==================== design 1
**Design 1: track usage over the die**

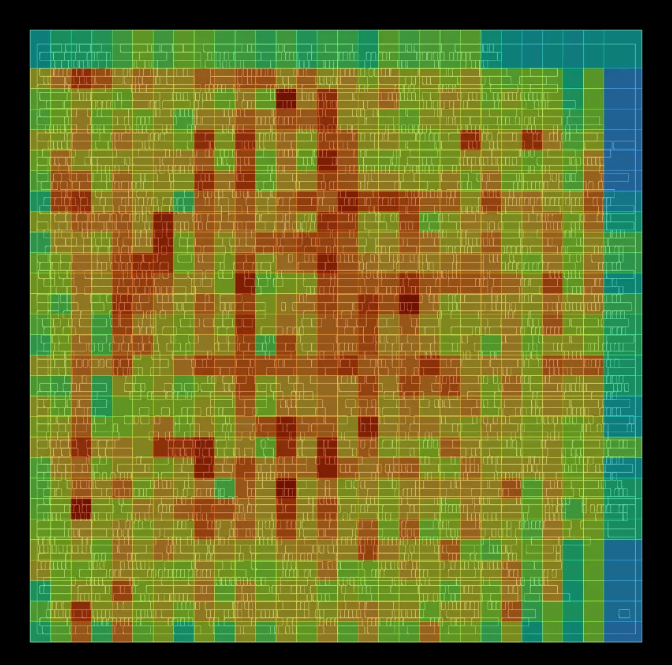
**Design 1: routed metal, one color a layer**

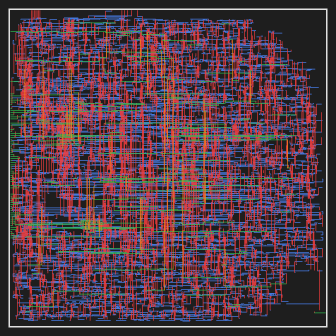
**Design 1: signal wires on met3**

Bar = 50 um.
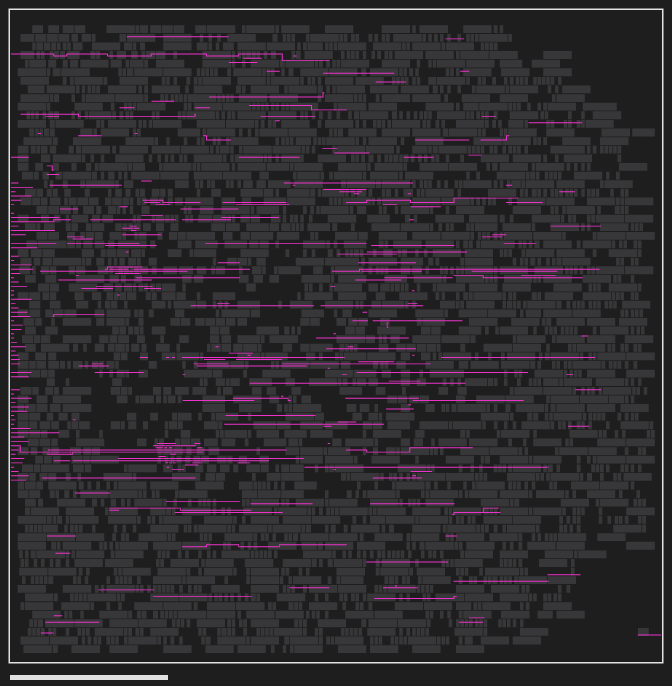
[config.mk]
export PLATFORM = sky130hd
export DESIGN_NAME = msg_schedule
export DESIGN_NICKNAME = d
export VERILOG_FILES = /design/src/rtl/sha_pkg.sv /design/src/rtl/sigma_func.sv /design/src/rtl/msg_schedule.sv
export SDC_FILE = /design/constraint.sdc
export NUM_CORES = 1
export LEC_CHECK = 0
export CAP_MARGIN = 20
export CORE_MARGIN = 2
export CORE_UTILIZATION = 60
export CTS_CLUSTER_SIZE = 14
export DETAILED_ROUTE_END_ITERATION = 7
export PLACE_DENSITY = 0.78
export RECOVER_POWER = 25
export SLEW_MARGIN = 20
export SYNTH_ARGS = -nofsm -noshare
export SYNTH_HDL_FRONTEND = slang
export SYNTH_SLANG_ARGS = --single-unit
[constraint.sdc]
create_clock -name clk -period 7.75 [get_ports clk]
set_input_delay 1.1625 -clock clk [delete_from_list [all_inputs] [get_ports clk]]
set_output_delay 1.1625 -clock clk [all_outputs]
set_load 0.005 [all_outputs]
[src/rtl/sha_pkg.sv]
// Shared types and constants for the SHA-2 message schedule expander:
// FSM states, sigma rotate/shift amounts and default round counts.
package sha_pkg;

  typedef enum logic [1:0] {
    IDLE   = 2'd0,
    LOAD   = 2'd1,
    EXPAND = 2'd2
  } state_t;

  localparam int unsigned ROUNDS_256 = 32'd64;
  localparam int unsigned ROUNDS_512 = 32'd80;

  // SHA-256 small sigmas
  localparam int unsigned S0_R1_32 = 32'd7;
  localparam int unsigned S0_R2_32 = 32'd18;
  localparam int unsigned S0_SH_32 = 32'd3;
  localparam int unsigned S1_R1_32 = 32'd17;
  localparam int unsigned S1_R2_32 = 32'd19;
  localparam int unsigned S1_SH_32 = 32'd10;

  // SHA-512 small sigmas
  localparam int unsigned S0_R1_64 = 32'd1;
  localparam int unsigned S0_R2_64 = 32'd8;
  localparam int unsigned S0_SH_64 = 32'd7;
  localparam int unsigned S1_R1_64 = 32'd19;
  localparam int unsigned S1_R2_64 = 32'd61;
  localparam int unsigned S1_SH_64 = 32'd6;

  function automatic int unsigned pick_amt(input int unsigned width,
                                           input int unsigned amt32,
                                           input int unsigned amt64);
    return (width == 32'd64) ? amt64 : amt32;
  endfunction

endpackage

[src/rtl/sigma_func.sv]
// Small sigma: rotr(R1) ^ rotr(R2) ^ shr(S), purely combinational.
module sigma_func #(
  parameter int unsigned WIDTH = 32,
  parameter int unsigned R1    = 7,
  parameter int unsigned R2    = 18,
  parameter int unsigned S     = 3
) (
  input  logic [WIDTH-1:0] x,
  output logic [WIDTH-1:0] y
);

  logic [WIDTH-1:0] rot1_s;
  logic [WIDTH-1:0] rot2_s;

  assign rot1_s = (x >> R1) | (x << (WIDTH - R1));
  assign rot2_s = (x >> R2) | (x << (WIDTH - R2));
  assign y      = rot1_s ^ rot2_s ^ (x >> S);

endmodule

[src/rtl/msg_schedule.sv]
// SHA-2 message schedule: passes the 16 message words through, then expands
// W[16..ROUNDS-1] from a 16-word sliding window, one word per accepted transfer.
module msg_schedule
  import sha_pkg::*;
#(
  parameter int unsigned WIDTH  = 32,
  parameter int unsigned ROUNDS = ROUNDS_256
) (
  input  logic             clk,
  input  logic             rst_n,
  input  logic             start,
  input  logic             in_valid,
  input  logic [WIDTH-1:0] in_data,
  output logic             in_ready,
  output logic             out_valid,
  output logic [WIDTH-1:0] out_data,
  input  logic             out_ready,
  output logic [6:0]       out_index,
  output logic             busy,
  output logic             done
);

  localparam int unsigned S0_R1 = pick_amt(WIDTH, S0_R1_32, S0_R1_64);
  localparam int unsigned S0_R2 = pick_amt(WIDTH, S0_R2_32, S0_R2_64);
  localparam int unsigned S0_SH = pick_amt(WIDTH, S0_SH_32, S0_SH_64);
  localparam int unsigned S1_R1 = pick_amt(WIDTH, S1_R1_32, S1_R1_64);
  localparam int unsigned S1_R2 = pick_amt(WIDTH, S1_R2_32, S1_R2_64);
  localparam int unsigned S1_SH = pick_amt(WIDTH, S1_SH_32, S1_SH_64);
  localparam logic [6:0]  LAST_T = 7'(ROUNDS - 32'd1);

  state_t           state_r;
  state_t           state_next_s;
  logic [6:0]       t_r;
  logic [WIDTH-1:0] window_r [16];
  logic [WIDTH-1:0] s0_s;
  logic [WIDTH-1:0] s1_s;
  logic [WIDTH-1:0] sum_s;
  logic             xfer_s;

  sigma_func #(.WIDTH(WIDTH), .R1(S0_R1), .R2(S0_R2), .S(S0_SH)) u_s0 (
    .x (window_r[1]),
    .y (s0_s)
  );

  sigma_func #(.WIDTH(WIDTH), .R1(S1_R1), .R2(S1_R2), .S(S1_SH)) u_s1 (
    .x (window_r[14]),
    .y (s1_s)
  );

  // window[15] is W[t-1], so W[t-2], W[t-7], W[t-15], W[t-16] sit at 14, 9, 1, 0
  assign sum_s     = s1_s + window_r[9] + s0_s + window_r[0];
  assign xfer_s    = out_valid & out_ready;
  assign out_index = t_r;

  // Next-state and stream handshake decode
  always_comb begin
    state_next_s = state_r;
    out_valid    = 1'b0;
    out_data     = '0;
    in_ready     = 1'b0;
    busy         = 1'b0;
    done         = 1'b0;
    case (state_r)
      IDLE: begin
        if (start) state_next_s = LOAD;
        else       state_next_s = IDLE;
      end
      LOAD: begin
        busy      = 1'b1;
        out_valid = in_valid;
        in_ready  = out_ready;
        if (in_valid) out_data = in_data;
        else          out_data = '0;
        if (in_valid && out_ready && (t_r == 7'd15)) state_next_s = EXPAND;
        else                                         state_next_s = LOAD;
      end
      EXPAND: begin
        busy      = 1'b1;
        out_valid = 1'b1;
        out_data  = sum_s;
        if (out_ready && (t_r == LAST_T)) begin
          state_next_s = IDLE;
          done         = 1'b1;
        end else begin
          state_next_s = EXPAND;
        end
      end
      default: state_next_s = IDLE;
    endcase
  end

  // State and word counter; t wraps to 0 on the last word so the next block starts clean
  always_ff @(posedge clk or negedge rst_n) begin
    if (!rst_n) begin
      state_r <= IDLE;
      t_r     <= 7'd0;
    end else begin
      state_r <= state_next_s;
      if (xfer_s) begin
        if ((state_r == EXPAND) && (t_r == LAST_T)) t_r <= 7'd0;
        else                                        t_r <= t_r + 7'd1;
      end
    end
  end

  // Sliding window: every accepted word shifts in at the newest end
  always_ff @(posedge clk or negedge rst_n) begin
    if (!rst_n) begin
      for (int i = 0; i < 16; i++) window_r[i] <= '0;
    end else if (xfer_s) begin
      for (int i = 0; i < 15; i++) window_r[i] <= window_r[i+1];
      window_r[15] <= out_data;
    end
  end

endmodule

==> CHANGELOG.md <==
### Changed

* Run status: complete, but fails checks
* Violated checks: max-capacitance violations, max-slew violations
* Max FFs per register at 512
* Max-slew violation count at 167
* Min Tclk post-route at 6.75 ns
* Met3 usage at 6.15%
* Top area cells in the synthesized netlist: sky130_fd_sc_hd__dfrtp_1 53%, sky130_fd_sc_hd__nand2_1 20%, sky130_fd_sc_hd__fa_1 5.1%
* DRC at 0
* MaxCap Viol Count at 2
* Top library cells by usage in the layout, fill and taps aside: 1,317 x sky130_fd_sc_hd__nand2_1, 521 x sky130_fd_sc_hd__dfrtp_1, 125 x sky130_fd_sc_hd__inv_1
* Number of signal-net buffers in the layout at 89
* Routing layer with the top usage in global route: met1
* Final RePlAce weighted congestion at 0.916
* Element type at the critical path end: primary output
* Count of nets after finishing at 2,865
* Multi-input combinational area share at 37.6%
* Xor-xnor portion of the synthesized cell area at 5.15%
* Number of vias in the routed layout at 17.6k
* Endpoint of the lowest-slack register-to-register path: window_r[473]
* Antenna violations before repair at 0
* Largest non-sequential cell family by area: simple AND/OR/NAND/NOR gates
* Clock transition at the register clock pins on the worst setup and hold paths after CTS at 0.06 ns
* Non-Clock Buffer Area Fraction at 3.48%
* Slew at the pin closest to its max-slew limit at 5.71 ns
* CTS H-tree depth at 2
* Unrepaired setup endpoints after global routing: false
* Share of synthesized area spent on multiplexers at 0.562%
* Simple Share, Synth at 23.0%
* Iter 0 DRT Violations at 1,935
## Picture notes: 'track usage over the die' of design 1
met1 demand-to-capacity share in global routing: 42.2%
Post-Route Utilization: 68.2%
GR Layer Usage met2: 41.4%

## Picture notes: 'routed metal, one color a layer' of design 1
Key: metal 2 = red [wire length 25.2 mm]; metal 3 = green [wire length 3,510 um]; metal 1 = blue [wire length 26.4 mm]; metal 4 = orange [wire length 1,310 um]

## Picture notes: 'signal wires on met3' of design 1
The layer holds 6.2% of the routed length. The layer carries 3,510 um of wire. The longest straight run is 76.8 um. The wires run mostly horizontal. 193 nets have wire on it.

-- how the worst max path moves through the flow --
stage	slack (ns)	depth (start not counted)	endpoint
5_1_grt	0.41	1	window_r[200]
2_1_floorplan	2.46	16	out_data[21]
6_report	1.0	16	out_data[21]
3_3_place_gp	1.71	16	out_data[21]
3_5_place_dp	1.70	16	out_data[21]
4_1_cts	1.00	16	out_data[21]
-- through the flow --
stage	utilization (%)	cell area (um^2)
floorplan	-	24500
global placement	63.4	25400
detailed placement	63.4	25400
CTS	68.2	27300
global route	68.2	27300
finish	68.2	27300

==================== design 2
**src/rtl/button_debouncer.sv**
```systemverilog
// rtl/button_debouncer.sv - push-button synchroniser, debouncer, edge pulses, toggle and long-press detector
module button_debouncer #(
    parameter int SYNC_STAGES_P       = 2,
    parameter int DEBOUNCE_CYCLES_P   = 1250000,
    parameter int LONG_PRESS_CYCLES_P = 125000000
) (
    input  logic clk,
    input  logic rst_n,
    input  logic btn,
    output logic btn_db,
    output logic btn_press,
    output logic btn_release,
    output logic btn_tgl,
    output logic long_press
);

    localparam int DB_W = $clog2(DEBOUNCE_CYCLES_P);
    localparam int LP_W = $clog2(LONG_PRESS_CYCLES_P + 1);
    localparam logic [DB_W-1:0] DB_LAST = DB_W'(DEBOUNCE_CYCLES_P - 1);
    localparam logic [LP_W-1:0] LP_MAX  = LP_W'(LONG_PRESS_CYCLES_P);
    localparam logic [LP_W-1:0] LP_PRE  = LP_W'(LONG_PRESS_CYCLES_P - 1);

    logic [SYNC_STAGES_P-1:0] sync_q;
    logic                     btn_s;
    logic [DB_W-1:0]          db_cnt;
    logic [LP_W-1:0]          lp_cnt;
    logic                     accept;

    always_ff @(posedge clk or negedge rst_n) begin
        if (!rst_n) begin
            sync_q <= '0;
        end else begin
            sync_q <= {sync_q[SYNC_STAGES_P-2:0], btn};
        end
    end

    assign btn_s  = sync_q[SYNC_STAGES_P-1];
    // New level is taken on the last cycle of an unbroken disagreement run
    assign accept = (btn_s != btn_db) && (db_cnt == DB_LAST);

    always_ff @(posedge clk or negedge rst_n) begin
        if (!rst_n) begin
            db_cnt <= '0;
            btn_db <= 1'b0;
        end else if (btn_s == btn_db) begin
            db_cnt <= '0;
        end else if (accept) begin
            db_cnt <= '0;
            btn_db <= btn_s;
        end else begin
            db_cnt <= db_cnt + DB_W'(1);
        end
    end

    always_ff @(posedge clk or negedge rst_n) begin
        if (!rst_n) begin
            btn_press   <= 1'b0;
            btn_release <= 1'b0;
            btn_tgl     <= 1'b0;
        end else begin
            btn_press   <= accept & btn_s;
            btn_release <= accept & ~btn_s;
            if (accept && btn_s) begin
                btn_tgl <= ~btn_tgl;
            end
        end
    end

    // Saturating hold counter makes long_press one-shot per press
    always_ff @(posedge clk or negedge rst_n) begin
        if (!rst_n) begin
            lp_cnt     <= '0;
            long_press <= 1'b0;
        end else begin
            long_press <= btn_db && (lp_cnt == LP_PRE);
            if (!btn_db) begin
                lp_cnt <= '0;
            end else if (lp_cnt != LP_MAX) begin
                lp_cnt <= lp_cnt + LP_W'(1);
            end
        end
    end

endmodule

```
**config.mk**
```make
export PLATFORM = sky130hd
export DESIGN_NAME = button_debouncer
export DESIGN_NICKNAME = d
export VERILOG_FILES = /design/src/rtl/button_debouncer.sv
export SDC_FILE = /design/constraint.sdc
export NUM_CORES = 1
export LEC_CHECK = 0
export CORE_MARGIN = 8
export CORE_UTILIZATION = 30
export CTS_CLUSTER_DIAMETER = 100
export DETAILED_ROUTE_END_ITERATION = 7
export PLACE_DENSITY = 0.46
export REMOVE_ABC_BUFFERS = 1
export SYNTH_ARGS = -nofsm -noshare
export SYNTH_HDL_FRONTEND = slang
export SYNTH_SLANG_ARGS = --single-unit
```
**constraint.sdc**
```tcl
create_clock -name clk -period 2.27 [get_ports clk]
set_input_delay 0.454 -clock clk [delete_from_list [all_inputs] [get_ports clk]]
set_output_delay 0.454 -clock clk [all_outputs]
set_load 0.01 [all_outputs]
```
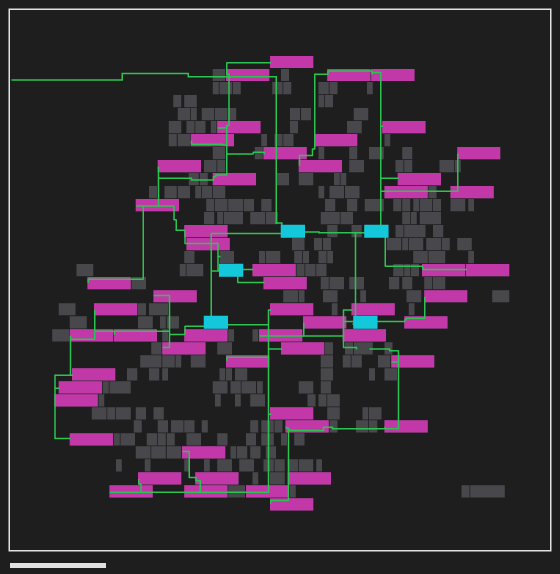
**Above:** design 2 (clock wires, drivers and flops).
Bar = 20 um.
Key: clock wires = green [length 758 um]; clock drivers = cyan [count 5]; flip-flops = magenta [count 55]
There are 6 routed clock nets.

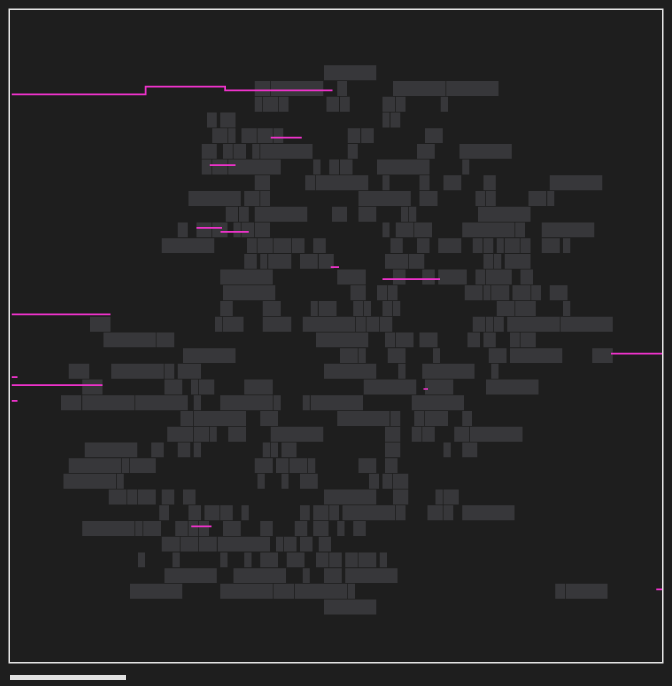
**Above:** design 2 (signal wires on met3).
Bar = 20 um.
The layer carries 132 um of wire. The wires run mostly horizontal. The layer holds 2.2% of the routed length. The longest straight run is 23.0 um. 13 nets have wire on it.
met3 usage: 2.29%
Total Wirelength: 5970 um
number of vias in the routed layout: 2,155

==> CHANGELOG.md <==
### Changed

* Run status: finished, final reports clean
* P_comb at 41.4 uW
* Cell type taking the most area: registers
* Internal Dissipation at 1240 uW
* Areal power density over the cells at 522 nW/um^2
* Warning count from the yosys run at 0
* Minimum setup slack in the final design at 0.183 ns
* Sequential element share of the synthesized area at 48.9%
* Library cell used as clock root buffer: sky130_fd_sc_hd__clkbuf_8
* Total area of sequential cells at 1380 um^2
* Synthesized chip area reported by yosys at 2820 um^2
* Uppermost signal routing layer after detailed routing: met4
* Setup_tns at 0 ns
* GR Layer Usage met2 at 14.4%
* DIE AREA at 12,700 um^2
* Layout inverter count without the clock tree at 8
[worst max path at each step]
stage | from | end | cells past startpoint
CTS | lp_cnt[1] | lp_cnt[20] | 5
detailed placement | lp_cnt[1] | lp_cnt[22] | 5
global route | lp_cnt[1] | lp_cnt[22] | 5
floorplan | db_cnt[0] | db_cnt[10] | 5
global placement | lp_cnt[1] | lp_cnt[22] | 5
finish | lp_cnt[1] | lp_cnt[22] | 5
[flip-flops by register name (all words and copies together), names as in the netlist]
register,flops
btn_tgl,1
db_cnt,21
long_press,1
btn_press,1
btn_db,1
btn_release,1
sync_q,2
lp_cnt,27

==================== design 3
File: config.mk
export PLATFORM = sky130hd
export DESIGN_NAME = collision_detector
export DESIGN_NICKNAME = d
export VERILOG_FILES = /design/src/rtl/breakout_pkg.sv /design/src/rtl/ball_hit_window.sv /design/src/rtl/collision_detector.sv
export SDC_FILE = /design/constraint.sdc
export NUM_CORES = 1
export LEC_CHECK = 0
export ABC_CLOCK_PERIOD_IN_PS = 2190
export CORE_AREA = 2 2 85 87
export CTS_BUF_LIST = sky130_fd_sc_hd__clkbuf_8 sky130_fd_sc_hd__clkbuf_16
export CTS_CLUSTER_DIAMETER = 30
export DETAILED_ROUTE_END_ITERATION = 16
export DIE_AREA = 0 0 87 89
export PLACE_DENSITY = 0.7
export SLEW_MARGIN = 40
export SYNTH_ARGS = -nofsm -noshare
export SYNTH_HDL_FRONTEND = slang
export SYNTH_SLANG_ARGS = --single-unit
export TNS_END_PERCENT = 100
File: constraint.sdc
create_clock -name clk -period 2.19 [get_ports clk]
set_input_delay 0.219 -clock clk [delete_from_list [all_inputs] [get_ports clk]]
set_output_delay 0.219 -clock clk [all_outputs]
set_load 0.01 [all_outputs]
File: src/rtl/breakout_pkg.sv
// rtl/breakout_pkg.sv - shared screen constants, ball defaults and edge-flag indices
// Also holds the stage-1 record carried between detector pipeline stages.
package breakout_pkg;

  localparam int H_ACTIVE     = 640;
  localparam int V_ACTIVE     = 480;
  localparam int BORDER_WIDTH = 8;

  localparam int BALL_SIZE_DEFAULT = 4;

  localparam int TOP    = 0;
  localparam int BOTTOM = 1;
  localparam int LEFT   = 2;
  localparam int RIGHT  = 3;

  typedef struct packed {
    logic       in_ball;
    logic [3:0] edges;
    logic       obstacle;
    logic       strobe;
  } stage1_t;

  // Last covered coordinate, widened so a window at the screen edge cannot wrap.
  function automatic logic [10:0] span_end(input logic [9:0] start, input int size);
    return {1'b0, start} + 11'(size - 1);
  endfunction

endpackage

File: src/rtl/ball_hit_window.sv
// rtl/ball_hit_window.sv - square window range and edge compare against a pixel position
// Purely combinational; reused for ball collision and paddle hit-zone detection.
module ball_hit_window
  import breakout_pkg::*;
#(
  parameter int SIZE = BALL_SIZE_DEFAULT
) (
  input  logic [9:0] pix_x,
  input  logic [9:0] pix_y,
  input  logic       pix_active,
  input  logic [9:0] win_x,
  input  logic [9:0] win_y,
  output logic       in_win,
  output logic [3:0] edges
);

  logic [10:0] x_end;
  logic [10:0] y_end;
  logic        in_x;
  logic        in_y;

  assign x_end = span_end(win_x, SIZE);
  assign y_end = span_end(win_y, SIZE);

  assign in_x   = (pix_x >= win_x) && ({1'b0, pix_x} <= x_end);
  assign in_y   = (pix_y >= win_y) && ({1'b0, pix_y} <= y_end);
  assign in_win = pix_active && in_x && in_y;

  always_comb begin
    edges         = '0;
    edges[TOP]    = (pix_y == win_y);
    edges[BOTTOM] = ({1'b0, pix_y} == y_end);
    edges[LEFT]   = (pix_x == win_x);
    edges[RIGHT]  = ({1'b0, pix_x} == x_end);
  end

endmodule

File: src/rtl/collision_detector.sv
// rtl/collision_detector.sv - ball/obstacle overlap detector with per-frame hit count
// Optional brick-hit coordinate capture enabled by COLLISION_BRICK_HIT_EN.
module collision_detector
  import breakout_pkg::*;
#(
  parameter int BALL_SIZE        = BALL_SIZE_DEFAULT,
  parameter int FRAME_PULSE_LINE = 481
) (
  input  logic       clk,
  input  logic       rst,
  input  logic [9:0] pix_x,
  input  logic [9:0] pix_y,
  input  logic       pix_active,
  input  logic       obstacle,
  input  logic [9:0] ball_x,
  input  logic [8:0] ball_y,
  output logic       frame_pulse,
  output logic       collision,
  output logic       ball_top_col,
  output logic       ball_bottom_col,
  output logic       ball_left_col,
  output logic       ball_right_col,
`ifdef COLLISION_BRICK_HIT_EN
  output logic [3:0] hit_count,
  input  logic       brick,
  output logic       brick_hit_valid,
  output logic [9:0] brick_hit_x,
  output logic [9:0] brick_hit_y
`else
  output logic [3:0] hit_count
`endif
);

  logic       frame_origin;
  logic [9:0] sx;
  logic [8:0] sy;
  logic [9:0] win_x;
  logic [9:0] win_y;
  logic       in_win;
  logic [3:0] edges;
  stage1_t    s1;
  logic       hit;
  logic [3:0] hit_cnt;

  assign frame_origin = (pix_x == '0) && (pix_y == '0);

  // The origin pixel already sees the freshly captured position, so the whole
  // frame is judged against one consistent ball location.
  assign win_x = frame_origin ? ball_x : sx;
  assign win_y = {1'b0, (frame_origin ? ball_y : sy)};

  always_ff @(posedge clk or posedge rst) begin
    if (rst) begin
      sx <= '0;
      sy <= '0;
    end else if (frame_origin) begin
      sx <= ball_x;
      sy <= ball_y;
    end
  end

  ball_hit_window #(
    .SIZE(BALL_SIZE)
  ) u_window (
    .pix_x      (pix_x),
    .pix_y      (pix_y),
    .pix_active (pix_active),
    .win_x      (win_x),
    .win_y      (win_y),
    .in_win     (in_win),
    .edges      (edges)
  );

  always_ff @(posedge clk or posedge rst) begin
    if (rst) begin
      s1 <= '0;
    end else begin
      s1.in_ball  <= in_win;
      s1.edges    <= edges;
      s1.obstacle <= obstacle;
      s1.strobe   <= (pix_x == '0) && (pix_y == 10'(FRAME_PULSE_LINE));
    end
  end

  assign hit = s1.in_ball & s1.obstacle;

  always_ff @(posedge clk or posedge rst) begin
    if (rst) begin
      collision       <= 1'b0;
      ball_top_col    <= 1'b0;
      ball_bottom_col <= 1'b0;
      ball_left_col   <= 1'b0;
      ball_right_col  <= 1'b0;
      frame_pulse     <= 1'b0;
    end else begin
      collision       <= hit;
      ball_top_col    <= hit & s1.edges[TOP];
      ball_bottom_col <= hit & s1.edges[BOTTOM];
      ball_left_col   <= hit & s1.edges[LEFT];
      ball_right_col  <= hit & s1.edges[RIGHT];
      frame_pulse     <= s1.strobe;
    end
  end

  // A collision coinciding with frame_pulse belongs to the frame just starting.
  always_ff @(posedge clk or posedge rst) begin
    if (rst) begin
      hit_cnt   <= '0;
      hit_count <= '0;
    end else if (frame_pulse) begin
      hit_count <= hit_cnt;
      hit_cnt   <= {3'b000, collision};
    end else if (collision && (hit_cnt != 4'hF)) begin
      hit_cnt <= hit_cnt + 4'd1;
    end
  end

`ifdef COLLISION_BRICK_HIT_EN
  logic       s1_brick;
  logic [9:0] s1_x;
  logic [9:0] s1_y;
  logic       brick_new;

  always_ff @(posedge clk or posedge rst) begin
    if (rst) begin
      s1_brick <= 1'b0;
      s1_x     <= '0;
      s1_y     <= '0;
    end else begin
      s1_brick <= brick;
      s1_x     <= pix_x;
      s1_y     <= pix_y;
    end
  end

  assign brick_new = hit & s1_brick;

  always_ff @(posedge clk or posedge rst) begin
    if (rst) begin
      brick_hit_valid <= 1'b0;
      brick_hit_x     <= '0;
      brick_hit_y     <= '0;
    end else if (brick_new && (!brick_hit_valid || frame_pulse)) begin
      brick_hit_valid <= 1'b1;
      brick_hit_x     <= s1_x;
      brick_hit_y     <= s1_y;
    end else if (frame_pulse) begin
      brick_hit_valid <= 1'b0;
    end
  end
`endif

endmodule

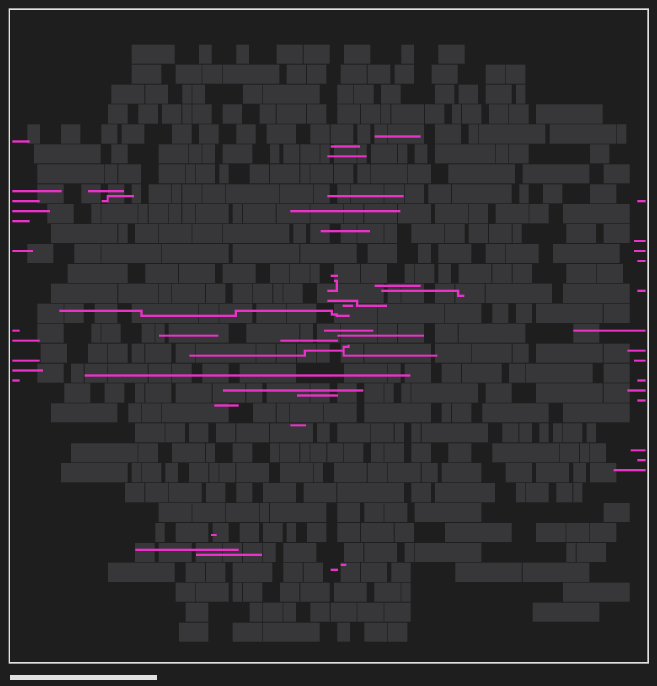
**Above:** design 3 (signal wires on met3).
Bar = 20 um.
The layer carries 356 um of wire. The layer holds 4.1% of the routed length. 50 nets have wire on it. The longest straight run is 44.2 um.

==> CHANGELOG.md <==
### Changed

* Estimated wirelength of the detail-placed design at 6670 um
* Share of flip-flops with an asynchronous set or reset after synthesis at 100%
* Minimum setup slack in the final design at -1.19 ns
* Die span in y at 89 um
* Die boundary width at 87 um
* Max-slew violation count at 0
* Fraction of power spent switching nets at 27.1%
* Relative area of clock buffers and inverters in the final design at 1.73%
* Nature of the critical path startpoint: input port
* P_comb at 333 uW
* Number of setup buffers added after CTS at 12
* Tightest Hold Check Type: input port to flip-flop
* Number of stages on the worst hold path at 4
* CTS-repair resized insts at 86
* Top Registers: sx (10), sy (9), s1 (7)
* Violated checks: negative setup slack
* Flop pwr share at 49.2%
* Finish-stage setup viols at 5
* Critical path origin: pix_y[9]
* Worst EP arrival at 3.60 ns
* Fraction of the mapped netlist area in compound gates at 11.5%
* Clock Path Buffers at 2
* Critical path endpoint: s1[6]
* Count of instantiated cells in the yosys netlist at 294
* Filler instances at 480
* Number of buffer and inverter instances along the worst setup path at 2
* Launching point of the worst reg2reg path: sy[2]
* CP delay by family, top: simple AND/OR/NAND/NOR gates
* Endpoint of the lowest-slack register-to-register path: s1[6]
* Netlist area before placement at 2960 um^2
* Multi-input gates at 225
* Library cell with the highest instance count after synthesis: sky130_fd_sc_hd__ha_1
* Library cell used as clock root buffer: sky130_fd_sc_hd__clkbuf_8
* Worst-case hold slack at 0.322 ns
* Post-Route Utilization at 70.2%
* Run status: complete, but fails checks
* Total area of sequential cells at 1000 um^2
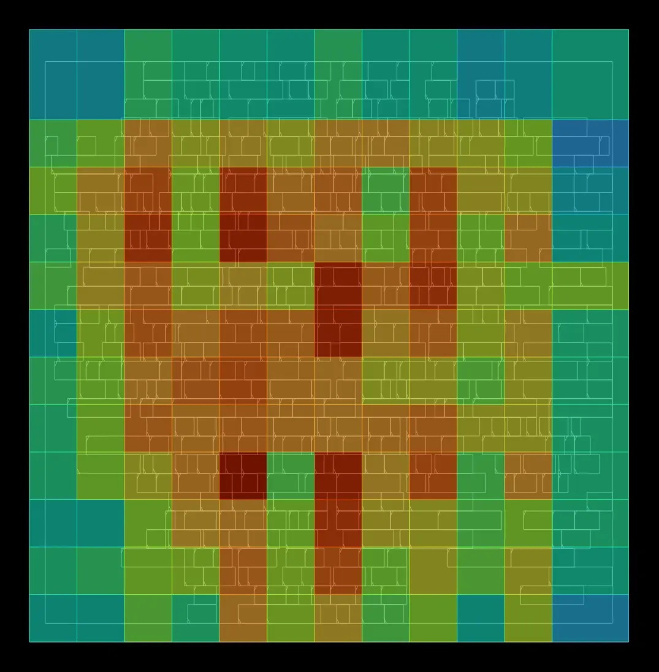
**Above:** design 3 (track usage over the die).
detailed-route wire length per cell: 16.6 um
met1 demand-to-capacity share in global routing: 28.0%
routing layer with the top usage in global route: met2

## metal layers
| layer | global-route usage, % | vias to the layer above | part of all wire [%] |
|---|---|---|---|
| li1 | - | 1403 | - |
| met1 | 28.0 | 1397 | 43 |
| met2 | 39.6 | 78 | 51 |
| met3 | 3.60 | 10 | 4.1 |
| met4 | 5.82 | 0 | 1.2 |
| met5 | 0 | - | 0 |

==================== design 4
--- src/rtl/nibble_link_pkg.sv ---
// nibble_link_pkg: shared constants, FSM states and nibble packing for the nibble link scheduler
package nibble_link_pkg;
  localparam int DEPTH = 8;
  localparam int PTR_W = 4;
  localparam int CRED_W = 4;
  localparam int CRED_PER_BYTE = 2;
  typedef enum logic [1:0] {IDLE, WR0, WR1} state_t;
  function automatic logic [3:0] pack_lo(input logic [7:0] b);
    return {b[5], b[4], b[1], b[0]};
  endfunction
  function automatic logic [3:0] pack_hi(input logic [7:0] b);
    return {b[7], b[6], b[3], b[2]};
  endfunction
endpackage

--- src/rtl/nibble_link_sched_if.sv ---
// nibble_link_sched_if: requester handshakes, credit return and link memory write port
interface nibble_link_sched_if;
  import nibble_link_pkg::*;
  logic in0_valid;
  logic [7:0] in0_data;
  logic in0_ready;
  logic in1_valid;
  logic [7:0] in1_data;
  logic in1_ready;
  logic crd_ret;
  logic mem_w_en;
  logic [PTR_W-1:0] mem_w_addr;
  logic [3:0] mem_w_data;
  logic [PTR_W-1:0] wptr;
  logic [CRED_W-1:0] credits;
  logic grant_id;
  logic busy;
  logic ovf_err;
  modport master (
    output in0_valid, in0_data, in1_valid, in1_data, crd_ret,
    input in0_ready, in1_ready, mem_w_en, mem_w_addr, mem_w_data, wptr, credits, grant_id, busy, ovf_err
  );
  modport slave (
    input in0_valid, in0_data, in1_valid, in1_data, crd_ret,
    output in0_ready, in1_ready, mem_w_en, mem_w_addr, mem_w_data, wptr, credits, grant_id, busy, ovf_err
  );
endinterface

--- src/rtl/nibble_link_sched_rr_arb2.sv ---
// rr_arb2: two-way round-robin arbiter, favouring the requester not granted last
module rr_arb2 (
  input  logic       req0,
  input  logic       req1,
  input  logic       last_grant,
  input  logic       en,
  output logic [1:0] grant
);
  assign grant[0] = en & req0 & (~req1 | last_grant);
  assign grant[1] = en & req1 & (~req0 | ~last_grant);
endmodule

--- src/rtl/nibble_link_sched.sv ---
// nibble_link_sched: arbitrates two byte producers and writes each byte as two nibbles under credit control
module nibble_link_sched
  import nibble_link_pkg::*;
(
  input logic clk,
  input logic rst,
  nibble_link_sched_if.slave bus
);
  state_t state, state_nxt;
  logic [7:0] hold;
  logic last_grant, grant_id, ovf_err, en, accept;
  logic [1:0] gnt;
  logic [PTR_W-1:0] wptr;
  logic [CRED_W-1:0] credits, credits_nxt;
  logic [3:0] wr_data;
  assign en = !rst && state != WR0 && credits >= CRED_W'(CRED_PER_BYTE);
  rr_arb2 u_arb (
    .req0(bus.in0_valid),
    .req1(bus.in1_valid),
    .last_grant(last_grant),
    .en(en),
    .grant(gnt)
  );
  assign accept = |gnt;
  // next state, credit update and write nibble selection
  always_comb begin
    state_nxt = state == WR0 ? WR1 : accept ? WR0 : IDLE;
    credits_nxt = (accept && !bus.crd_ret) ? credits - CRED_W'(CRED_PER_BYTE)
                : (bus.crd_ret && !accept) ? (credits >= CRED_W'(DEPTH - CRED_PER_BYTE) ? CRED_W'(DEPTH)
                                                : credits + CRED_W'(CRED_PER_BYTE))
                : credits;
    wr_data = state == WR0 ? pack_lo(hold) : state == WR1 ? pack_hi(hold) : 4'd0;
  end
  // state, pointer, credits and captured byte
  always_ff @(posedge clk) begin
    if (rst) begin
      state <= IDLE;
      hold <= '0;
      last_grant <= 1'b1;
      grant_id <= 1'b0;
      ovf_err <= 1'b0;
      wptr <= '0;
      credits <= CRED_W'(DEPTH);
    end else begin
      state <= state_nxt;
      credits <= credits_nxt;
      ovf_err <= ovf_err | (bus.crd_ret && credits == CRED_W'(DEPTH));
      wptr <= state != IDLE ? wptr + 1'b1 : wptr;
      if (accept) begin
        hold <= gnt[1] ? bus.in1_data : bus.in0_data;
        last_grant <= gnt[1];
        grant_id <= gnt[1];
      end
    end
  end
  assign bus.in0_ready = gnt[0];
  assign bus.in1_ready = gnt[1];
  assign bus.mem_w_en = state != IDLE;
  assign bus.mem_w_addr = wptr;
  assign bus.mem_w_data = wr_data;
  assign bus.wptr = wptr;
  assign bus.credits = credits;
  assign bus.grant_id = grant_id;
  assign bus.busy = state != IDLE;
  assign bus.ovf_err = ovf_err;
endmodule
--- src/flat_wrapper.sv ---
// flat-port wrapper written by rule: the top's interface ports become plain ports
module nibble_link_sched_flat import nibble_link_pkg::*;
  (clk, rst, bus_in0_valid, bus_in0_data, bus_in1_valid, bus_in1_data, bus_crd_ret, bus_in0_ready, bus_in1_ready, bus_mem_w_en, bus_mem_w_addr, bus_mem_w_data, bus_wptr, bus_credits, bus_grant_id, bus_busy, bus_ovf_err);
  nibble_link_sched_if bus_i ();
  input logic clk;
  input logic rst;
  input wire logic [$bits(bus_i.in0_valid)-1:0] bus_in0_valid;
  input wire logic [$bits(bus_i.in0_data)-1:0] bus_in0_data;
  input wire logic [$bits(bus_i.in1_valid)-1:0] bus_in1_valid;
  input wire logic [$bits(bus_i.in1_data)-1:0] bus_in1_data;
  input wire logic [$bits(bus_i.crd_ret)-1:0] bus_crd_ret;
  output wire logic [$bits(bus_i.in0_ready)-1:0] bus_in0_ready;
  output wire logic [$bits(bus_i.in1_ready)-1:0] bus_in1_ready;
  output wire logic [$bits(bus_i.mem_w_en)-1:0] bus_mem_w_en;
  output wire logic [$bits(bus_i.mem_w_addr)-1:0] bus_mem_w_addr;
  output wire logic [$bits(bus_i.mem_w_data)-1:0] bus_mem_w_data;
  output wire logic [$bits(bus_i.wptr)-1:0] bus_wptr;
  output wire logic [$bits(bus_i.credits)-1:0] bus_credits;
  output wire logic [$bits(bus_i.grant_id)-1:0] bus_grant_id;
  output wire logic [$bits(bus_i.busy)-1:0] bus_busy;
  output wire logic [$bits(bus_i.ovf_err)-1:0] bus_ovf_err;
  assign bus_i.in0_valid = bus_in0_valid;
  assign bus_i.in0_data = bus_in0_data;
  assign bus_i.in1_valid = bus_in1_valid;
  assign bus_i.in1_data = bus_in1_data;
  assign bus_i.crd_ret = bus_crd_ret;
  assign bus_in0_ready = bus_i.in0_ready;
  assign bus_in1_ready = bus_i.in1_ready;
  assign bus_mem_w_en = bus_i.mem_w_en;
  assign bus_mem_w_addr = bus_i.mem_w_addr;
  assign bus_mem_w_data = bus_i.mem_w_data;
  assign bus_wptr = bus_i.wptr;
  assign bus_credits = bus_i.credits;
  assign bus_grant_id = bus_i.grant_id;
  assign bus_busy = bus_i.busy;
  assign bus_ovf_err = bus_i.ovf_err;
  nibble_link_sched u_core (.clk(clk), .rst(rst), .bus(bus_i));
endmodule
--- config.mk ---
export PLATFORM = sky130hd
export DESIGN_NAME = nibble_link_sched_flat
export DESIGN_NICKNAME = d
export VERILOG_FILES = /design/src/rtl/nibble_link_pkg.sv /design/src/rtl/nibble_link_sched_if.sv /design/src/rtl/nibble_link_sched_rr_arb2.sv /design/src/rtl/nibble_link_sched.sv /design/src/flat_wrapper.sv
export SDC_FILE = /design/constraint.sdc
export NUM_CORES = 1
export LEC_CHECK = 0
export CORE_UTILIZATION = 40
export CTS_BUF_LIST = sky130_fd_sc_hd__clkbuf_4 sky130_fd_sc_hd__clkbuf_8
export DETAILED_ROUTE_END_ITERATION = 10
export PLACE_DENSITY_LB_ADDON = 0.3
export SLEW_MARGIN = 20
export SYNTH_ARGS = -nofsm -noshare
export SYNTH_HDL_FRONTEND = slang
export SYNTH_SLANG_ARGS = --single-unit
--- constraint.sdc ---
create_clock -name clk -period 2.2 [get_ports clk]
set_clock_uncertainty 0.2 [all_clocks]
set_input_delay 0.33 -clock clk [delete_from_list [all_inputs] [get_ports clk]]
set_output_delay 0.33 -clock clk [all_outputs]
set_load 0.05 [all_outputs]
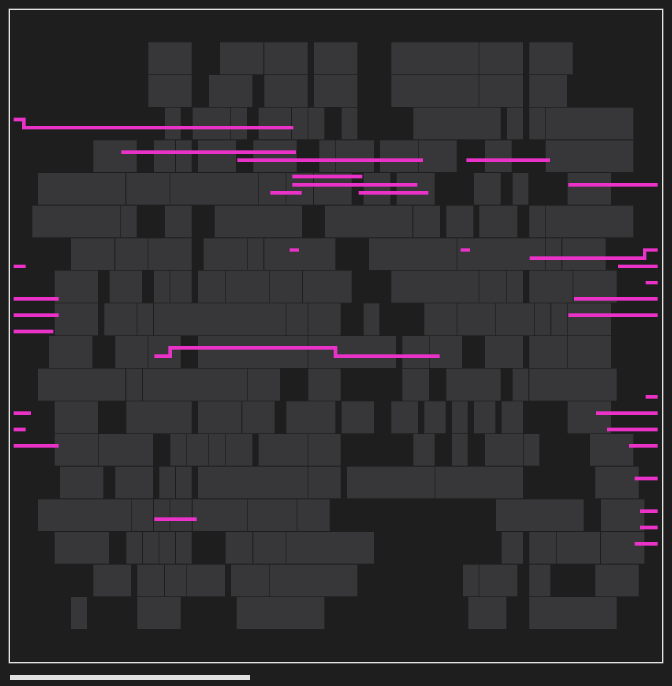
**Above:** design 4 (signal wires on met3).
Bar = 20 um.
The layer holds 6.4% of the routed length. The longest straight run is 22.3 um.
Total Wirelength: 2820 um
met3 usage: 6.39%
number of vias in the routed layout: 1,154

[routing by layer]
metal  vias up  part of all wire (%)  wire, um  track usage (%)
li1        572                     -         -                -
met1       534                    44      1230             24.0
met2        44                    49      1390             36.2
met3         4                   6.4       180             6.39
met4         0                  0.60        17             5.56
met5         -                     0         0                0
[power by group through the flow]
stage	registers (uW)	clock network (uW)	logic, uW
2_1_floorplan	497	0	246
3_3_place_gp	443	0	469
3_5_place_dp	445	0	480
4_1_cts	437	311	495
5_1_grt	444	327	534
6_report	438	303	500
==> CHANGELOG.md <==
### Changed

* Run status: complete, but fails checks
* Violated checks: negative setup slack
* Min-Delay Startpoint: u_core.bus.mem_w_addr[3]
* Crit share post-route at 102%
* Count of instantiated cells in the yosys netlist at 134
* Clock tree from TritonCTS: built
* Post-place instance area at 1680 um^2
* Finish-stage setup viols at 2
* Largest stage delay on the critical path at 0.43 ns
* Commonest non-fill, non-tap cell in the layout: sky130_fd_sc_hd__clkdlybuf4s50_1
* Areal power density over the cells at 699 nW/um^2
* Filler instances at 203
* CTS H-tree depth at 1
* Top-level port count at 43
* Reg-to-reg setup timing slack at 0.02 ns
* Minimum setup slack in the final design at -0.0382 ns
* CP max stage cell: sky130_fd_sc_hd__or4_4
* Layout overhead on the synthesized area at 62.1%
* Share of flip-flops with an asynchronous set or reset after synthesis at 0%
* Unrepaired setup endpoints after global routing: true
* Netlist area before placement at 1100 um^2
* Endpoint of the lowest-slack register-to-register path: u_core.bus.credits[3]
* Min Tclk post-route at 2.24 ns
* Die span in y at 54.3 um
* Critical path fanouts, max at 3
* Share of post-route cells with drive strength above 1 at 24.2%
* Critical path endpoint: bus_in0_ready
* Worst EP arrival at 1.71 ns
* MaxCap Viol Count at 0
* DIE AREA at 2950 um^2
* Clock Path Buffers at 2
* Synthesized chip area reported by yosys at 1100 um^2
* Std-Cell Rows at 18
* R2r worst-path depth at 10

==================== design 5
**Design 5: signal wires on met3**

Bar = 20 um.
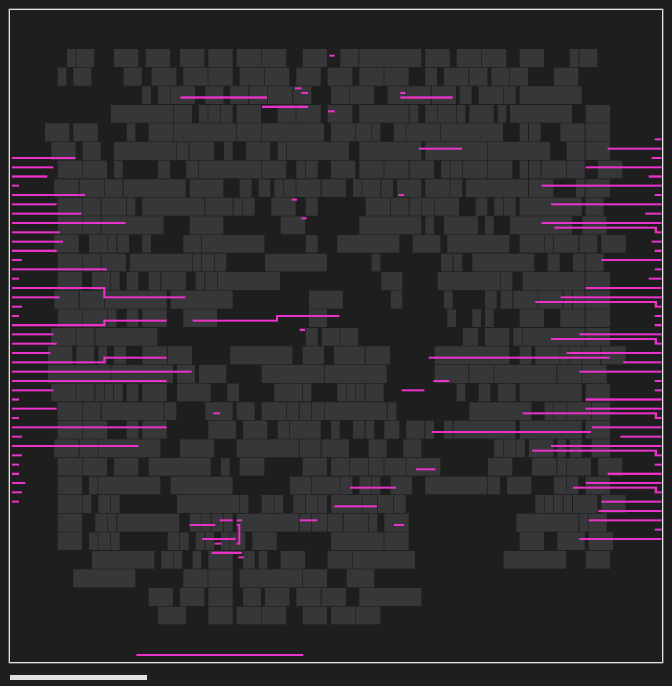
[config.mk]
export PLATFORM = sky130hd
export DESIGN_NAME = lpif_tx_arbiter_flat
export DESIGN_NICKNAME = d
export VERILOG_FILES = /design/src/rtl/lpif_tx_arbiter_if.sv /design/src/rtl/lpif_tx_arbiter.sv /design/src/flat_wrapper.sv
export SDC_FILE = /design/constraint.sdc
export NUM_CORES = 1
export LEC_CHECK = 0
export CAP_MARGIN = 20
export CORE_MARGIN = 5
export CORE_UTILIZATION = 39
export DETAILED_ROUTE_END_ITERATION = 6
export GPL_ROUTABILITY_DRIVEN = 0
export GPL_TIMING_DRIVEN = 0
export PLACE_DENSITY = 0.87
export SLEW_MARGIN = 40
export SYNTH_ARGS = -nofsm -noshare
export SYNTH_HDL_FRONTEND = slang
export SYNTH_SLANG_ARGS = --single-unit
[constraint.sdc]
create_clock -name lclk -period 2.4 [get_ports lclk]
set_clock_uncertainty 0.2 [all_clocks]
set_input_delay 0.24 -clock lclk [delete_from_list [all_inputs] [get_ports lclk]]
set_output_delay 0.24 -clock lclk [all_outputs]
set_load 0.03 [all_outputs]
[src/rtl/lpif_tx_arbiter_if.sv]
// LPIF transmit-side signal bundle: source request/ack pairs, PHY status and the framed output bus.
// master = arbiter view, slave = environment view (sources + PHY).
interface lpif_tx_arbiter_if #(
  parameter int BUS_WIDTH = 32
);
  localparam int NB = BUS_WIDTH / 8;

  logic [3:0]           pl_state_sts;
  logic                 pl_trdy;

  logic                 tlp_req;
  logic [BUS_WIDTH-1:0] tlp_data;
  logic [NB-1:0]        tlp_valid;
  logic [NB-1:0]        tlp_sop;
  logic [NB-1:0]        tlp_eop;
  logic                 tlp_ack;

  logic                 dllp_req;
  logic [BUS_WIDTH-1:0] dllp_data;
  logic [NB-1:0]        dllp_valid;
  logic [NB-1:0]        dllp_sop;
  logic [NB-1:0]        dllp_eop;
  logic                 dllp_ack;

  logic                 lp_irdy;
  logic [BUS_WIDTH-1:0] lp_data;
  logic [NB-1:0]        lp_valid;
  logic [NB-1:0]        lp_tlp_start;
  logic [NB-1:0]        lp_tlp_end;
  logic [NB-1:0]        lp_dllp_start;
  logic [NB-1:0]        lp_dllp_end;
  logic [NB-1:0]        lp_tlpedb;
  logic                 tx_abort;

  modport master (
    input  pl_state_sts, pl_trdy,
    input  tlp_req, tlp_data, tlp_valid, tlp_sop, tlp_eop,
    output tlp_ack,
    input  dllp_req, dllp_data, dllp_valid, dllp_sop, dllp_eop,
    output dllp_ack,
    output lp_irdy, lp_data, lp_valid, lp_tlp_start, lp_tlp_end,
    output lp_dllp_start, lp_dllp_end, lp_tlpedb, tx_abort
  );

  modport slave (
    output pl_state_sts, pl_trdy,
    output tlp_req, tlp_data, tlp_valid, tlp_sop, tlp_eop,
    input  tlp_ack,
    output dllp_req, dllp_data, dllp_valid, dllp_sop, dllp_eop,
    input  dllp_ack,
    input  lp_irdy, lp_data, lp_valid, lp_tlp_start, lp_tlp_end,
    input  lp_dllp_start, lp_dllp_end, lp_tlpedb, tx_abort
  );
endinterface

[src/rtl/lpif_tx_arbiter.sv]
// Packet-atomic TLP/DLLP scheduler onto the LPIF TX bus; accepted beat appears on lp_* one cycle later.
// Holds the output register while pl_trdy is low; acks are withheld until the register frees up.
module lpif_tx_arbiter #(
  parameter int BUS_WIDTH    = 32,
  parameter int STARVE_LIMIT = 4
) (
  input logic               lclk,
  input logic               reset,
  lpif_tx_arbiter_if.master bus
);
  localparam int NB = BUS_WIDTH / 8;

  typedef enum logic [1:0] {S_IDLE, S_DLLP, S_TLP} state_t;

  state_t               r_state;
  logic [3:0]           r_starve_cnt;
  logic                 r_tlp_pend;
  logic                 r_irdy;
  logic [BUS_WIDTH-1:0] r_data;
  logic [NB-1:0]        r_valid;
  logic [NB-1:0]        r_tlp_start;
  logic [NB-1:0]        r_tlp_end;
  logic [NB-1:0]        r_dllp_start;
  logic [NB-1:0]        r_dllp_end;
  logic                 r_tx_abort;

  logic w_active;
  logic w_link_rst;
  logic w_out_free;
  logic w_pick_tlp;
  logic w_take_tlp;
  logic w_take_dllp;
  logic w_dllp_tlp_pend;

  assign w_active   = (bus.pl_state_sts == 4'b0001);
  assign w_link_rst = (bus.pl_state_sts == 4'b0000);
  assign w_out_free = !r_irdy || bus.pl_trdy;
  assign w_pick_tlp = bus.tlp_req && (!bus.dllp_req || (r_starve_cnt == 4'(STARVE_LIMIT)));
  // A DLLP counts against the TLP only if the TLP was already waiting when the DLLP won.
  assign w_dllp_tlp_pend = (r_state == S_IDLE) ? bus.tlp_req : r_tlp_pend;

  always_comb begin
    w_take_tlp  = 1'b0;
    w_take_dllp = 1'b0;
    case (r_state)
      S_IDLE: begin
        if (w_active && w_out_free) begin
          if (w_pick_tlp)        w_take_tlp  = 1'b1;
          else if (bus.dllp_req) w_take_dllp = 1'b1;
        end
      end
      S_DLLP:  w_take_dllp = !w_link_rst && w_out_free && bus.dllp_req;
      S_TLP:   w_take_tlp  = !w_link_rst && w_out_free && bus.tlp_req;
      default: ;
    endcase
  end

  always_ff @(posedge lclk or posedge reset) begin
    if (reset) begin
      r_state      <= S_IDLE;
      r_starve_cnt <= 4'd0;
      r_tlp_pend   <= 1'b0;
      r_irdy       <= 1'b0;
      r_data       <= '0;
      r_valid      <= '0;
      r_tlp_start  <= '0;
      r_tlp_end    <= '0;
      r_dllp_start <= '0;
      r_dllp_end   <= '0;
      r_tx_abort   <= 1'b0;
    end else begin
      r_tx_abort <= 1'b0;
      if (w_link_rst) begin
        // Once flushed the state is IDLE and the register empty, so held RESET cannot re-pulse.
        r_tx_abort   <= (r_state != S_IDLE) || r_irdy;
        r_state      <= S_IDLE;
        r_tlp_pend   <= 1'b0;
        r_irdy       <= 1'b0;
        r_data       <= '0;
        r_valid      <= '0;
        r_tlp_start  <= '0;
        r_tlp_end    <= '0;
        r_dllp_start <= '0;
        r_dllp_end   <= '0;
      end else if (w_take_tlp) begin
        r_irdy       <= 1'b1;
        r_data       <= bus.tlp_data;
        r_valid      <= bus.tlp_valid;
        r_tlp_start  <= bus.tlp_sop;
        r_tlp_end    <= bus.tlp_eop;
        r_dllp_start <= '0;
        r_dllp_end   <= '0;
        if (|bus.tlp_eop) begin
          r_state      <= S_IDLE;
          r_starve_cnt <= 4'd0;
        end else begin
          r_state <= S_TLP;
        end
      end else if (w_take_dllp) begin
        r_irdy       <= 1'b1;
        r_data       <= bus.dllp_data;
        r_valid      <= bus.dllp_valid;
        r_tlp_start  <= '0;
        r_tlp_end    <= '0;
        r_dllp_start <= bus.dllp_sop;
        r_dllp_end   <= bus.dllp_eop;
        if (|bus.dllp_eop) begin
          r_state <= S_IDLE;
          if (w_dllp_tlp_pend && (r_starve_cnt != 4'(STARVE_LIMIT)))
            r_starve_cnt <= r_starve_cnt + 4'd1;
        end else begin
          r_state <= S_DLLP;
          if (r_state == S_IDLE) r_tlp_pend <= bus.tlp_req;
        end
      end else if (r_irdy && bus.pl_trdy) begin
        r_irdy       <= 1'b0;
        r_data       <= '0;
        r_valid      <= '0;
        r_tlp_start  <= '0;
        r_tlp_end    <= '0;
        r_dllp_start <= '0;
        r_dllp_end   <= '0;
      end
    end
  end

  assign bus.tlp_ack       = w_take_tlp;
  assign bus.dllp_ack      = w_take_dllp;
  assign bus.lp_irdy       = r_irdy;
  assign bus.lp_data       = r_data;
  assign bus.lp_valid      = r_valid;
  assign bus.lp_tlp_start  = r_tlp_start;
  assign bus.lp_tlp_end    = r_tlp_end;
  assign bus.lp_dllp_start = r_dllp_start;
  assign bus.lp_dllp_end   = r_dllp_end;
  assign bus.lp_tlpedb     = '0;
  assign bus.tx_abort      = r_tx_abort;
endmodule

[src/flat_wrapper.sv]
// flat-port wrapper written by rule: the top's interface ports become plain ports
module lpif_tx_arbiter_flat 
#(
  parameter int BUS_WIDTH    = 32,
  parameter int STARVE_LIMIT = 4
)
  (lclk, reset, bus_pl_state_sts, bus_pl_trdy, bus_tlp_req, bus_tlp_data, bus_tlp_valid, bus_tlp_sop, bus_tlp_eop, bus_tlp_ack, bus_dllp_req, bus_dllp_data, bus_dllp_valid, bus_dllp_sop, bus_dllp_eop, bus_dllp_ack, bus_lp_irdy, bus_lp_data, bus_lp_valid, bus_lp_tlp_start, bus_lp_tlp_end, bus_lp_dllp_start, bus_lp_dllp_end, bus_lp_tlpedb, bus_tx_abort);
  lpif_tx_arbiter_if #(.BUS_WIDTH(BUS_WIDTH)) bus_i ();
  input logic lclk;
  input logic reset;
  input wire logic [$bits(bus_i.pl_state_sts)-1:0] bus_pl_state_sts;
  input wire logic [$bits(bus_i.pl_trdy)-1:0] bus_pl_trdy;
  input wire logic [$bits(bus_i.tlp_req)-1:0] bus_tlp_req;
  input wire logic [$bits(bus_i.tlp_data)-1:0] bus_tlp_data;
  input wire logic [$bits(bus_i.tlp_valid)-1:0] bus_tlp_valid;
  input wire logic [$bits(bus_i.tlp_sop)-1:0] bus_tlp_sop;
  input wire logic [$bits(bus_i.tlp_eop)-1:0] bus_tlp_eop;
  output wire logic [$bits(bus_i.tlp_ack)-1:0] bus_tlp_ack;
  input wire logic [$bits(bus_i.dllp_req)-1:0] bus_dllp_req;
  input wire logic [$bits(bus_i.dllp_data)-1:0] bus_dllp_data;
  input wire logic [$bits(bus_i.dllp_valid)-1:0] bus_dllp_valid;
  input wire logic [$bits(bus_i.dllp_sop)-1:0] bus_dllp_sop;
  input wire logic [$bits(bus_i.dllp_eop)-1:0] bus_dllp_eop;
  output wire logic [$bits(bus_i.dllp_ack)-1:0] bus_dllp_ack;
  output wire logic [$bits(bus_i.lp_irdy)-1:0] bus_lp_irdy;
  output wire logic [$bits(bus_i.lp_data)-1:0] bus_lp_data;
  output wire logic [$bits(bus_i.lp_valid)-1:0] bus_lp_valid;
  output wire logic [$bits(bus_i.lp_tlp_start)-1:0] bus_lp_tlp_start;
  output wire logic [$bits(bus_i.lp_tlp_end)-1:0] bus_lp_tlp_end;
  output wire logic [$bits(bus_i.lp_dllp_start)-1:0] bus_lp_dllp_start;
  output wire logic [$bits(bus_i.lp_dllp_end)-1:0] bus_lp_dllp_end;
  output wire logic [$bits(bus_i.lp_tlpedb)-1:0] bus_lp_tlpedb;
  output wire logic [$bits(bus_i.tx_abort)-1:0] bus_tx_abort;
  assign bus_i.pl_state_sts = bus_pl_state_sts;
  assign bus_i.pl_trdy = bus_pl_trdy;
  assign bus_i.tlp_req = bus_tlp_req;
  assign bus_i.tlp_data = bus_tlp_data;
  assign bus_i.tlp_valid = bus_tlp_valid;
  assign bus_i.tlp_sop = bus_tlp_sop;
  assign bus_i.tlp_eop = bus_tlp_eop;
  assign bus_tlp_ack = bus_i.tlp_ack;
  assign bus_i.dllp_req = bus_dllp_req;
  assign bus_i.dllp_data = bus_dllp_data;
  assign bus_i.dllp_valid = bus_dllp_valid;
  assign bus_i.dllp_sop = bus_dllp_sop;
  assign bus_i.dllp_eop = bus_dllp_eop;
  assign bus_dllp_ack = bus_i.dllp_ack;
  assign bus_lp_irdy = bus_i.lp_irdy;
  assign bus_lp_data = bus_i.lp_data;
  assign bus_lp_valid = bus_i.lp_valid;
  assign bus_lp_tlp_start = bus_i.lp_tlp_start;
  assign bus_lp_tlp_end = bus_i.lp_tlp_end;
  assign bus_lp_dllp_start = bus_i.lp_dllp_start;
  assign bus_lp_dllp_end = bus_i.lp_dllp_end;
  assign bus_lp_tlpedb = bus_i.lp_tlpedb;
  assign bus_tx_abort = bus_i.tx_abort;
  lpif_tx_arbiter #(.BUS_WIDTH(BUS_WIDTH), .STARVE_LIMIT(STARVE_LIMIT)) u_core (.lclk(lclk), .reset(reset), .bus(bus_i));
endmodule
==> CHANGELOG.md <==
### Changed

* Max-slew violation count at 0
* Worst path required time at 1.96 ns
* CTS H-tree depth at 3
* Critical Path, Cell by Cell: nand2b_1, nor3b_2, nand3_2, clkinv_4, clkdlybuf4s15_2
* Library cell used as clock root buffer: sky130_fd_sc_hd__clkbuf_8
* Worst slew margin relative to its limit at 66.5%
* Netlist area before placement at 2850 um^2
* Number of flops mapped to enable cells by yosys at 0
* Antenna violations before repair at 0
* Clock Path Buffers at 2
* Post-place instance area at 4530 um^2
* Tightest Hold Check Type: input port to asynchronous set/reset pin
* MaxCap Viol Count at 0
* Floorplan-stage core utilization at 39.7%
* Clock transition at the register clock pins on the worst setup and hold paths after CTS at 0.07 ns
* Launching point of the worst reg2reg path: u_core.r_starve_cnt[0]
* Sum of overflow across all layers after global routing at 0
* Top library cells by usage in the layout, fill and taps aside: 150 x sky130_fd_sc_hd__clkdlybuf4s50_1, 73 x sky130_fd_sc_hd__nand2_1, 61 x sky130_fd_sc_hd__dfrtp_1
* Nature of the critical path startpoint: flip-flop
* Cell type taking the most area: non-clock buffers
* Number of buffer and inverter instances along the worst setup path at 2
* Tap Cells at 99
* Mean cell area of the mapped netlist at 9.46 um^2
* Run status: finished, final reports clean
* Flip-flop and latch power at 1310 uW
## Picture notes: 'signal wires on met3' of design 5
The layer carries 854 um of wire. 103 nets have wire on it. The wires run mostly horizontal. The layer holds 9.5% of the routed length. The longest straight run is 26.2 um.

[what timing repair did]
| action | 4_1_cts | 5_1_grt |
|---|---|---|
| gates cloned | 1 | 0 |
| pin swaps | 1 | 1 |
| buffers inserted | 4 | 3 |
| gates resized | 17 | 18 |
| endpoints found under the setup margin | 2 | 43 |
[routing by layer]
metal  track usage [%]  vias up  wire length (um)
met4              8.77        0               163
met3              6.39       20               854
met5                 0        -                 0
li1                  -     1398                 -
met1              22.4     1399              3420
met2              33.5      132              4580

==================== design 6
$ cat src/rtl/mem_port_arbiter.sv
// Single-port data memory arbiter for CPU MEM stage, UART loader and VGA reader.
// Optional perf counters are built when MEM_ARB_PERF_CNT_EN is defined.
module mem_port_arbiter #(
  parameter int ADDR_WIDTH   = 14,
  parameter int DATA_WIDTH   = 32,
  parameter int STARVE_LIMIT = 4
) (
  input  logic                  clk,
  input  logic                  rst,
  input  logic                  uart_mode,
  input  logic                  cpu_req,
  input  logic                  cpu_we,
  input  logic [ADDR_WIDTH-1:0] cpu_addr,
  input  logic [DATA_WIDTH-1:0] cpu_wdata,
  output logic                  cpu_gnt,
  output logic                  cpu_stall,
  output logic [DATA_WIDTH-1:0] cpu_rdata,
  output logic                  cpu_rvalid,
  input  logic                  uart_req,
  input  logic [ADDR_WIDTH-1:0] uart_addr,
  input  logic [DATA_WIDTH-1:0] uart_wdata,
  output logic                  uart_gnt,
  input  logic                  vga_req,
  input  logic [ADDR_WIDTH-1:0] vga_addr,
  output logic                  vga_gnt,
  output logic [DATA_WIDTH-1:0] vga_rdata,
  output logic                  vga_rvalid,
  output logic                  mem_en,
  output logic                  mem_we,
  output logic [ADDR_WIDTH-1:0] mem_addr,
  output logic [DATA_WIDTH-1:0] mem_wdata,
  input  logic [DATA_WIDTH-1:0] mem_rdata,
  output logic [1:0]            owner,
  output logic [15:0]           perf_cpu_stall_cnt,
  output logic [15:0]           perf_vga_force_cnt
);

  // Handshake: req is a level held by the requester together with its
  // address/data until gnt is seen high in the same cycle; gnt means the
  // access reached the memory port this cycle, and nothing is latched here.
  typedef enum logic [1:0] {
    TAG_NONE = 2'd0,
    TAG_CPU  = 2'd1,
    TAG_VGA  = 2'd2
  } rd_tag_t;

  localparam logic [3:0] LIMIT = 4'(STARVE_LIMIT);

  logic [3:0]            starve_cnt;
  rd_tag_t               rd_tag;
  logic [DATA_WIDTH-1:0] cpu_rdata_q;
  logic [DATA_WIDTH-1:0] vga_rdata_q;
  logic                  ureq;
  logic                  vga_starved;

  assign ureq        = uart_req & uart_mode;
  assign vga_starved = (starve_cnt >= LIMIT);

  // No grant during reset so a reset cycle can never write memory.
  always_comb begin
    cpu_gnt  = 1'b0;
    uart_gnt = 1'b0;
    vga_gnt  = 1'b0;
    owner    = 2'd0;
    if (!rst) begin
      if (ureq) begin
        uart_gnt = 1'b1;
        owner    = 2'd2;
      end else if (vga_req && vga_starved) begin
        vga_gnt = 1'b1;
        owner   = 2'd3;
      end else if (cpu_req) begin
        cpu_gnt = 1'b1;
        owner   = 2'd1;
      end else if (vga_req) begin
        vga_gnt = 1'b1;
        owner   = 2'd3;
      end
    end
  end

  assign cpu_stall = cpu_req & ~cpu_gnt;

  always_comb begin
    mem_en    = 1'b0;
    mem_we    = 1'b0;
    mem_addr  = '0;
    mem_wdata = '0;
    if (uart_gnt) begin
      mem_en    = 1'b1;
      mem_we    = 1'b1;
      mem_addr  = uart_addr;
      mem_wdata = uart_wdata;
    end else if (cpu_gnt) begin
      mem_en    = 1'b1;
      mem_we    = cpu_we;
      mem_addr  = cpu_addr;
      mem_wdata = cpu_wdata;
    end else if (vga_gnt) begin
      mem_en    = 1'b1;
      mem_addr  = vga_addr;
    end
  end

  always_ff @(posedge clk) begin
    if (rst) begin
      starve_cnt  <= 4'd0;
      rd_tag      <= TAG_NONE;
      cpu_rdata_q <= '0;
      vga_rdata_q <= '0;
    end else begin
      if (vga_gnt || !vga_req) begin
        starve_cnt <= 4'd0;
      end else if (starve_cnt < LIMIT) begin
        starve_cnt <= starve_cnt + 4'd1;
      end
      if (cpu_gnt && !cpu_we) begin
        rd_tag <= TAG_CPU;
      end else if (vga_gnt) begin
        rd_tag <= TAG_VGA;
      end else begin
        rd_tag <= TAG_NONE;
      end
      cpu_rdata_q <= cpu_rdata;
      vga_rdata_q <= vga_rdata;
    end
  end

  // The memory read register supplies the data; the hold registers keep
  // each requester's last word when it is not the one being returned.
  assign cpu_rvalid = (rd_tag == TAG_CPU) & ~rst;
  assign vga_rvalid = (rd_tag == TAG_VGA) & ~rst;
  assign cpu_rdata  = cpu_rvalid ? mem_rdata : cpu_rdata_q;
  assign vga_rdata  = vga_rvalid ? mem_rdata : vga_rdata_q;

`ifdef MEM_ARB_PERF_CNT_EN
  logic vga_forced;
  assign vga_forced = vga_gnt & vga_starved;

  always_ff @(posedge clk) begin
    if (rst) begin
      perf_cpu_stall_cnt <= 16'd0;
      perf_vga_force_cnt <= 16'd0;
    end else begin
      if (cpu_stall && (perf_cpu_stall_cnt != 16'hFFFF)) begin
        perf_cpu_stall_cnt <= perf_cpu_stall_cnt + 16'd1;
      end
      if (vga_forced && (perf_vga_force_cnt != 16'hFFFF)) begin
        perf_vga_force_cnt <= perf_vga_force_cnt + 16'd1;
      end
    end
  end
`else
  assign perf_cpu_stall_cnt = 16'd0;
  assign perf_vga_force_cnt = 16'd0;
`endif

endmodule
$ cat config.mk
export PLATFORM = sky130hd
export DESIGN_NAME = mem_port_arbiter
export DESIGN_NICKNAME = d
export VERILOG_FILES = /design/src/rtl/mem_port_arbiter.sv
export SDC_FILE = /design/constraint.sdc
export NUM_CORES = 1
export LEC_CHECK = 0
export CAP_MARGIN = 20
export CORE_AREA = 2 2 114 116
export DETAILED_ROUTE_END_ITERATION = 8
export DIE_AREA = 0 0 116 118
export PLACE_DENSITY = 0.76
export SLEW_MARGIN = 20
export SYNTH_ARGS = -nofsm -noshare
export SYNTH_HDL_FRONTEND = slang
export SYNTH_SLANG_ARGS = --single-unit
$ cat constraint.sdc
create_clock -name clk -period 4.3 [get_ports clk]
set_input_delay 0.86 -clock clk [delete_from_list [all_inputs] [get_ports clk]]
set_output_delay 0.86 -clock clk [all_outputs]
set_load 0.01 [all_outputs]
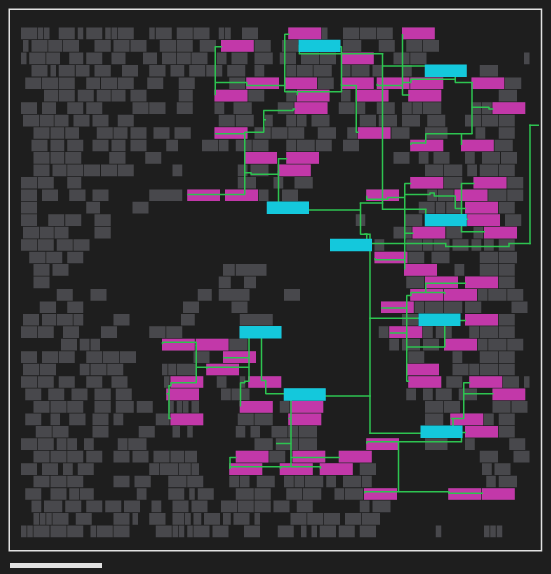
**Above:** design 6 (clock wires, drivers and flops).
Bar = 20 um.
Key: clock wires = green [length 869 um]; flip-flops = magenta [count 70]; clock drivers = cyan [count 9]
There are 10 routed clock nets.
Clock power frac: 38.9%
clock group total power: 674 uW
Layout Skew: 0.00271 ns
insertion delay to the later sink of the worst-skew pair: 0.32 ns

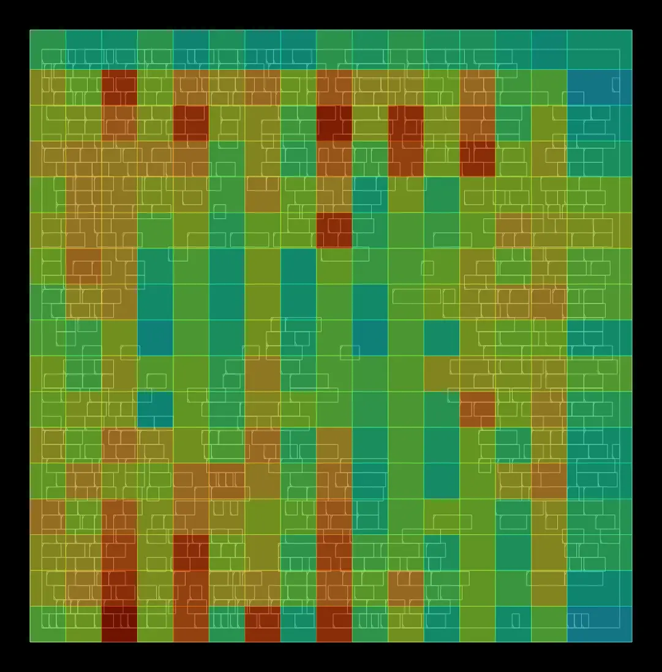
**Above:** design 6 (track usage over the die).
met3 usage: 7.67%
detailed-route wire length per cell: 17.1 um
routing layer with the top usage in global route: met2
GR Layer Usage met2: 34.5%

-- cells by family after synthesis --
kind of cell / synth area share (%)
adders and majority gates: 0.347
AOI/OAI and AO/OA: 13.4
muxes: 20.0
DFF: 38.8
buffers and inverters: 10.2
other: 0.104
and+or+nand+nor: 16.9
xor gates and xnor gates: 0.243
-- registers in the layout, indices dropped and copies added, names as in the netlist --
signal,flops
rd_tag,2
cpu_rdata_q,32
starve_cnt,4
vga_rdata_q,32
==> CHANGELOG.md <==
### Changed

* Gate Count Post-Synth at 346
* Tap Cells at 172
* Uppermost signal routing layer after detailed routing: met4
* Post-synthesis sequential element count at 70
* Library cell used as clock root buffer: sky130_fd_sc_hd__clkbuf_16
* Share of post-route cells with drive strength above 1 at 16.1%
* Netlist area before placement at 3610 um^2
* Hold buffer count at cts at 0
* Number of stages on the worst hold path at 2
* Worst EP arrival at 3.01 ns
* Slew at the pin closest to its max-slew limit at 0.816 ns
* Number of buffers inserted during clock tree synthesis at 9
* Estimated wirelength of the detail-placed design at 10,400 um
* Number of distinct library cells after synthesis at 33
* Top library cells by usage in the layout, fill and taps aside: 263 x sky130_fd_sc_hd__clkdlybuf4s50_1, 70 x sky130_fd_sc_hd__dfxtp_1, 66 x sky130_fd_sc_hd__nor2b_1
* Die boundary width at 116 um
* Filler instances at 1,161
* Sequential share of cell area at 21.3%
* Top power consumer group: clock
* Run status: finished, final reports clean
* Clock tree sinks at 70
* Non-Clock Buffer Area Fraction at 41.1%
* Flip-flop and latch power at 665 uW
* Minimum setup slack in the final design at 0.432 ns
* Clock Path Buffers at 2
* Total tool warning count at 26
* Top-area cell type share of the netlist area at 38.8%
* Fraction of power spent switching nets at 22.5%
* P_comb at 393 uW
* MaxCap Viol Count at 0
* Most common cell type on the critical path: sky130_fd_sc_hd__clkdlybuf4s50_1
* Post-Place Worst Slack at 0.448 ns
* Diode count at 0
* Filler-free cell count of the finished design at 774
* Clock tree from TritonCTS: built
* Number of flops mapped to enable cells by yosys at 0
* Worst Hold Path EP: starve_cnt[1]
* Top area cells in the synthesized netlist: sky130_fd_sc_hd__dfxtp_1 39%, sky130_fd_sc_hd__mux2_2 20%, sky130_fd_sc_hd__nor2b_1 11%
* Finish-stage setup viols at 0
* Pin count of the biggest net entering global routing at 50
* Share of flip-flops with an asynchronous set or reset after synthesis at 0%
* Reg-to-reg setup timing slack at 2.51 ns
* Max Freq at 259 MHz
* Critical Path, Cell by Cell: clkdlybuf4s50_1, and3b_2, and2_1, a221o_1, clkdlybuf4s50_1

==================== design 7
`src/rtl/blackjack_pkg.sv`:
```
// Shared types for the blackjack datapath and control.
// The control FSM compares timer states against these names.
package blackjack_pkg;

    typedef enum logic [1:0] {
        T_IDLE = 2'd0,
        T_RUN  = 2'd1,
        T_DONE = 2'd2
    } timer_state_t;

endpackage

```
`src/rtl/countdown_timer.sv`:
```
// Loadable down-counting delay timer with start/busy/done handshake.
// Decrements by DECREMENT per qualified tick, saturating at zero.
module countdown_timer
    import blackjack_pkg::*;
#(
    parameter int WIDTH     = 16,
    parameter int DECREMENT = 1
) (
    input  logic             i_clk,
    input  logic             i_reset,
    input  logic             i_start,
    input  logic [WIDTH-1:0] i_load,
    input  logic             i_tick,
    input  logic             i_enabled,
    input  logic             i_abort,
    output logic             o_busy,
    output logic             o_done,
    output logic [WIDTH-1:0] o_value
);

    localparam logic [WIDTH-1:0] STEP = WIDTH'(DECREMENT);

    timer_state_t     state;
    timer_state_t     state_next;
    logic [WIDTH-1:0] value_next;
    logic             qualified;

    assign qualified = i_tick && i_enabled;

    // Next state and next count: abort beats start, start beats tick.
    always_comb begin
        state_next = state;
        value_next = o_value;
        if (i_abort) begin
            state_next = T_IDLE;
            value_next = '0;
        end else if (i_start) begin
            value_next = i_load;
            state_next = (i_load != '0) ? T_RUN : T_DONE;
        end else begin
            case (state)
                T_RUN: begin
                    if (qualified) begin
                        // Compare first so the subtraction never borrows.
                        if (o_value <= STEP) begin
                            value_next = '0;
                            state_next = T_DONE;
                        end else begin
                            value_next = o_value - STEP;
                        end
                    end
                end
                T_DONE: begin
                    state_next = T_IDLE;
                end
                T_IDLE: begin
                    state_next = T_IDLE;
                end
                default: begin
                    state_next = T_IDLE;
                    value_next = '0;
                end
            endcase
        end
    end

    // State, count and registered done pulse.
    always_ff @(posedge i_clk or posedge i_reset) begin
        if (i_reset) begin
            state   <= T_IDLE;
            o_value <= '0;
            o_done  <= 1'b0;
        end else begin
            state   <= state_next;
            o_value <= value_next;
            o_done  <= (state_next == T_DONE);
        end
    end

    // Busy is a pure decode of the registered state.
    always_comb begin
        o_busy = (state == T_RUN);
    end

endmodule

```
`config.mk`:
```
export PLATFORM = sky130hd
export DESIGN_NAME = countdown_timer
export DESIGN_NICKNAME = d
export VERILOG_FILES = /design/src/rtl/blackjack_pkg.sv /design/src/rtl/countdown_timer.sv
export SDC_FILE = /design/constraint.sdc
export NUM_CORES = 1
export LEC_CHECK = 0
export CORE_ASPECT_RATIO = 0.9
export CORE_MARGIN = 1
export CORE_UTILIZATION = 46
export DETAILED_ROUTE_END_ITERATION = 6
export GPL_TIMING_DRIVEN = 0
export MAX_ROUTING_LAYER = met4
export PLACE_DENSITY = 0.9
export SYNTH_ARGS = -nofsm -noshare
export SYNTH_HDL_FRONTEND = slang
export SYNTH_SLANG_ARGS = --single-unit
```
`constraint.sdc`:
```
create_clock -name i_clk -period 2.6 [get_ports i_clk]
set_input_delay 0.52 -clock i_clk [delete_from_list [all_inputs] [get_ports i_clk]]
set_output_delay 0.52 -clock i_clk [all_outputs]
set_load 0.01 [all_outputs]
```
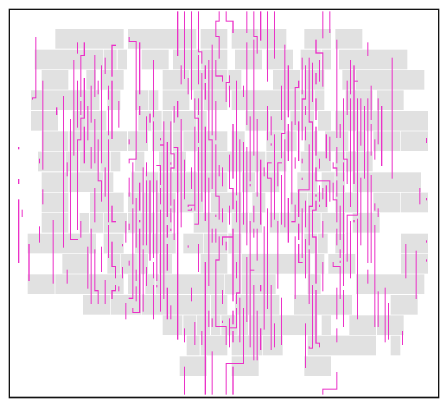
**Above:** design 7 (metal 2).
The longest straight run is 25.5 um. 181 nets have wire on it. The wires run mostly vertical. The layer holds 49% of the routed length.

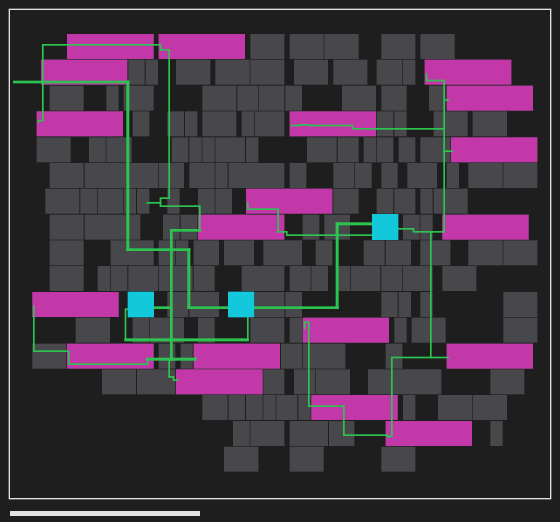
**Above:** design 7 (clock wires, drivers and flops).
Bar = 20 um.
Key: clock wires = green [length 295 um]; flip-flops = magenta [count 19]; clock drivers = cyan [count 3]
There are 4 routed clock nets.

==> CHANGELOG.md <==
### Changed

* Run status: complete, but fails checks
* Violated checks: design-rule violations
* DRC at 4
* R2r worst-path depth at 7
* Critical path fanouts, max at 7
* Insertion delay to the later sink of the worst-skew pair at 0.31 ns
* CP delay by family, top: simple AND/OR/NAND/NOR gates
* Commonest cells in the synthesized netlist: 19 x sky130_fd_sc_hd__dfrtp_1, 12 x sky130_fd_sc_hd__o21ai_1, 11 x sky130_fd_sc_hd__a21oi_1, 11 x sky130_fd_sc_hd__nor2_1, 10 x sky130_fd_sc_hd__inv_1
* MaxCap Viol Count at 0
* Worst path required time at 2.81 ns
* Commonest non-fill, non-tap cell in the layout: sky130_fd_sc_hd__clkdlybuf4s50_1
* Gate Count Post-Synth at 138
* Share of synthesized area spent on multiplexers at 0%
* Element type at the critical path end: flip-flop
* Tightest Hold Check Type: input port to asynchronous set/reset pin
* Worst EP arrival at 2.41 ns
* Share of post-route cells with drive strength above 1 at 7.18%
* Nature of the critical path startpoint: flip-flop
* CTS H-tree depth at 1
* Simple Share, Synth at 26.7%
* Crit share post-route at 84.4%
* Post-Place Worst Slack at 0.126 ns
==> registers in the layout, summed over array words and instances (netlist names) <==
signal   flops
o_value     16
o_done       1
state        2
==> routing by layer <==
metal | wire length [um] | vias up | track usage (%) | share of wire [%]
met3 | 268 | 13 | 5.82 | 7.4
met1 | 1510 | 624 | 32.1 | 42
li1 | - | 624 | - | -
met2 | 1770 | 66 | 46.3 | 49
met5 | 0 | - | - | 0
met4 | 66 | 0 | 11.4 | 1.8
==> report_power, final <==
part / switching, uW / internal, uW / total, uW
sequential: 41.6 / 319 / 361
combinational: 146 / 151 / 297
clock: 103 / 60.1 / 163
total: 291 / 530 / 820

==================== design 8
## src/rtl/usb3_rx_lcmd_decode_pkg.sv

```systemverilog
// Shared link command constants: framing symbols, LCW field layout, error codes
// and the CRC-5 definition used by both the RX decoder and the TX generator.
package usb3_rx_lcmd_decode_pkg;

    localparam logic [7:0]  SYM_SLC       = 8'hDC;
    localparam logic [7:0]  SYM_EPF       = 8'hF7;
    localparam logic [31:0] LCSTART_DATA  = {SYM_SLC, SYM_SLC, SYM_SLC, SYM_EPF};
    localparam logic [3:0]  LCSTART_DATAK = 4'b1111;

    localparam int LCW_CRC_MSB  = 15;
    localparam int LCW_CRC_LSB  = 11;
    localparam int LCW_INFO_MSB = 10;

    localparam logic [4:0] CRC5_POLY = 5'b00101;
    localparam logic [4:0] CRC5_SEED = 5'b11111;

    typedef enum logic [1:0] {
        ERR_CRC      = 2'd0,
        ERR_MISMATCH = 2'd1,
        ERR_KSYM     = 2'd2,
        ERR_TIMEOUT  = 2'd3
    } lcmd_err_e;

    typedef enum logic [0:0] {
        ST_IDLE     = 1'b0,
        ST_WAIT_LCW = 1'b1
    } lcmd_state_e;

    function automatic logic is_lcstart(input logic [31:0] data, input logic [3:0] datak);
        return (data == LCSTART_DATA) && (datak == LCSTART_DATAK);
    endfunction

    // Serial CRC-5, info bit 0 enters first; final remainder is inverted.
    function automatic logic [4:0] crc5_calc(input logic [10:0] info);
        logic [4:0] crc;
        logic       fb;
        crc = CRC5_SEED;
        for (int i = 0; i < 11; i++) begin
            fb  = info[i] ^ crc[4];
            crc = {crc[3:0], 1'b0} ^ (fb ? CRC5_POLY : 5'b00000);
        end
        return ~crc;
    endfunction

endpackage

```

## src/rtl/usb3_crc5_lcw.sv

```systemverilog
// Combinational CRC-5 over the 11 link control word info bits.
module usb3_crc5_lcw
    import usb3_rx_lcmd_decode_pkg::*;
(
    input  logic [10:0] info,
    output logic [4:0]  crc
);

    assign crc = crc5_calc(info);

endmodule

```

## src/rtl/usb3_rx_lcmd_decode.sv

```systemverilog
// Receive link command decoder: finds LCSTART, captures the LCW word, validates
// both copies and the CRC-5, and emits one registered valid or error pulse.
module usb3_rx_lcmd_decode
    import usb3_rx_lcmd_decode_pkg::*;
#(
    parameter int IDLE_TIMEOUT = 4,
    parameter int ERRCNT_W     = 8
) (
    input  logic                local_clk,
    input  logic                reset_n,
    input  logic                enable,
    input  logic                in_active,
    input  logic [31:0]         in_data,
    input  logic [3:0]          in_datak,
    output logic                lcmd_valid,
    output logic [10:0]         lcmd_info,
    output logic                lcmd_err,
    output logic [1:0]          lcmd_err_code,
    output logic [ERRCNT_W-1:0] err_count
);

    localparam int                 GAP_W    = (IDLE_TIMEOUT > 1) ? $clog2(IDLE_TIMEOUT + 1) : 1;
    localparam logic [GAP_W-1:0]   GAP_LAST = GAP_W'(IDLE_TIMEOUT - 1);
    localparam logic [ERRCNT_W-1:0] CNT_MAX = {ERRCNT_W{1'b1}};

    lcmd_state_e      state_r;
    logic [GAP_W-1:0] gap_cnt_r;
    logic             st1_eval_r;
    logic             st1_timeout_r;
    logic             st1_ksym_r;
    logic [31:0]      st1_data_r;

    logic             lcstart_s;
    logic [15:0]      lcw_a_s;
    logic [15:0]      lcw_b_s;
    logic [4:0]       crc_s;
    logic             good_s;
    logic             bad_s;
    lcmd_err_e        code_s;

    assign lcstart_s = is_lcstart(in_data, in_datak);

    // The first symbol of each copy carries the low byte of the LCW.
    assign lcw_a_s = {st1_data_r[23:16], st1_data_r[31:24]};
    assign lcw_b_s = {st1_data_r[7:0],   st1_data_r[15:8]};

    usb3_crc5_lcw u_crc5 (
        .info (lcw_a_s[LCW_INFO_MSB:0]),
        .crc  (crc_s)
    );

    // Framing FSM; captures the LCW word (or a timeout) into the evaluation stage.
    always_ff @(posedge local_clk or negedge reset_n) begin
        if (!reset_n) begin
            state_r       <= ST_IDLE;
            gap_cnt_r     <= {GAP_W{1'b0}};
            st1_eval_r    <= 1'b0;
            st1_timeout_r <= 1'b0;
            st1_ksym_r    <= 1'b0;
            st1_data_r    <= 32'h0000_0000;
        end else if (!enable) begin
            state_r       <= ST_IDLE;
            gap_cnt_r     <= {GAP_W{1'b0}};
            st1_eval_r    <= 1'b0;
            st1_timeout_r <= 1'b0;
        end else begin
            st1_eval_r    <= 1'b0;
            st1_timeout_r <= 1'b0;
            case (state_r)
                ST_IDLE: begin
                    gap_cnt_r <= {GAP_W{1'b0}};
                    if (in_active && lcstart_s) begin
                        state_r <= ST_WAIT_LCW;
                    end else begin
                        state_r <= ST_IDLE;
                    end
                end
                ST_WAIT_LCW: begin
                    if (in_active) begin
                        gap_cnt_r <= {GAP_W{1'b0}};
                        if (lcstart_s) begin
                            state_r <= ST_WAIT_LCW;
                        end else begin
                            state_r    <= ST_IDLE;
                            st1_eval_r <= 1'b1;
                            st1_ksym_r <= |in_datak;
                            st1_data_r <= in_data;
                        end
                    end else if (gap_cnt_r == GAP_LAST) begin
                        state_r       <= ST_IDLE;
                        gap_cnt_r     <= {GAP_W{1'b0}};
                        st1_timeout_r <= 1'b1;
                    end else begin
                        gap_cnt_r <= gap_cnt_r + GAP_W'(1);
                    end
                end
                default: begin
                    state_r   <= ST_IDLE;
                    gap_cnt_r <= {GAP_W{1'b0}};
                end
            endcase
        end
    end

    // Evaluate the captured word; the first failing check decides the code.
    always_comb begin
        good_s = 1'b0;
        bad_s  = 1'b0;
        code_s = ERR_CRC;
        if (st1_timeout_r) begin
            bad_s  = 1'b1;
            code_s = ERR_TIMEOUT;
        end else if (st1_eval_r) begin
            if (st1_ksym_r) begin
                bad_s  = 1'b1;
                code_s = ERR_KSYM;
            end else if (lcw_a_s != lcw_b_s) begin
                bad_s  = 1'b1;
                code_s = ERR_MISMATCH;
            end else if (lcw_a_s[LCW_CRC_MSB:LCW_CRC_LSB] != crc_s) begin
                bad_s  = 1'b1;
                code_s = ERR_CRC;
            end else begin
                good_s = 1'b1;
            end
        end else begin
            good_s = 1'b0;
            bad_s  = 1'b0;
        end
    end

    // Registered result pulses, held info/code and the saturating error counter.
    always_ff @(posedge local_clk or negedge reset_n) begin
        if (!reset_n) begin
            lcmd_valid    <= 1'b0;
            lcmd_info     <= 11'h000;
            lcmd_err      <= 1'b0;
            lcmd_err_code <= 2'd0;
            err_count     <= {ERRCNT_W{1'b0}};
        end else begin
            lcmd_valid <= good_s & enable;
            lcmd_err   <= bad_s & enable;
            if (good_s && enable) begin
                lcmd_info <= lcw_a_s[LCW_INFO_MSB:0];
            end else begin
                lcmd_info <= lcmd_info;
            end
            if (bad_s && enable) begin
                lcmd_err_code <= code_s;
                if (err_count != CNT_MAX) begin
                    err_count <= err_count + ERRCNT_W'(1);
                end else begin
                    err_count <= err_count;
                end
            end else begin
                lcmd_err_code <= lcmd_err_code;
                err_count     <= err_count;
            end
        end
    end

endmodule

```

## config.mk

```make
export PLATFORM = sky130hd
export DESIGN_NAME = usb3_rx_lcmd_decode
export DESIGN_NICKNAME = d
export VERILOG_FILES = /design/src/rtl/usb3_rx_lcmd_decode_pkg.sv /design/src/rtl/usb3_crc5_lcw.sv /design/src/rtl/usb3_rx_lcmd_decode.sv
export SDC_FILE = /design/constraint.sdc
export NUM_CORES = 1
export LEC_CHECK = 0
export CAP_MARGIN = 20
export CORE_UTILIZATION = 51
export CTS_CLUSTER_DIAMETER = 50
export CTS_CLUSTER_SIZE = 14
export DETAILED_ROUTE_END_ITERATION = 16
export MAX_ROUTING_LAYER = met4
export PLACE_DENSITY = 0.8
export SKIP_LAST_GASP = 1
export SYNTH_ARGS = -nofsm -noshare
export SYNTH_HDL_FRONTEND = slang
export SYNTH_SLANG_ARGS = --single-unit
```

## constraint.sdc

```tcl
create_clock -name local_clk -period 3.3 [get_ports local_clk]
set_clock_uncertainty 0.15 [all_clocks]
set_input_delay 0.825 -clock local_clk [delete_from_list [all_inputs] [get_ports local_clk]]
set_output_delay 0.825 -clock local_clk [all_outputs]
set_load 0.005 [all_outputs]
```

==> CHANGELOG.md <==
### Changed

* Run status: finished, final reports clean
* Flop pwr share at 46.5%
* Antenna violations before repair at 0
* Post-place instance area at 3770 um^2
* Library cell with the highest instance count after synthesis: sky130_fd_sc_hd__dfrtp_1
* P_comb at 144 uW
* Largest stage delay on the critical path at 0.49 ns
* Layout inverter count without the clock tree at 5
* Detailed-route wire length per cell at 16.0 um
* Worst EP arrival at 3.03 ns
* Finish-stage setup viols at 0
* Element type at the critical path end: flip-flop
* Number of global-route vias before repair at 2,065
* CLK BUF at 13
* Total tool warning count at 26
* Overall power after layout at 1690 uW
* Simple Share, Synth at 10.9%
* Number of signal-net buffers in the layout at 68
* CTS H-tree depth at 3
* Start-to-end type of the worst setup path: input port to flip-flop
* Multi-input gates at 161
* Static power due to leakage at 0.00194 uW
-- layer usage --
layer / part of all wire [%] / vias up
li1: - / 990
met5: 0 / -
met1: 45 / 1033
met2: 50 / 63
met4: 0.59 / 0
met3: 4.3 / 2
-- state kept, by name (all words and copies together), names as in the netlist --
signal	flops
st1_data_r	32
lcmd_info	11
err_count	8
gap_cnt_r	3
lcmd_err_code	2
lcmd_err	1
lcmd_valid	1
st1_eval_r	1
st1_ksym_r	1
st1_timeout_r	1
state_r	1
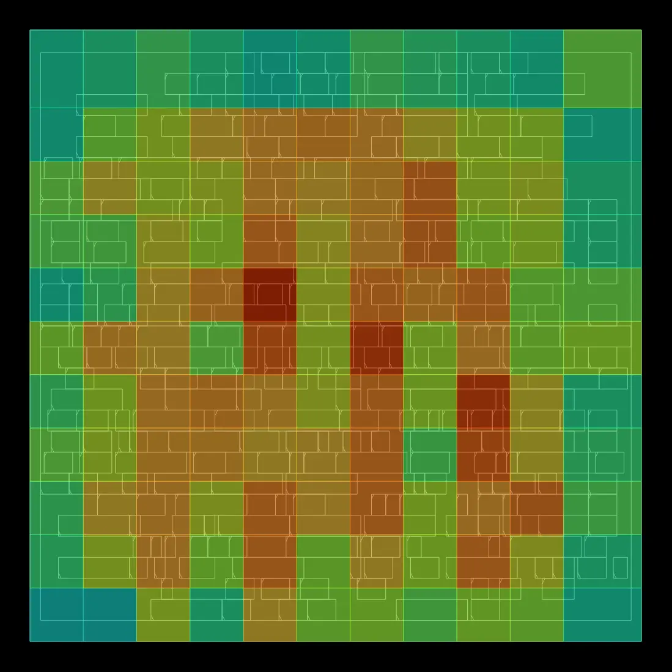
**Above:** design 8 (track usage over the die).
met3 usage: 6.90%
routing layer with the top usage in global route: met2
Post-Route Utilization: 71.3%
met1 demand-to-capacity share in global routing: 28.7%
GR Layer Usage met2: 36.1%


==================== design 9
**Design 9: track usage over the die**

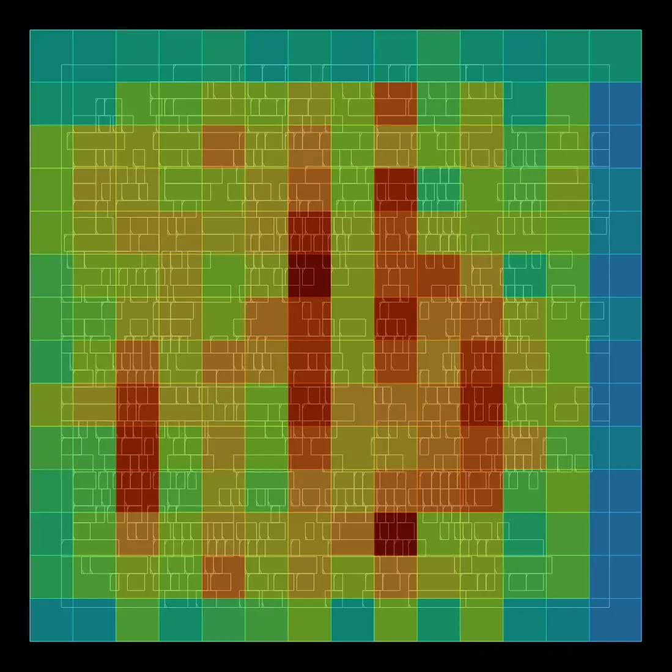
**Design 9: signal wires on met3**

Bar = 20 um.
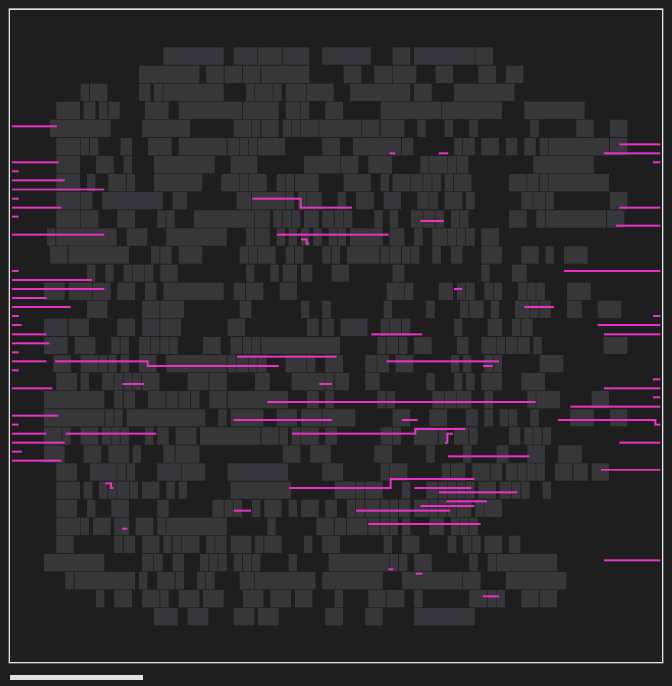
**Design 9: metal 2**

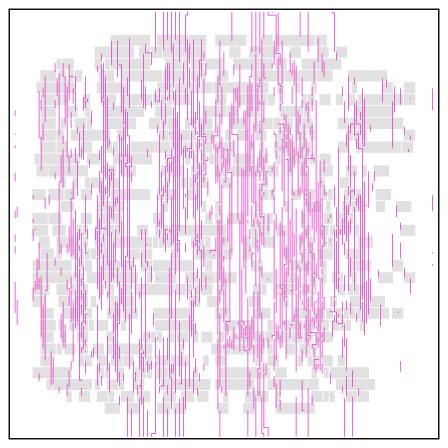
[src/rtl/dual_issue_hazard_stage_pkg.sv]
// Shared types for the dual-issue hazard stage: slot bundle, bubble constant
// and the PAIR/SECOND issue-state encoding.
package dual_issue_hazard_stage_pkg;

    localparam int REG_W = 5;

    typedef enum logic {
        PAIR   = 1'b0,
        SECOND = 1'b1
    } state_e;

    typedef struct packed {
        logic             valid;
        logic [REG_W-1:0] rs;
        logic [REG_W-1:0] rt;
        logic [REG_W-1:0] rd;
        logic             regwrite;
        logic             memread;
        logic             memwrite;
    } slot_t;

    // All-zero slot so EX-stage forwarding can never match a bubble
    localparam slot_t BUBBLE = '0;

endpackage

[src/rtl/dual_issue_hazard_stage_hazard_compare.sv]
// Combinational detector for load-use hazards against the EX slots and for
// intra-pair conflicts that force the ID pair to split.
module hazard_compare
    import dual_issue_hazard_stage_pkg::*;
#(
    parameter int NUM_REGS_ZERO = 0
) (
    input  slot_t ex1_i,
    input  slot_t ex2_i,
    input  slot_t cand1_i,
    input  slot_t cand2_i,
    input  slot_t pair1_i,
    input  slot_t pair2_i,
    input  logic  branch1_i,
    input  logic  branch2_i,
    output logic  load_use_o,
    output logic  pair_conflict_o
);

    localparam logic [REG_W-1:0] ZERO_REG = REG_W'(NUM_REGS_ZERO);

    logic rawHazard;
    logic wawHazard;
    logic memHazard;
    logic unusedFields;

    function automatic logic loadFeeds(input slot_t ex, input slot_t c);
        return ex.valid && ex.memread && ex.regwrite && (ex.rd != ZERO_REG) &&
               c.valid && ((ex.rd == c.rs) || (ex.rd == c.rt));
    endfunction

    always_comb begin
        load_use_o = loadFeeds(ex1_i, cand1_i) || loadFeeds(ex1_i, cand2_i) ||
                     loadFeeds(ex2_i, cand1_i) || loadFeeds(ex2_i, cand2_i);
    end

    assign rawHazard = pair1_i.regwrite && (pair1_i.rd != ZERO_REG) &&
                       ((pair1_i.rd == pair2_i.rs) || (pair1_i.rd == pair2_i.rt));
    assign wawHazard = pair1_i.regwrite && pair2_i.regwrite &&
                       (pair1_i.rd == pair2_i.rd) && (pair1_i.rd != ZERO_REG);
    // Only one data-memory port, so two memory ops can never share a cycle
    assign memHazard = (pair1_i.memread || pair1_i.memwrite) &&
                       (pair2_i.memread || pair2_i.memwrite);

    assign pair_conflict_o = pair1_i.valid && pair2_i.valid &&
                             (rawHazard || wawHazard || memHazard || branch1_i || branch2_i);

    assign unusedFields = ^{ex1_i.memwrite, ex2_i.memwrite,
                            cand1_i.rd, cand1_i.regwrite, cand1_i.memread, cand1_i.memwrite,
                            cand2_i.rd, cand2_i.regwrite, cand2_i.memread, cand2_i.memwrite,
                            pair1_i.rs, pair1_i.rt};

endmodule

[src/rtl/dual_issue_hazard_stage.sv]
// Issue/hazard FSM and ID/EX pipeline register for the dual-issue pipeline;
// decides whether both, one or neither ID instruction advances into EX.
module dual_issue_hazard_stage #(
    parameter int REG_W         = dual_issue_hazard_stage_pkg::REG_W,
    parameter int NUM_REGS_ZERO = 0
) (
    input  logic             clk,
    input  logic             rst_n,
    input  logic             id_valid,
    input  logic [REG_W-1:0] id_rs1,
    input  logic [REG_W-1:0] id_rt1,
    input  logic [REG_W-1:0] id_rd1,
    input  logic             id_regwrite1,
    input  logic             id_memread1,
    input  logic             id_memwrite1,
    input  logic             id_branch1,
    input  logic [REG_W-1:0] id_rs2,
    input  logic [REG_W-1:0] id_rt2,
    input  logic [REG_W-1:0] id_rd2,
    input  logic             id_regwrite2,
    input  logic             id_memread2,
    input  logic             id_memwrite2,
    input  logic             id_branch2,
    input  logic             ex_flush,
    output logic             stall_ifid,
    output logic             split_busy,
    output logic             ex_valid1,
    output logic             ex_valid2,
    output logic [REG_W-1:0] ex_rs1,
    output logic [REG_W-1:0] ex_rt1,
    output logic [REG_W-1:0] ex_rd1,
    output logic [REG_W-1:0] ex_rs2,
    output logic [REG_W-1:0] ex_rt2,
    output logic [REG_W-1:0] ex_rd2,
    output logic             ex_regwrite1,
    output logic             ex_memread1,
    output logic             ex_memwrite1,
    output logic             ex_regwrite2,
    output logic             ex_memread2,
    output logic             ex_memwrite2
);

    import dual_issue_hazard_stage_pkg::*;

    state_e state_q, state_d;
    slot_t  ex1_q, ex1_d;
    slot_t  ex2_q, ex2_d;
    slot_t  inst1, inst2, cand1, cand2;
    logic   loadUse, pairConflict, issueStall;

    always_comb begin
        inst1 = '{valid: 1'b1, rs: id_rs1, rt: id_rt1, rd: id_rd1,
                  regwrite: id_regwrite1, memread: id_memread1, memwrite: id_memwrite1};
        inst2 = '{valid: 1'b1, rs: id_rs2, rt: id_rt2, rd: id_rd2,
                  regwrite: id_regwrite2, memread: id_memread2, memwrite: id_memwrite2};
        cand1 = (state_q == SECOND) ? inst2 : inst1;
        cand2 = (state_q == SECOND) ? BUBBLE : inst2;
    end

    hazard_compare #(
        .NUM_REGS_ZERO(NUM_REGS_ZERO)
    ) u_hazard_compare (
        .ex1_i          (ex1_q),
        .ex2_i          (ex2_q),
        .cand1_i        (cand1),
        .cand2_i        (cand2),
        .pair1_i        (inst1),
        .pair2_i        (inst2),
        .branch1_i      (id_branch1),
        .branch2_i      (id_branch2),
        .load_use_o     (loadUse),
        .pair_conflict_o(pairConflict)
    );

    // Priority: flush, empty ID, load-use bubble, then pair/split issue
    always_comb begin
        state_d    = state_q;
        ex1_d      = BUBBLE;
        ex2_d      = BUBBLE;
        issueStall = 1'b0;
        if (ex_flush || !id_valid) begin
            state_d = PAIR;
        end else if (loadUse) begin
            issueStall = 1'b1;
        end else if (state_q == PAIR) begin
            ex1_d = inst1;
            if (pairConflict) begin
                issueStall = 1'b1;
                state_d    = SECOND;
            end else begin
                ex2_d = inst2;
            end
        end else begin
            ex1_d   = inst2;
            state_d = PAIR;
        end
    end

    always_ff @(posedge clk or negedge rst_n) begin
        if (!rst_n) begin
            state_q <= PAIR;
            ex1_q   <= BUBBLE;
            ex2_q   <= BUBBLE;
        end else begin
            state_q <= state_d;
            ex1_q   <= ex1_d;
            ex2_q   <= ex2_d;
        end
    end

    // Held low while in reset so IF/ID is never frozen by a stale pair
    assign stall_ifid   = rst_n && issueStall;
    assign split_busy   = (state_q == SECOND);

    assign ex_valid1    = ex1_q.valid;
    assign ex_rs1       = ex1_q.rs;
    assign ex_rt1       = ex1_q.rt;
    assign ex_rd1       = ex1_q.rd;
    assign ex_regwrite1 = ex1_q.regwrite;
    assign ex_memread1  = ex1_q.memread;
    assign ex_memwrite1 = ex1_q.memwrite;

    assign ex_valid2    = ex2_q.valid;
    assign ex_rs2       = ex2_q.rs;
    assign ex_rt2       = ex2_q.rt;
    assign ex_rd2       = ex2_q.rd;
    assign ex_regwrite2 = ex2_q.regwrite;
    assign ex_memread2  = ex2_q.memread;
    assign ex_memwrite2 = ex2_q.memwrite;

endmodule

[config.mk]
export PLATFORM = sky130hd
export DESIGN_NAME = dual_issue_hazard_stage
export DESIGN_NICKNAME = d
export VERILOG_FILES = /design/src/rtl/dual_issue_hazard_stage_pkg.sv /design/src/rtl/dual_issue_hazard_stage_hazard_compare.sv /design/src/rtl/dual_issue_hazard_stage.sv
export SDC_FILE = /design/constraint.sdc
export NUM_CORES = 1
export LEC_CHECK = 0
export ABC_AREA = 1
export CAP_MARGIN = 15
export CORE_MARGIN = 5
export CORE_UTILIZATION = 35
export CTS_CLUSTER_SIZE = 30
export DETAILED_ROUTE_END_ITERATION = 10
export PLACE_DENSITY = 0.66
export SETUP_SLACK_MARGIN = 0.2
export SLEW_MARGIN = 20
export SYNTH_ARGS = -nofsm -noshare
export SYNTH_HDL_FRONTEND = slang
export SYNTH_SLANG_ARGS = --single-unit
export TNS_END_PERCENT = 5
[constraint.sdc]
create_clock -name clk -period 2 [get_ports clk]
set_clock_uncertainty 0.05 [all_clocks]
set_input_delay 0.5 -clock clk [delete_from_list [all_inputs] [get_ports clk]]
set_output_delay 0.5 -clock clk [all_outputs]
set_load 0.05 [all_outputs]
==> CHANGELOG.md <==
### Changed

* First drt pass iteration count at 4
* Top area cells in the synthesized netlist: sky130_fd_sc_hd__dfrtp_1 36%, sky130_fd_sc_hd__nand2_1 22%, sky130_fd_sc_hd__nand3_1 10%
* Unrepaired setup endpoints after global routing: true
* First-pass GRT wire length at 16,500 um
* Run status: complete, but fails checks
* Detailed-routed wire length on met3 at 602 um
* Violated checks: negative setup slack
* Minimum setup slack in the final design at -0.664 ns
* Launching point of the worst reg2reg path: split_busy
* Areal power density over the cells at 485 nW/um^2
* Tap Cells at 102
* Finish-stage setup viols at 32
* Start-to-end type of the worst setup path: flip-flop to primary output
* Number of flip-flops and latches at 39
* Worst slew margin relative to its limit at 65.1%
* Max Freq at 375 MHz
Notes on 'track usage over the die' of design 9 above:
GR Layer Usage met2: 36.5%
met3 usage: 3.93%
global-route usage over all layers: 21.5%

Notes on 'signal wires on met3' of design 9 above:
The layer carries 602 um of wire. 71 nets have wire on it.
number of vias in the routed layout: 3,211
Total Wirelength: 10,100 um

Notes on 'metal 2' of design 9 above:
The layer holds 48% of the routed length. 495 nets have wire on it. The wires run mostly vertical.

## repair_timing
action	in CTS	in global routing
endpoints found under the setup margin	40	40
gates cloned	4	0
buffers inserted	8	0
pin swaps	8	2
gates resized	45	10
## worst reg2reg max path: cells and delay by family (launching register included)
kind	cells	cell delay [ns]
buffers and inverters	5	0.87
flip-flops	1	0.46
AND/OR/NAND/NOR	10	0.81
## power by group
group / internal, uW / switching (uW) / total (uW)
sequential: 811 / 16.9 / 828
combinational: 318 / 420 / 739
clock: 283 / 287 / 570

==================== design 10
**Design 10: signal wires on met3**

Bar = 20 um.
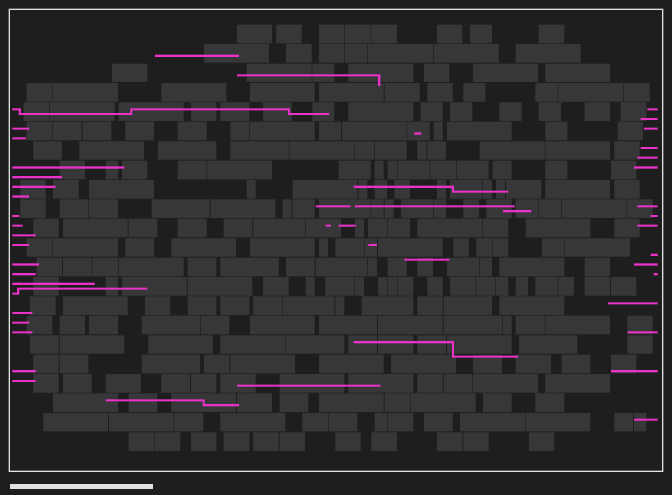
**Design 10: track usage over the die**

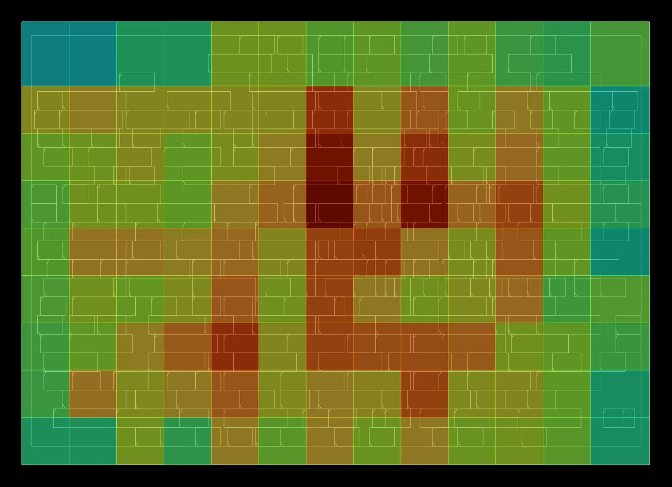
**Design 10: metal 2**

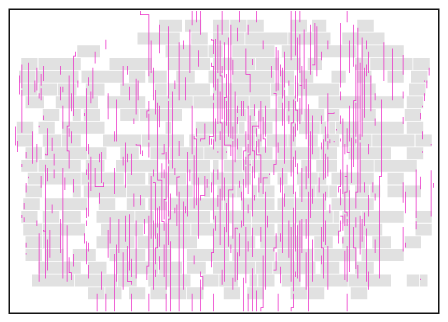
File: src/rtl/rca_seq_add_ctrl_pkg.sv
// Shared definitions for the sequential ripple-carry adder controller:
// FSM encodings, default geometry and the slice-index width helper.
package rca_seq_add_ctrl_pkg;

    typedef enum logic [1:0] {
        ST_IDLE = 2'd0,
        ST_RUN  = 2'd1,
        ST_DONE = 2'd2
    } state_e;

    localparam int DEF_SLICE_W    = 5;
    localparam int DEF_NUM_SLICES = 4;

    // A single-slice build still needs a one-bit index register.
    function automatic int idx_width(input int num_slices);
        return (num_slices > 1) ? $clog2(num_slices) : 1;
    endfunction

endpackage

File: src/rtl/rca_seq_add_ctrl_if.sv
// Requester <-> controller bundle. Optional macro SUB_EN adds the sub
// request bit alongside the operands.
interface rca_seq_add_ctrl_if #(
    parameter int SLICE_W    = rca_seq_add_ctrl_pkg::DEF_SLICE_W,
    parameter int NUM_SLICES = rca_seq_add_ctrl_pkg::DEF_NUM_SLICES
);
    localparam int TOT_W = SLICE_W * NUM_SLICES;

    logic             start;
    logic [TOT_W-1:0] a;
    logic [TOT_W-1:0] b;
    logic             c_in;
`ifdef SUB_EN
    logic             sub;
`endif
    logic             busy;
    logic             done;
    logic [TOT_W-1:0] s;
    logic             c_out;

`ifdef SUB_EN
    modport master (output start, a, b, c_in, sub, input busy, done, s, c_out);
    modport slave  (input start, a, b, c_in, sub, output busy, done, s, c_out);
`else
    modport master (output start, a, b, c_in, input busy, done, s, c_out);
    modport slave  (input start, a, b, c_in, output busy, done, s, c_out);
`endif

endinterface

File: src/rtl/rca_seq_add_ctrl_slice.sv
// rca_slice: purely combinational SLICE_W-bit ripple-carry adder, the one
// piece of arithmetic the controller reuses every RUN cycle.
module rca_slice #(
    parameter int SLICE_W = 5
) (
    input  logic [SLICE_W-1:0] a,
    input  logic [SLICE_W-1:0] b,
    input  logic               c_in,
    output logic [SLICE_W-1:0] s,
    output logic               c_out
);

    logic [SLICE_W:0] carry;

    assign carry[0] = c_in;

    generate
        for (genvar gi = 0; gi < SLICE_W; gi++) begin : g_fa
            assign s[gi]       = a[gi] ^ b[gi] ^ carry[gi];
            assign carry[gi+1] = (a[gi] & b[gi]) | (carry[gi] & (a[gi] ^ b[gi]));
        end
    endgenerate

    assign c_out = carry[SLICE_W];

endmodule

File: src/rtl/rca_seq_add_ctrl.sv
// Wide adder built from one reused rca_slice, LS slice first, carry held in
// a register between cycles. Macro SUB_EN enables a-b via the sub request bit.
module rca_seq_add_ctrl
    import rca_seq_add_ctrl_pkg::*;
#(
    parameter int SLICE_W    = DEF_SLICE_W,
    parameter int NUM_SLICES = DEF_NUM_SLICES
) (
    input  logic                clk,
    input  logic                rst_n,
    rca_seq_add_ctrl_if.slave   bus_if
);

    localparam int TOT_W = SLICE_W * NUM_SLICES;
    localparam int IDX_W = idx_width(NUM_SLICES);
    localparam logic [IDX_W-1:0] LAST_IDX = IDX_W'(NUM_SLICES - 1);

    state_e             state_q, state_d;
    logic [TOT_W-1:0]   op_a_q, op_a_d;
    logic [TOT_W-1:0]   op_b_q, op_b_d;
    logic               carry_q, carry_d;
    logic [IDX_W-1:0]   idx_q, idx_d;
    logic [TOT_W-1:0]   s_q, s_d;
    logic               c_out_q, c_out_d;

    logic [SLICE_W-1:0] slice_a, slice_b, slice_s;
    logic               slice_c;

    assign slice_a = op_a_q[int'(idx_q)*SLICE_W +: SLICE_W];
    assign slice_b = op_b_q[int'(idx_q)*SLICE_W +: SLICE_W];

    rca_slice #(
        .SLICE_W (SLICE_W)
    ) u_slice (
        .a     (slice_a),
        .b     (slice_b),
        .c_in  (carry_q),
        .s     (slice_s),
        .c_out (slice_c)
    );

    always_comb begin
        state_d = state_q;
        op_a_d  = op_a_q;
        op_b_d  = op_b_q;
        carry_d = carry_q;
        idx_d   = idx_q;
        s_d     = s_q;
        c_out_d = c_out_q;

        case (state_q)
            ST_IDLE: begin
                if (bus_if.start) begin
                    op_a_d  = bus_if.a;
                    idx_d   = '0;
                    s_d     = '0;
`ifdef SUB_EN
                    // Two's-complement subtract: invert b and force carry-in.
                    op_b_d  = bus_if.sub ? ~bus_if.b : bus_if.b;
                    carry_d = bus_if.sub ? 1'b1 : bus_if.c_in;
`else
                    op_b_d  = bus_if.b;
                    carry_d = bus_if.c_in;
`endif
                    state_d = ST_RUN;
                end
            end
            ST_RUN: begin
                s_d[int'(idx_q)*SLICE_W +: SLICE_W] = slice_s;
                carry_d = slice_c;
                idx_d   = idx_q + IDX_W'(1);
                if (idx_q == LAST_IDX) begin
                    c_out_d = slice_c;
                    state_d = ST_DONE;
                end
            end
            ST_DONE: state_d = ST_IDLE;
            default: state_d = ST_IDLE;
        endcase
    end

    always_ff @(posedge clk or negedge rst_n) begin
        if (!rst_n) begin
            state_q <= ST_IDLE;
            op_a_q  <= '0;
            op_b_q  <= '0;
            carry_q <= 1'b0;
            idx_q   <= '0;
            s_q     <= '0;
            c_out_q <= 1'b0;
        end else begin
            state_q <= state_d;
            op_a_q  <= op_a_d;
            op_b_q  <= op_b_d;
            carry_q <= carry_d;
            idx_q   <= idx_d;
            s_q     <= s_d;
            c_out_q <= c_out_d;
        end
    end

    // busy/done decode only the state register, so no input reaches an output.
    assign bus_if.busy  = (state_q != ST_IDLE);
    assign bus_if.done  = (state_q == ST_DONE);
    assign bus_if.s     = s_q;
    assign bus_if.c_out = c_out_q;

endmodule

File: src/flat_wrapper.sv
// flat-port wrapper written by rule: the top's interface ports become plain ports
module rca_seq_add_ctrl_flat import rca_seq_add_ctrl_pkg::*;
#(
    parameter int SLICE_W    = DEF_SLICE_W,
    parameter int NUM_SLICES = DEF_NUM_SLICES
)
  (clk, rst_n, bus_if_start, bus_if_a, bus_if_b, bus_if_c_in, bus_if_busy, bus_if_done, bus_if_s, bus_if_c_out);
  rca_seq_add_ctrl_if #(.SLICE_W(SLICE_W), .NUM_SLICES(NUM_SLICES)) bus_if_i ();
  input  logic clk;
  input  logic rst_n;
  input wire logic [$bits(bus_if_i.start)-1:0] bus_if_start;
  input wire logic [$bits(bus_if_i.a)-1:0] bus_if_a;
  input wire logic [$bits(bus_if_i.b)-1:0] bus_if_b;
  input wire logic [$bits(bus_if_i.c_in)-1:0] bus_if_c_in;
  output wire logic [$bits(bus_if_i.busy)-1:0] bus_if_busy;
  output wire logic [$bits(bus_if_i.done)-1:0] bus_if_done;
  output wire logic [$bits(bus_if_i.s)-1:0] bus_if_s;
  output wire logic [$bits(bus_if_i.c_out)-1:0] bus_if_c_out;
  assign bus_if_i.start = bus_if_start;
  assign bus_if_i.a = bus_if_a;
  assign bus_if_i.b = bus_if_b;
  assign bus_if_i.c_in = bus_if_c_in;
  assign bus_if_busy = bus_if_i.busy;
  assign bus_if_done = bus_if_i.done;
  assign bus_if_s = bus_if_i.s;
  assign bus_if_c_out = bus_if_i.c_out;
  rca_seq_add_ctrl #(.SLICE_W(SLICE_W), .NUM_SLICES(NUM_SLICES)) u_core (.clk(clk), .rst_n(rst_n), .bus_if(bus_if_i));
endmodule
File: config.mk
export PLATFORM = sky130hd
export DESIGN_NAME = rca_seq_add_ctrl_flat
export DESIGN_NICKNAME = d
export VERILOG_FILES = /design/src/rtl/rca_seq_add_ctrl_pkg.sv /design/src/rtl/rca_seq_add_ctrl_if.sv /design/src/rtl/rca_seq_add_ctrl_slice.sv /design/src/rtl/rca_seq_add_ctrl.sv /design/src/flat_wrapper.sv
export SDC_FILE = /design/constraint.sdc
export NUM_CORES = 1
export LEC_CHECK = 0
export ABC_CLOCK_PERIOD_IN_PS = 8600
export CORE_ASPECT_RATIO = 0.7
export CORE_UTILIZATION = 54
export CTS_CLUSTER_DIAMETER = 120
export DETAILED_ROUTE_END_ITERATION = 12
export HOLD_SLACK_MARGIN = 0.03
export PLACE_DENSITY = 0.88
export SYNTH_ARGS = -nofsm -noshare
export SYNTH_HDL_FRONTEND = slang
export SYNTH_HIERARCHICAL = 1
export SYNTH_SLANG_ARGS = --single-unit
File: constraint.sdc
create_clock -name clk -period 8.6 [get_ports clk]
set_input_delay 1.29 -clock clk [delete_from_list [all_inputs] [get_ports clk]]
set_output_delay 1.29 -clock clk [all_outputs]
set_load 0.01 [all_outputs]
==> CHANGELOG.md <==
### Changed

* Run status: finished, final reports clean
* P_comb at 753 uW
* Fraction of the mapped netlist area in compound gates at 8.24%
* Setup_tns at 0 ns
* Clock Path Buffers at 2
* Critical path fanouts, max at 19
* Count of nets after finishing at 325
* Estimated wirelength of the detail-placed design at 4080 um
* Share of synthesized area spent on multiplexers at 22.7%
* Net count after synthesis at 255
* Synthesized chip area reported by yosys at 3020 um^2
* MaxCap Viol Count at 0
* Clock tree from TritonCTS: built
* Synthesized-area fraction occupied by adder cells at 5.39%
* Total tool warning count at 30
* Std-Cell Rows at 22
* Post-synthesis sequential element count at 66
* Clock transition at the register clock pins on the worst setup and hold paths after CTS at 0.07 ns
* Detailed-routed wire length on met3 at 337 um
* Number of buffers inserted during clock tree synthesis at 9
* Element type at the critical path end: flip-flop
* Library cell with the highest instance count after synthesis: sky130_fd_sc_hd__dfrtp_1
* CTS-repair resized insts at 0
* Top flip-flop cell by instance count after synthesis: sky130_fd_sc_hd__dfrtp_1
* Core area at 5310 um^2
* Final hold viol count at 0
* Antenna violations before repair at 0
* Flop pwr share at 36.6%
* Simple Share, Synth at 4.81%
* Die span in y at 64.6 um
## Picture notes: 'signal wires on met3' of design 10
The layer carries 337 um of wire. The layer holds 5.8% of the routed length. The wires run mostly horizontal. The longest straight run is 22.1 um. 42 nets have wire on it.

## Picture notes: 'track usage over the die' of design 10
GR Layer Usage met2: 33.8%
met3 usage: 9.15%

## Picture notes: 'metal 2' of design 10
290 nets have wire on it. The layer holds 45% of the routed length. The wires run mostly vertical. The layer carries 2,600 um of wire. The longest straight run is 35.0 um.
Total Wirelength: 5790 um
number of vias in the routed layout: 1,862

## path summary, 6_finish.rpt
check	startpoint	end	slack (ns)	depth (start not counted)
setup / recovery	u_core/idx_q[0]	u_core/bus_if.s[4]	4.70	11
min in group asynchronous	rst_n	u_core/op_a_q[9]	1.11	2
hold reg to reg	u_core/op_b_q[6]	u_core/op_b_q[6]	0.50	1
setup reg to reg	u_core/idx_q[0]	u_core/bus_if.s[4]	4.70	11
hold / removal	u_core/op_b_q[6]	u_core/op_b_q[6]	0.50	1
max in group asynchronous	rst_n	u_core/op_b_q[8]	6.96	2

==================== design 11
**Design 11: clock wires, drivers and flops**

Bar = 20 um.
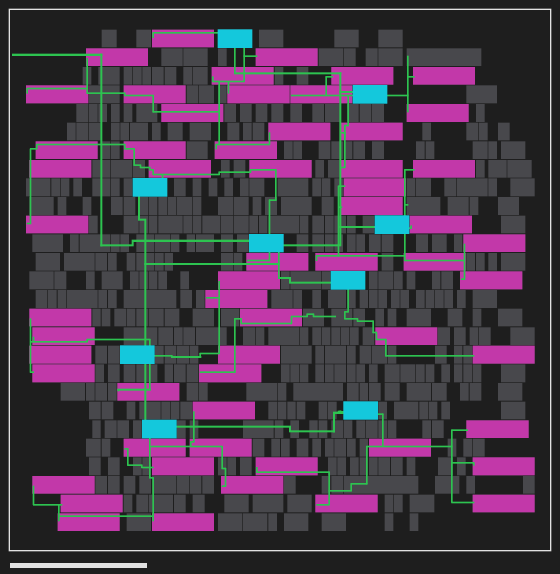
**Design 11: track usage over the die**

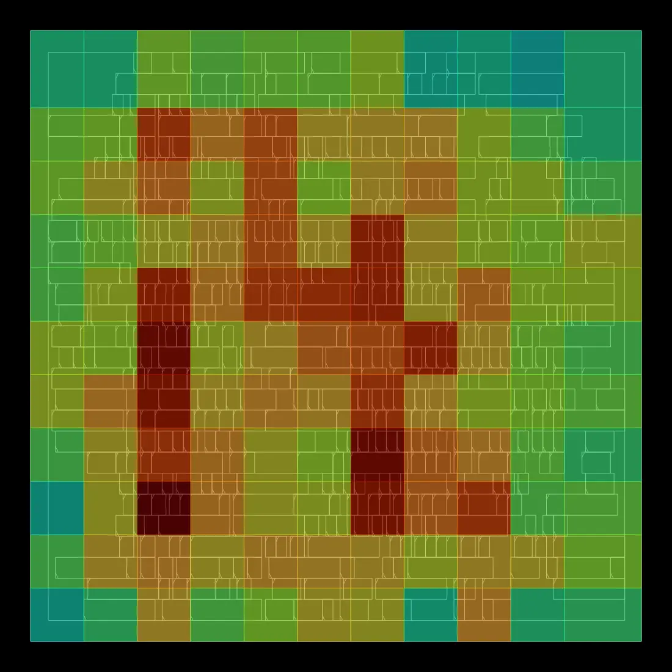
**Design 11: routed metal, one color a layer**

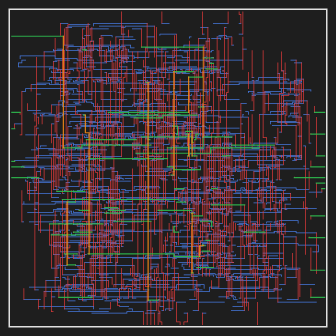
### src/rtl/clock_period_meter.sv
// -----------------------------------------------------------------------------
// clock_period_meter
//
// Receive/check end for the clock-divider outputs. Samples a divided clock
// (div_in) in the clk_in domain and measures how many clk_in cycles the
// sampled level stays high and low. The sum is the period. A run of LOCK_N
// identical periods asserts locked. If no expected edge arrives within
// TIMEOUT cycles, stuck is raised and held.
//
// Ports
//   clk_in      system clock
//   rst         asynchronous reset, active low
//   clear       synchronous clear, active high; same effect as rst
//   div_in      divided clock under test (asynchronous to nothing, but
//               only sampled on clk_in rising edges)
//   period      last published high_time + low_time, saturating
//   high_time   last published high duration (clk_in cycles)
//   low_time    last published low duration (clk_in cycles)
//   meas_valid  one-cycle pulse when a new measurement is published
//   locked      LOCK_N consecutive publishes carried the same period
//   stuck       no expected edge within TIMEOUT cycles; sticky until the
//               next rise, clear or rst
//   state_dbg   current measurement state (0 IDLE, 1 HIGH, 2 LOW)
//
// Handshake: meas_valid is a push-only strobe. There is no ready input.
// period/high_time/low_time are stable from the meas_valid cycle until the
// next publish, so a consumer may sample them any time after the strobe.
// -----------------------------------------------------------------------------
module clock_period_meter #(
    parameter int CNT_W   = 8,
    parameter int LOCK_N  = 4,
    parameter int TIMEOUT = 255
) (
    input  logic             clk_in,
    input  logic             rst,
    input  logic             clear,
    input  logic             div_in,
    output logic [CNT_W-1:0] period,
    output logic [CNT_W-1:0] high_time,
    output logic [CNT_W-1:0] low_time,
    output logic             meas_valid,
    output logic             locked,
    output logic             stuck,
    output logic [1:0]       state_dbg
);

    typedef enum logic [1:0] {
        ST_IDLE = 2'd0,
        ST_HIGH = 2'd1,
        ST_LOW  = 2'd2
    } state_t;

    localparam logic [CNT_W-1:0] TIMEOUT_C = CNT_W'(TIMEOUT);
    localparam logic [CNT_W-1:0] CNT_ONE   = CNT_W'(1);
    localparam logic [3:0]       RUN_MAX   = 4'(LOCK_N);

    state_t           state;
    state_t           state_nxt;

    logic             s1;
    logic             s2;
    logic             rise;
    logic             fall;

    logic [CNT_W-1:0] cnt;
    logic [CNT_W-1:0] hcnt;
    logic [CNT_W-1:0] lcnt;
    logic [3:0]       run;

    logic             publish;
    logic             timeout;
    logic [CNT_W:0]   sum;
    logic [CNT_W-1:0] new_period;

    // Edges are judged on the already-registered copy, so each duration is
    // the number of cycles s1 held its level.
    assign rise = s1 & ~s2;
    assign fall = ~s1 & s2;

    assign sum        = {1'b0, hcnt} + {1'b0, lcnt};
    assign new_period = sum[CNT_W] ? {CNT_W{1'b1}} : sum[CNT_W-1:0];

    assign locked    = (run == RUN_MAX);
    assign state_dbg = state;

    // -------------------------------------------------------------------------
    // State register
    // -------------------------------------------------------------------------
    always_ff @(posedge clk_in or negedge rst) begin
        if (!rst) begin
            state <= ST_IDLE;
        end else if (clear) begin
            state <= ST_IDLE;
        end else begin
            state <= state_nxt;
        end
    end

    // -------------------------------------------------------------------------
    // Next state. An edge always beats a timeout in the same cycle.
    // -------------------------------------------------------------------------
    always_comb begin
        state_nxt = state;
        publish   = 1'b0;
        timeout   = 1'b0;
        case (state)
            ST_IDLE: begin
                if (rise) begin
                    state_nxt = ST_HIGH;
                end else if (cnt == TIMEOUT_C) begin
                    timeout = 1'b1;
                end
            end
            ST_HIGH: begin
                if (fall) begin
                    state_nxt = ST_LOW;
                end else if (hcnt == TIMEOUT_C) begin
                    timeout   = 1'b1;
                    state_nxt = ST_IDLE;
                end
            end
            ST_LOW: begin
                if (rise) begin
                    publish   = 1'b1;
                    state_nxt = ST_HIGH;
                end else if (lcnt == TIMEOUT_C) begin
                    timeout   = 1'b1;
                    state_nxt = ST_IDLE;
                end
            end
            default: begin
                state_nxt = ST_IDLE;
            end
        endcase
    end

    // -------------------------------------------------------------------------
    // Sampling, counters, published results, lock run and stuck flag
    // -------------------------------------------------------------------------
    always_ff @(posedge clk_in or negedge rst) begin
        if (!rst) begin
            s1         <= 1'b0;
            s2         <= 1'b0;
            cnt        <= '0;
            hcnt       <= '0;
            lcnt       <= '0;
            run        <= '0;
            period     <= '0;
            high_time  <= '0;
            low_time   <= '0;
            meas_valid <= 1'b0;
            stuck      <= 1'b0;
        end else if (clear) begin
            s1         <= 1'b0;
            s2         <= 1'b0;
            cnt        <= '0;
            hcnt       <= '0;
            lcnt       <= '0;
            run        <= '0;
            period     <= '0;
            high_time  <= '0;
            low_time   <= '0;
            meas_valid <= 1'b0;
            stuck      <= 1'b0;
        end else begin
            s1         <= div_in;
            s2         <= s1;
            meas_valid <= publish;

            case (state)
                ST_IDLE: begin
                    if (rise) begin
                        hcnt <= CNT_ONE;
                        cnt  <= '0;
                    end else if (timeout) begin
                        cnt  <= '0;
                    end else begin
                        cnt  <= cnt + CNT_ONE;
                    end
                end
                ST_HIGH: begin
                    if (fall) begin
                        lcnt <= CNT_ONE;
                    end else if (!timeout) begin
                        hcnt <= hcnt + CNT_ONE;
                    end
                end
                ST_LOW: begin
                    if (rise) begin
                        hcnt <= CNT_ONE;
                    end else if (!timeout) begin
                        lcnt <= lcnt + CNT_ONE;
                    end
                end
                default: begin
                    cnt <= '0;
                end
            endcase

            if (publish) begin
                high_time <= hcnt;
                low_time  <= lcnt;
                period    <= new_period;
                // Compare against the period still held from the last publish.
                if (run == 4'd0 || new_period != period) begin
                    run <= 4'd1;
                end else if (run != RUN_MAX) begin
                    run <= run + 4'd1;
                end
            end

            if (rise) begin
                stuck <= 1'b0;
            end else if (timeout) begin
                stuck <= 1'b1;
                run   <= '0;
            end
        end
    end

endmodule
### config.mk
export PLATFORM = sky130hd
export DESIGN_NAME = clock_period_meter
export DESIGN_NICKNAME = d
export VERILOG_FILES = /design/src/rtl/clock_period_meter.sv
export SDC_FILE = /design/constraint.sdc
export NUM_CORES = 1
export LEC_CHECK = 0
export ABC_AREA = 1
export CAP_MARGIN = 10
export CORE_MARGIN = 2
export CORE_UTILIZATION = 62
export DETAILED_ROUTE_END_ITERATION = 6
export GPL_TIMING_DRIVEN = 1
export PLACE_DENSITY = 0.89
export SYNTH_ARGS = -nofsm -noshare
export SYNTH_HDL_FRONTEND = slang
export SYNTH_SLANG_ARGS = --single-unit
### constraint.sdc
create_clock -name clk_in -period 3.4 [get_ports clk_in]
set_clock_uncertainty 0.1 [all_clocks]
set_input_delay 0.51 -clock clk_in [delete_from_list [all_inputs] [get_ports clk_in]]
set_output_delay 0.51 -clock clk_in [all_outputs]
set_load 0.05 [all_outputs]
==> CHANGELOG.md <==
### Changed

* Min Tclk post-route at 2.74 ns
* Number of buffer and inverter instances along the worst setup path at 0
* Finish-stage setup viols at 0
* Areal power density over the cells at 466 nW/um^2
* CP max stage cell: sky130_fd_sc_hd__dfrtp_1
* Final std cell area, no fill at 4100 um^2
* Worst vdd ir at 0.000359 V
* Warning count from the yosys run at 0
* Core area at 5470 um^2
* Simple Share, Synth at 29.4%
* Layout overhead on the synthesized area at 17.5%
* Nature of the critical path startpoint: flip-flop
* Top library cells by usage in the layout, fill and taps aside: 98 x sky130_fd_sc_hd__nand2_1, 70 x sky130_fd_sc_hd__inv_1, 58 x sky130_fd_sc_hd__dfrtp_1
* Multi-input combinational area share at 41.7%
* Post-Place Worst Slack at 0.664 ns
* Netlist area before placement at 3490 um^2
* Total tool warning count at 30
* CP delay by family, top: simple AND/OR/NAND/NOR gates
* Run status: finished, final reports clean
* Minimum setup slack in the final design at 0.662 ns
* Xor-xnor portion of the synthesized cell area at 3.02%
* Std-Cell Rows at 27
* Reg-to-reg setup timing slack at 0.66 ns
* Fraction of the mapped netlist area in compound gates at 9.58%
* Top-area cell type share of the netlist area at 41.6%
* Net count after synthesis at 482
* Final hold viol count at 0
* Top power consumer group: registers
## Picture notes: 'clock wires, drivers and flops' of design 11
Key: clock drivers = cyan [count 9]; clock wires = green [length 758 um]; flip-flops = magenta [count 58]
Position of the flops: spread over the die.

## Picture notes: 'track usage over the die' of design 11
Post-Route Utilization: 74.9%
routing layer with the top usage in global route: met2
detailed-route wire length per cell: 14.7 um
met3 usage: 5.45%
met1 demand-to-capacity share in global routing: 36.7%

## Picture notes: 'routed metal, one color a layer' of design 11
Key: metal 4 = orange [wire length 221 um]; metal 1 = blue [wire length 3,580 um]; metal 2 = red [wire length 4,180 um]; metal 3 = green [wire length 469 um]
number of vias in the routed layout: 3,238
Total Wirelength: 8450 um
global-route usage over all layers: 28.9%

-- layer usage --
layer	track usage, %	wire length (um)	vias up
met5	0	0	-
met4	13.3	220	0
met3	5.45	468	26
met2	47.9	4180	117
met1	36.7	3580	1530
li1	-	-	1565
-- synthesized netlist by cell type (all sizes together), types with 6 or more instances --
| cell type | instances |
|---|---|
| a21oi | 6 |
| buf | 6 |
| dfrtp | 58 |
| ha | 17 |
| inv | 72 |
| nand2 | 105 |
| nand3 | 53 |
| nand4 | 11 |
| nor2 | 49 |
| o21ai | 50 |
| o22ai | 6 |
| xor2 | 10 |


==> layout pictures side by side <==
Metal 2.
(a)
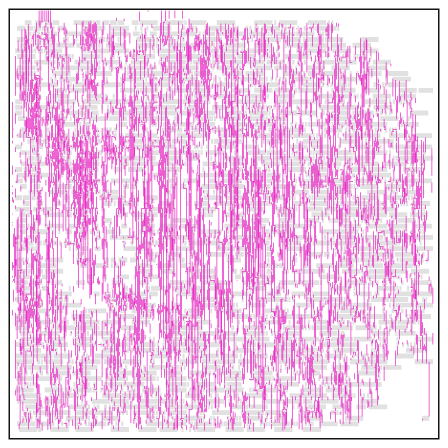
(b)
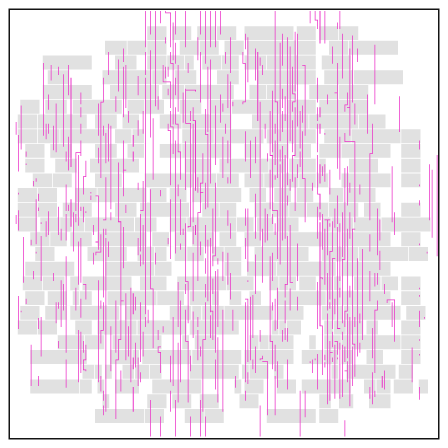
(c)
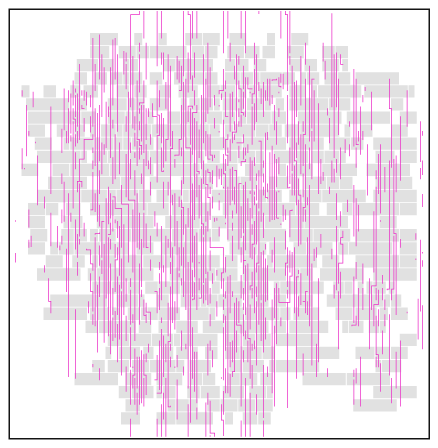
(d)
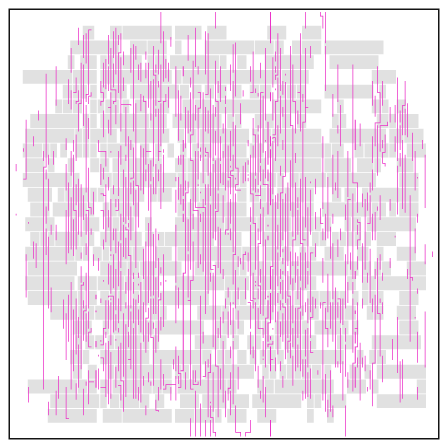
(e)
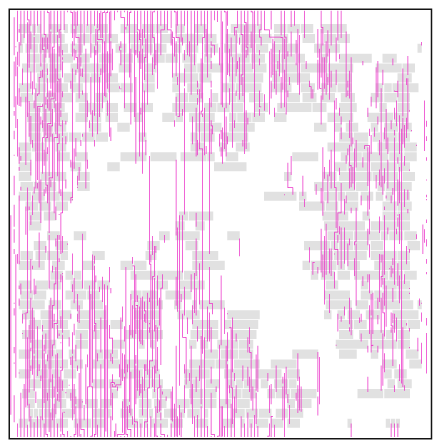
(f)
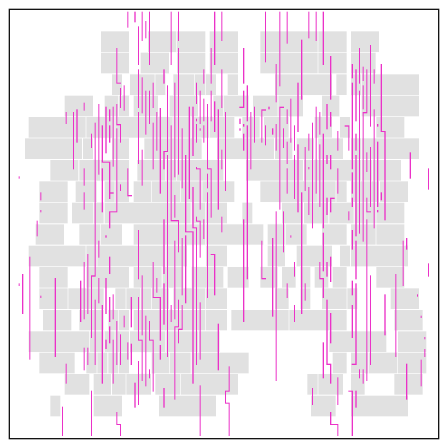
(b) is design 8.
(c) is design 3.
(f) is design 4.
(d) is design 11.
(e) is design 6.
(a) is design 1.

Key to (f):
The layer carries 1,390 um of wire. 177 nets have wire on it.


==> screenshots <==
Signal wires on met3.
Bar = 20 um.
picture 1
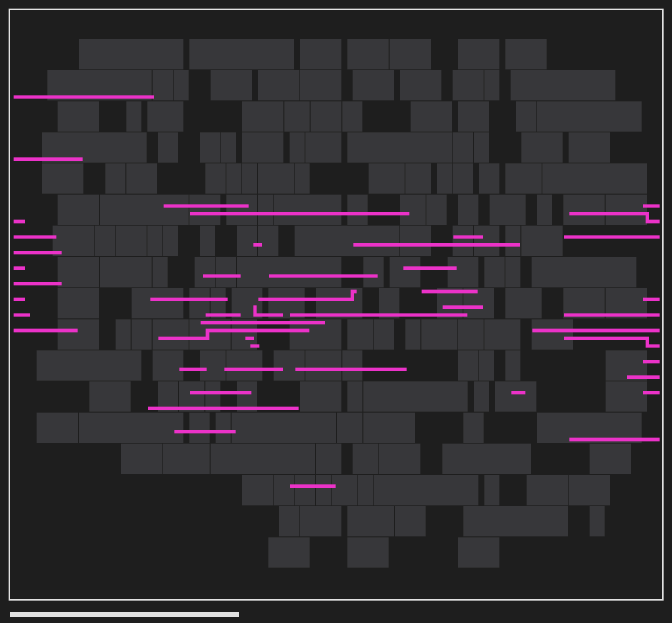
picture 2
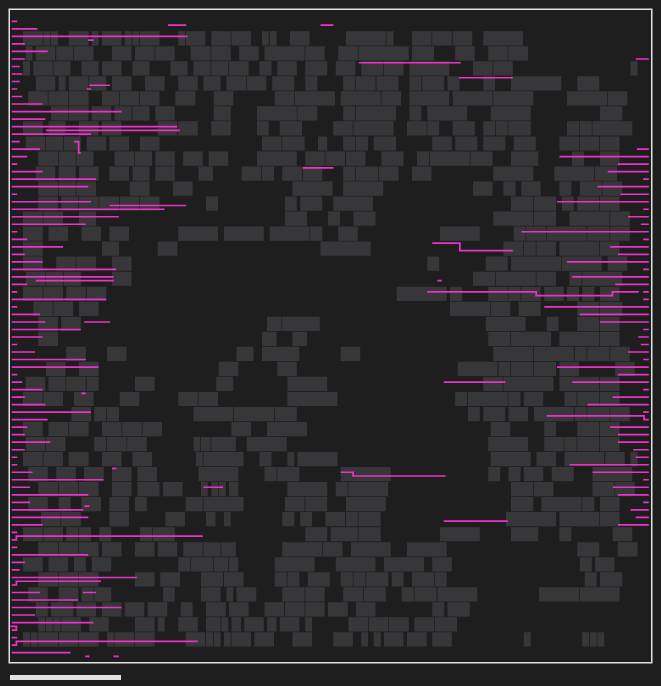
picture 3
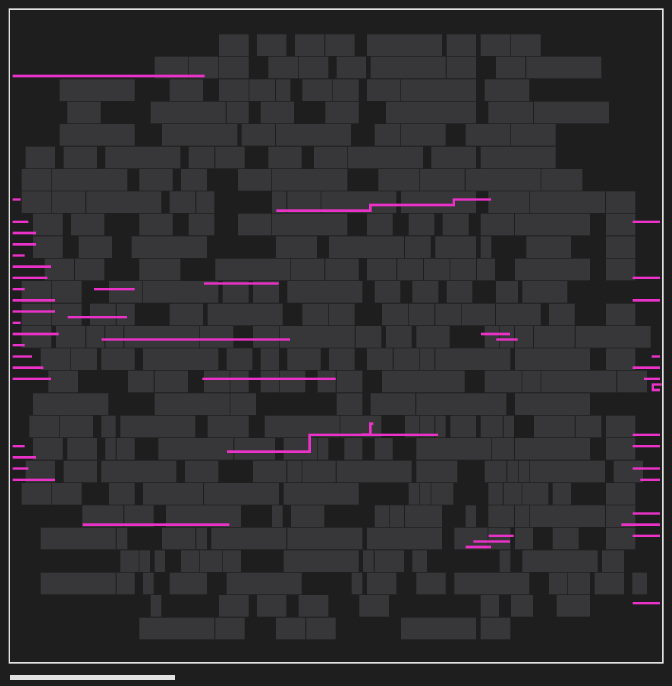
picture 4
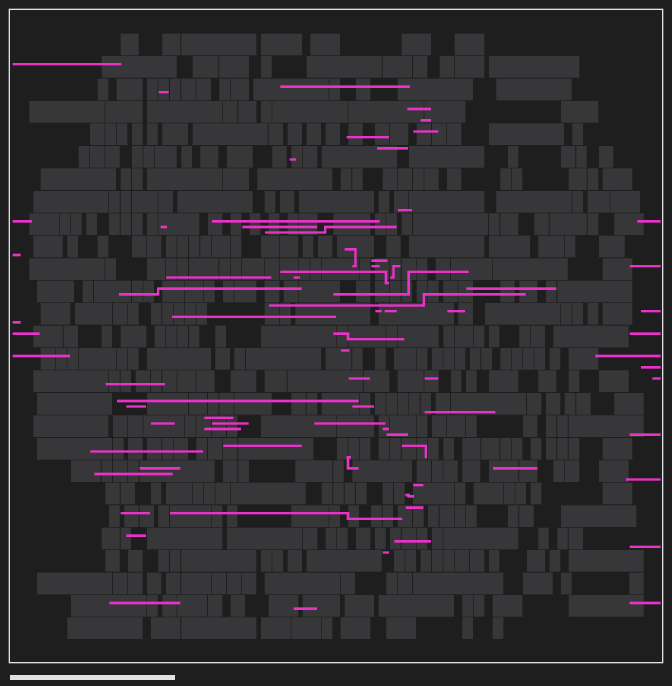
Of these, largest die: picture 2
Of these, smallest die: picture 1
- design 7 = picture 1
- design 8 = picture 3
- design 6 = picture 2
- design 11 = picture 4

Key to picture 3:
45 nets have wire on it. The longest straight run is 23.0 um. The layer holds 4.3% of the routed length. The wires run mostly horizontal.

Power and IR drop assume default switching activity.
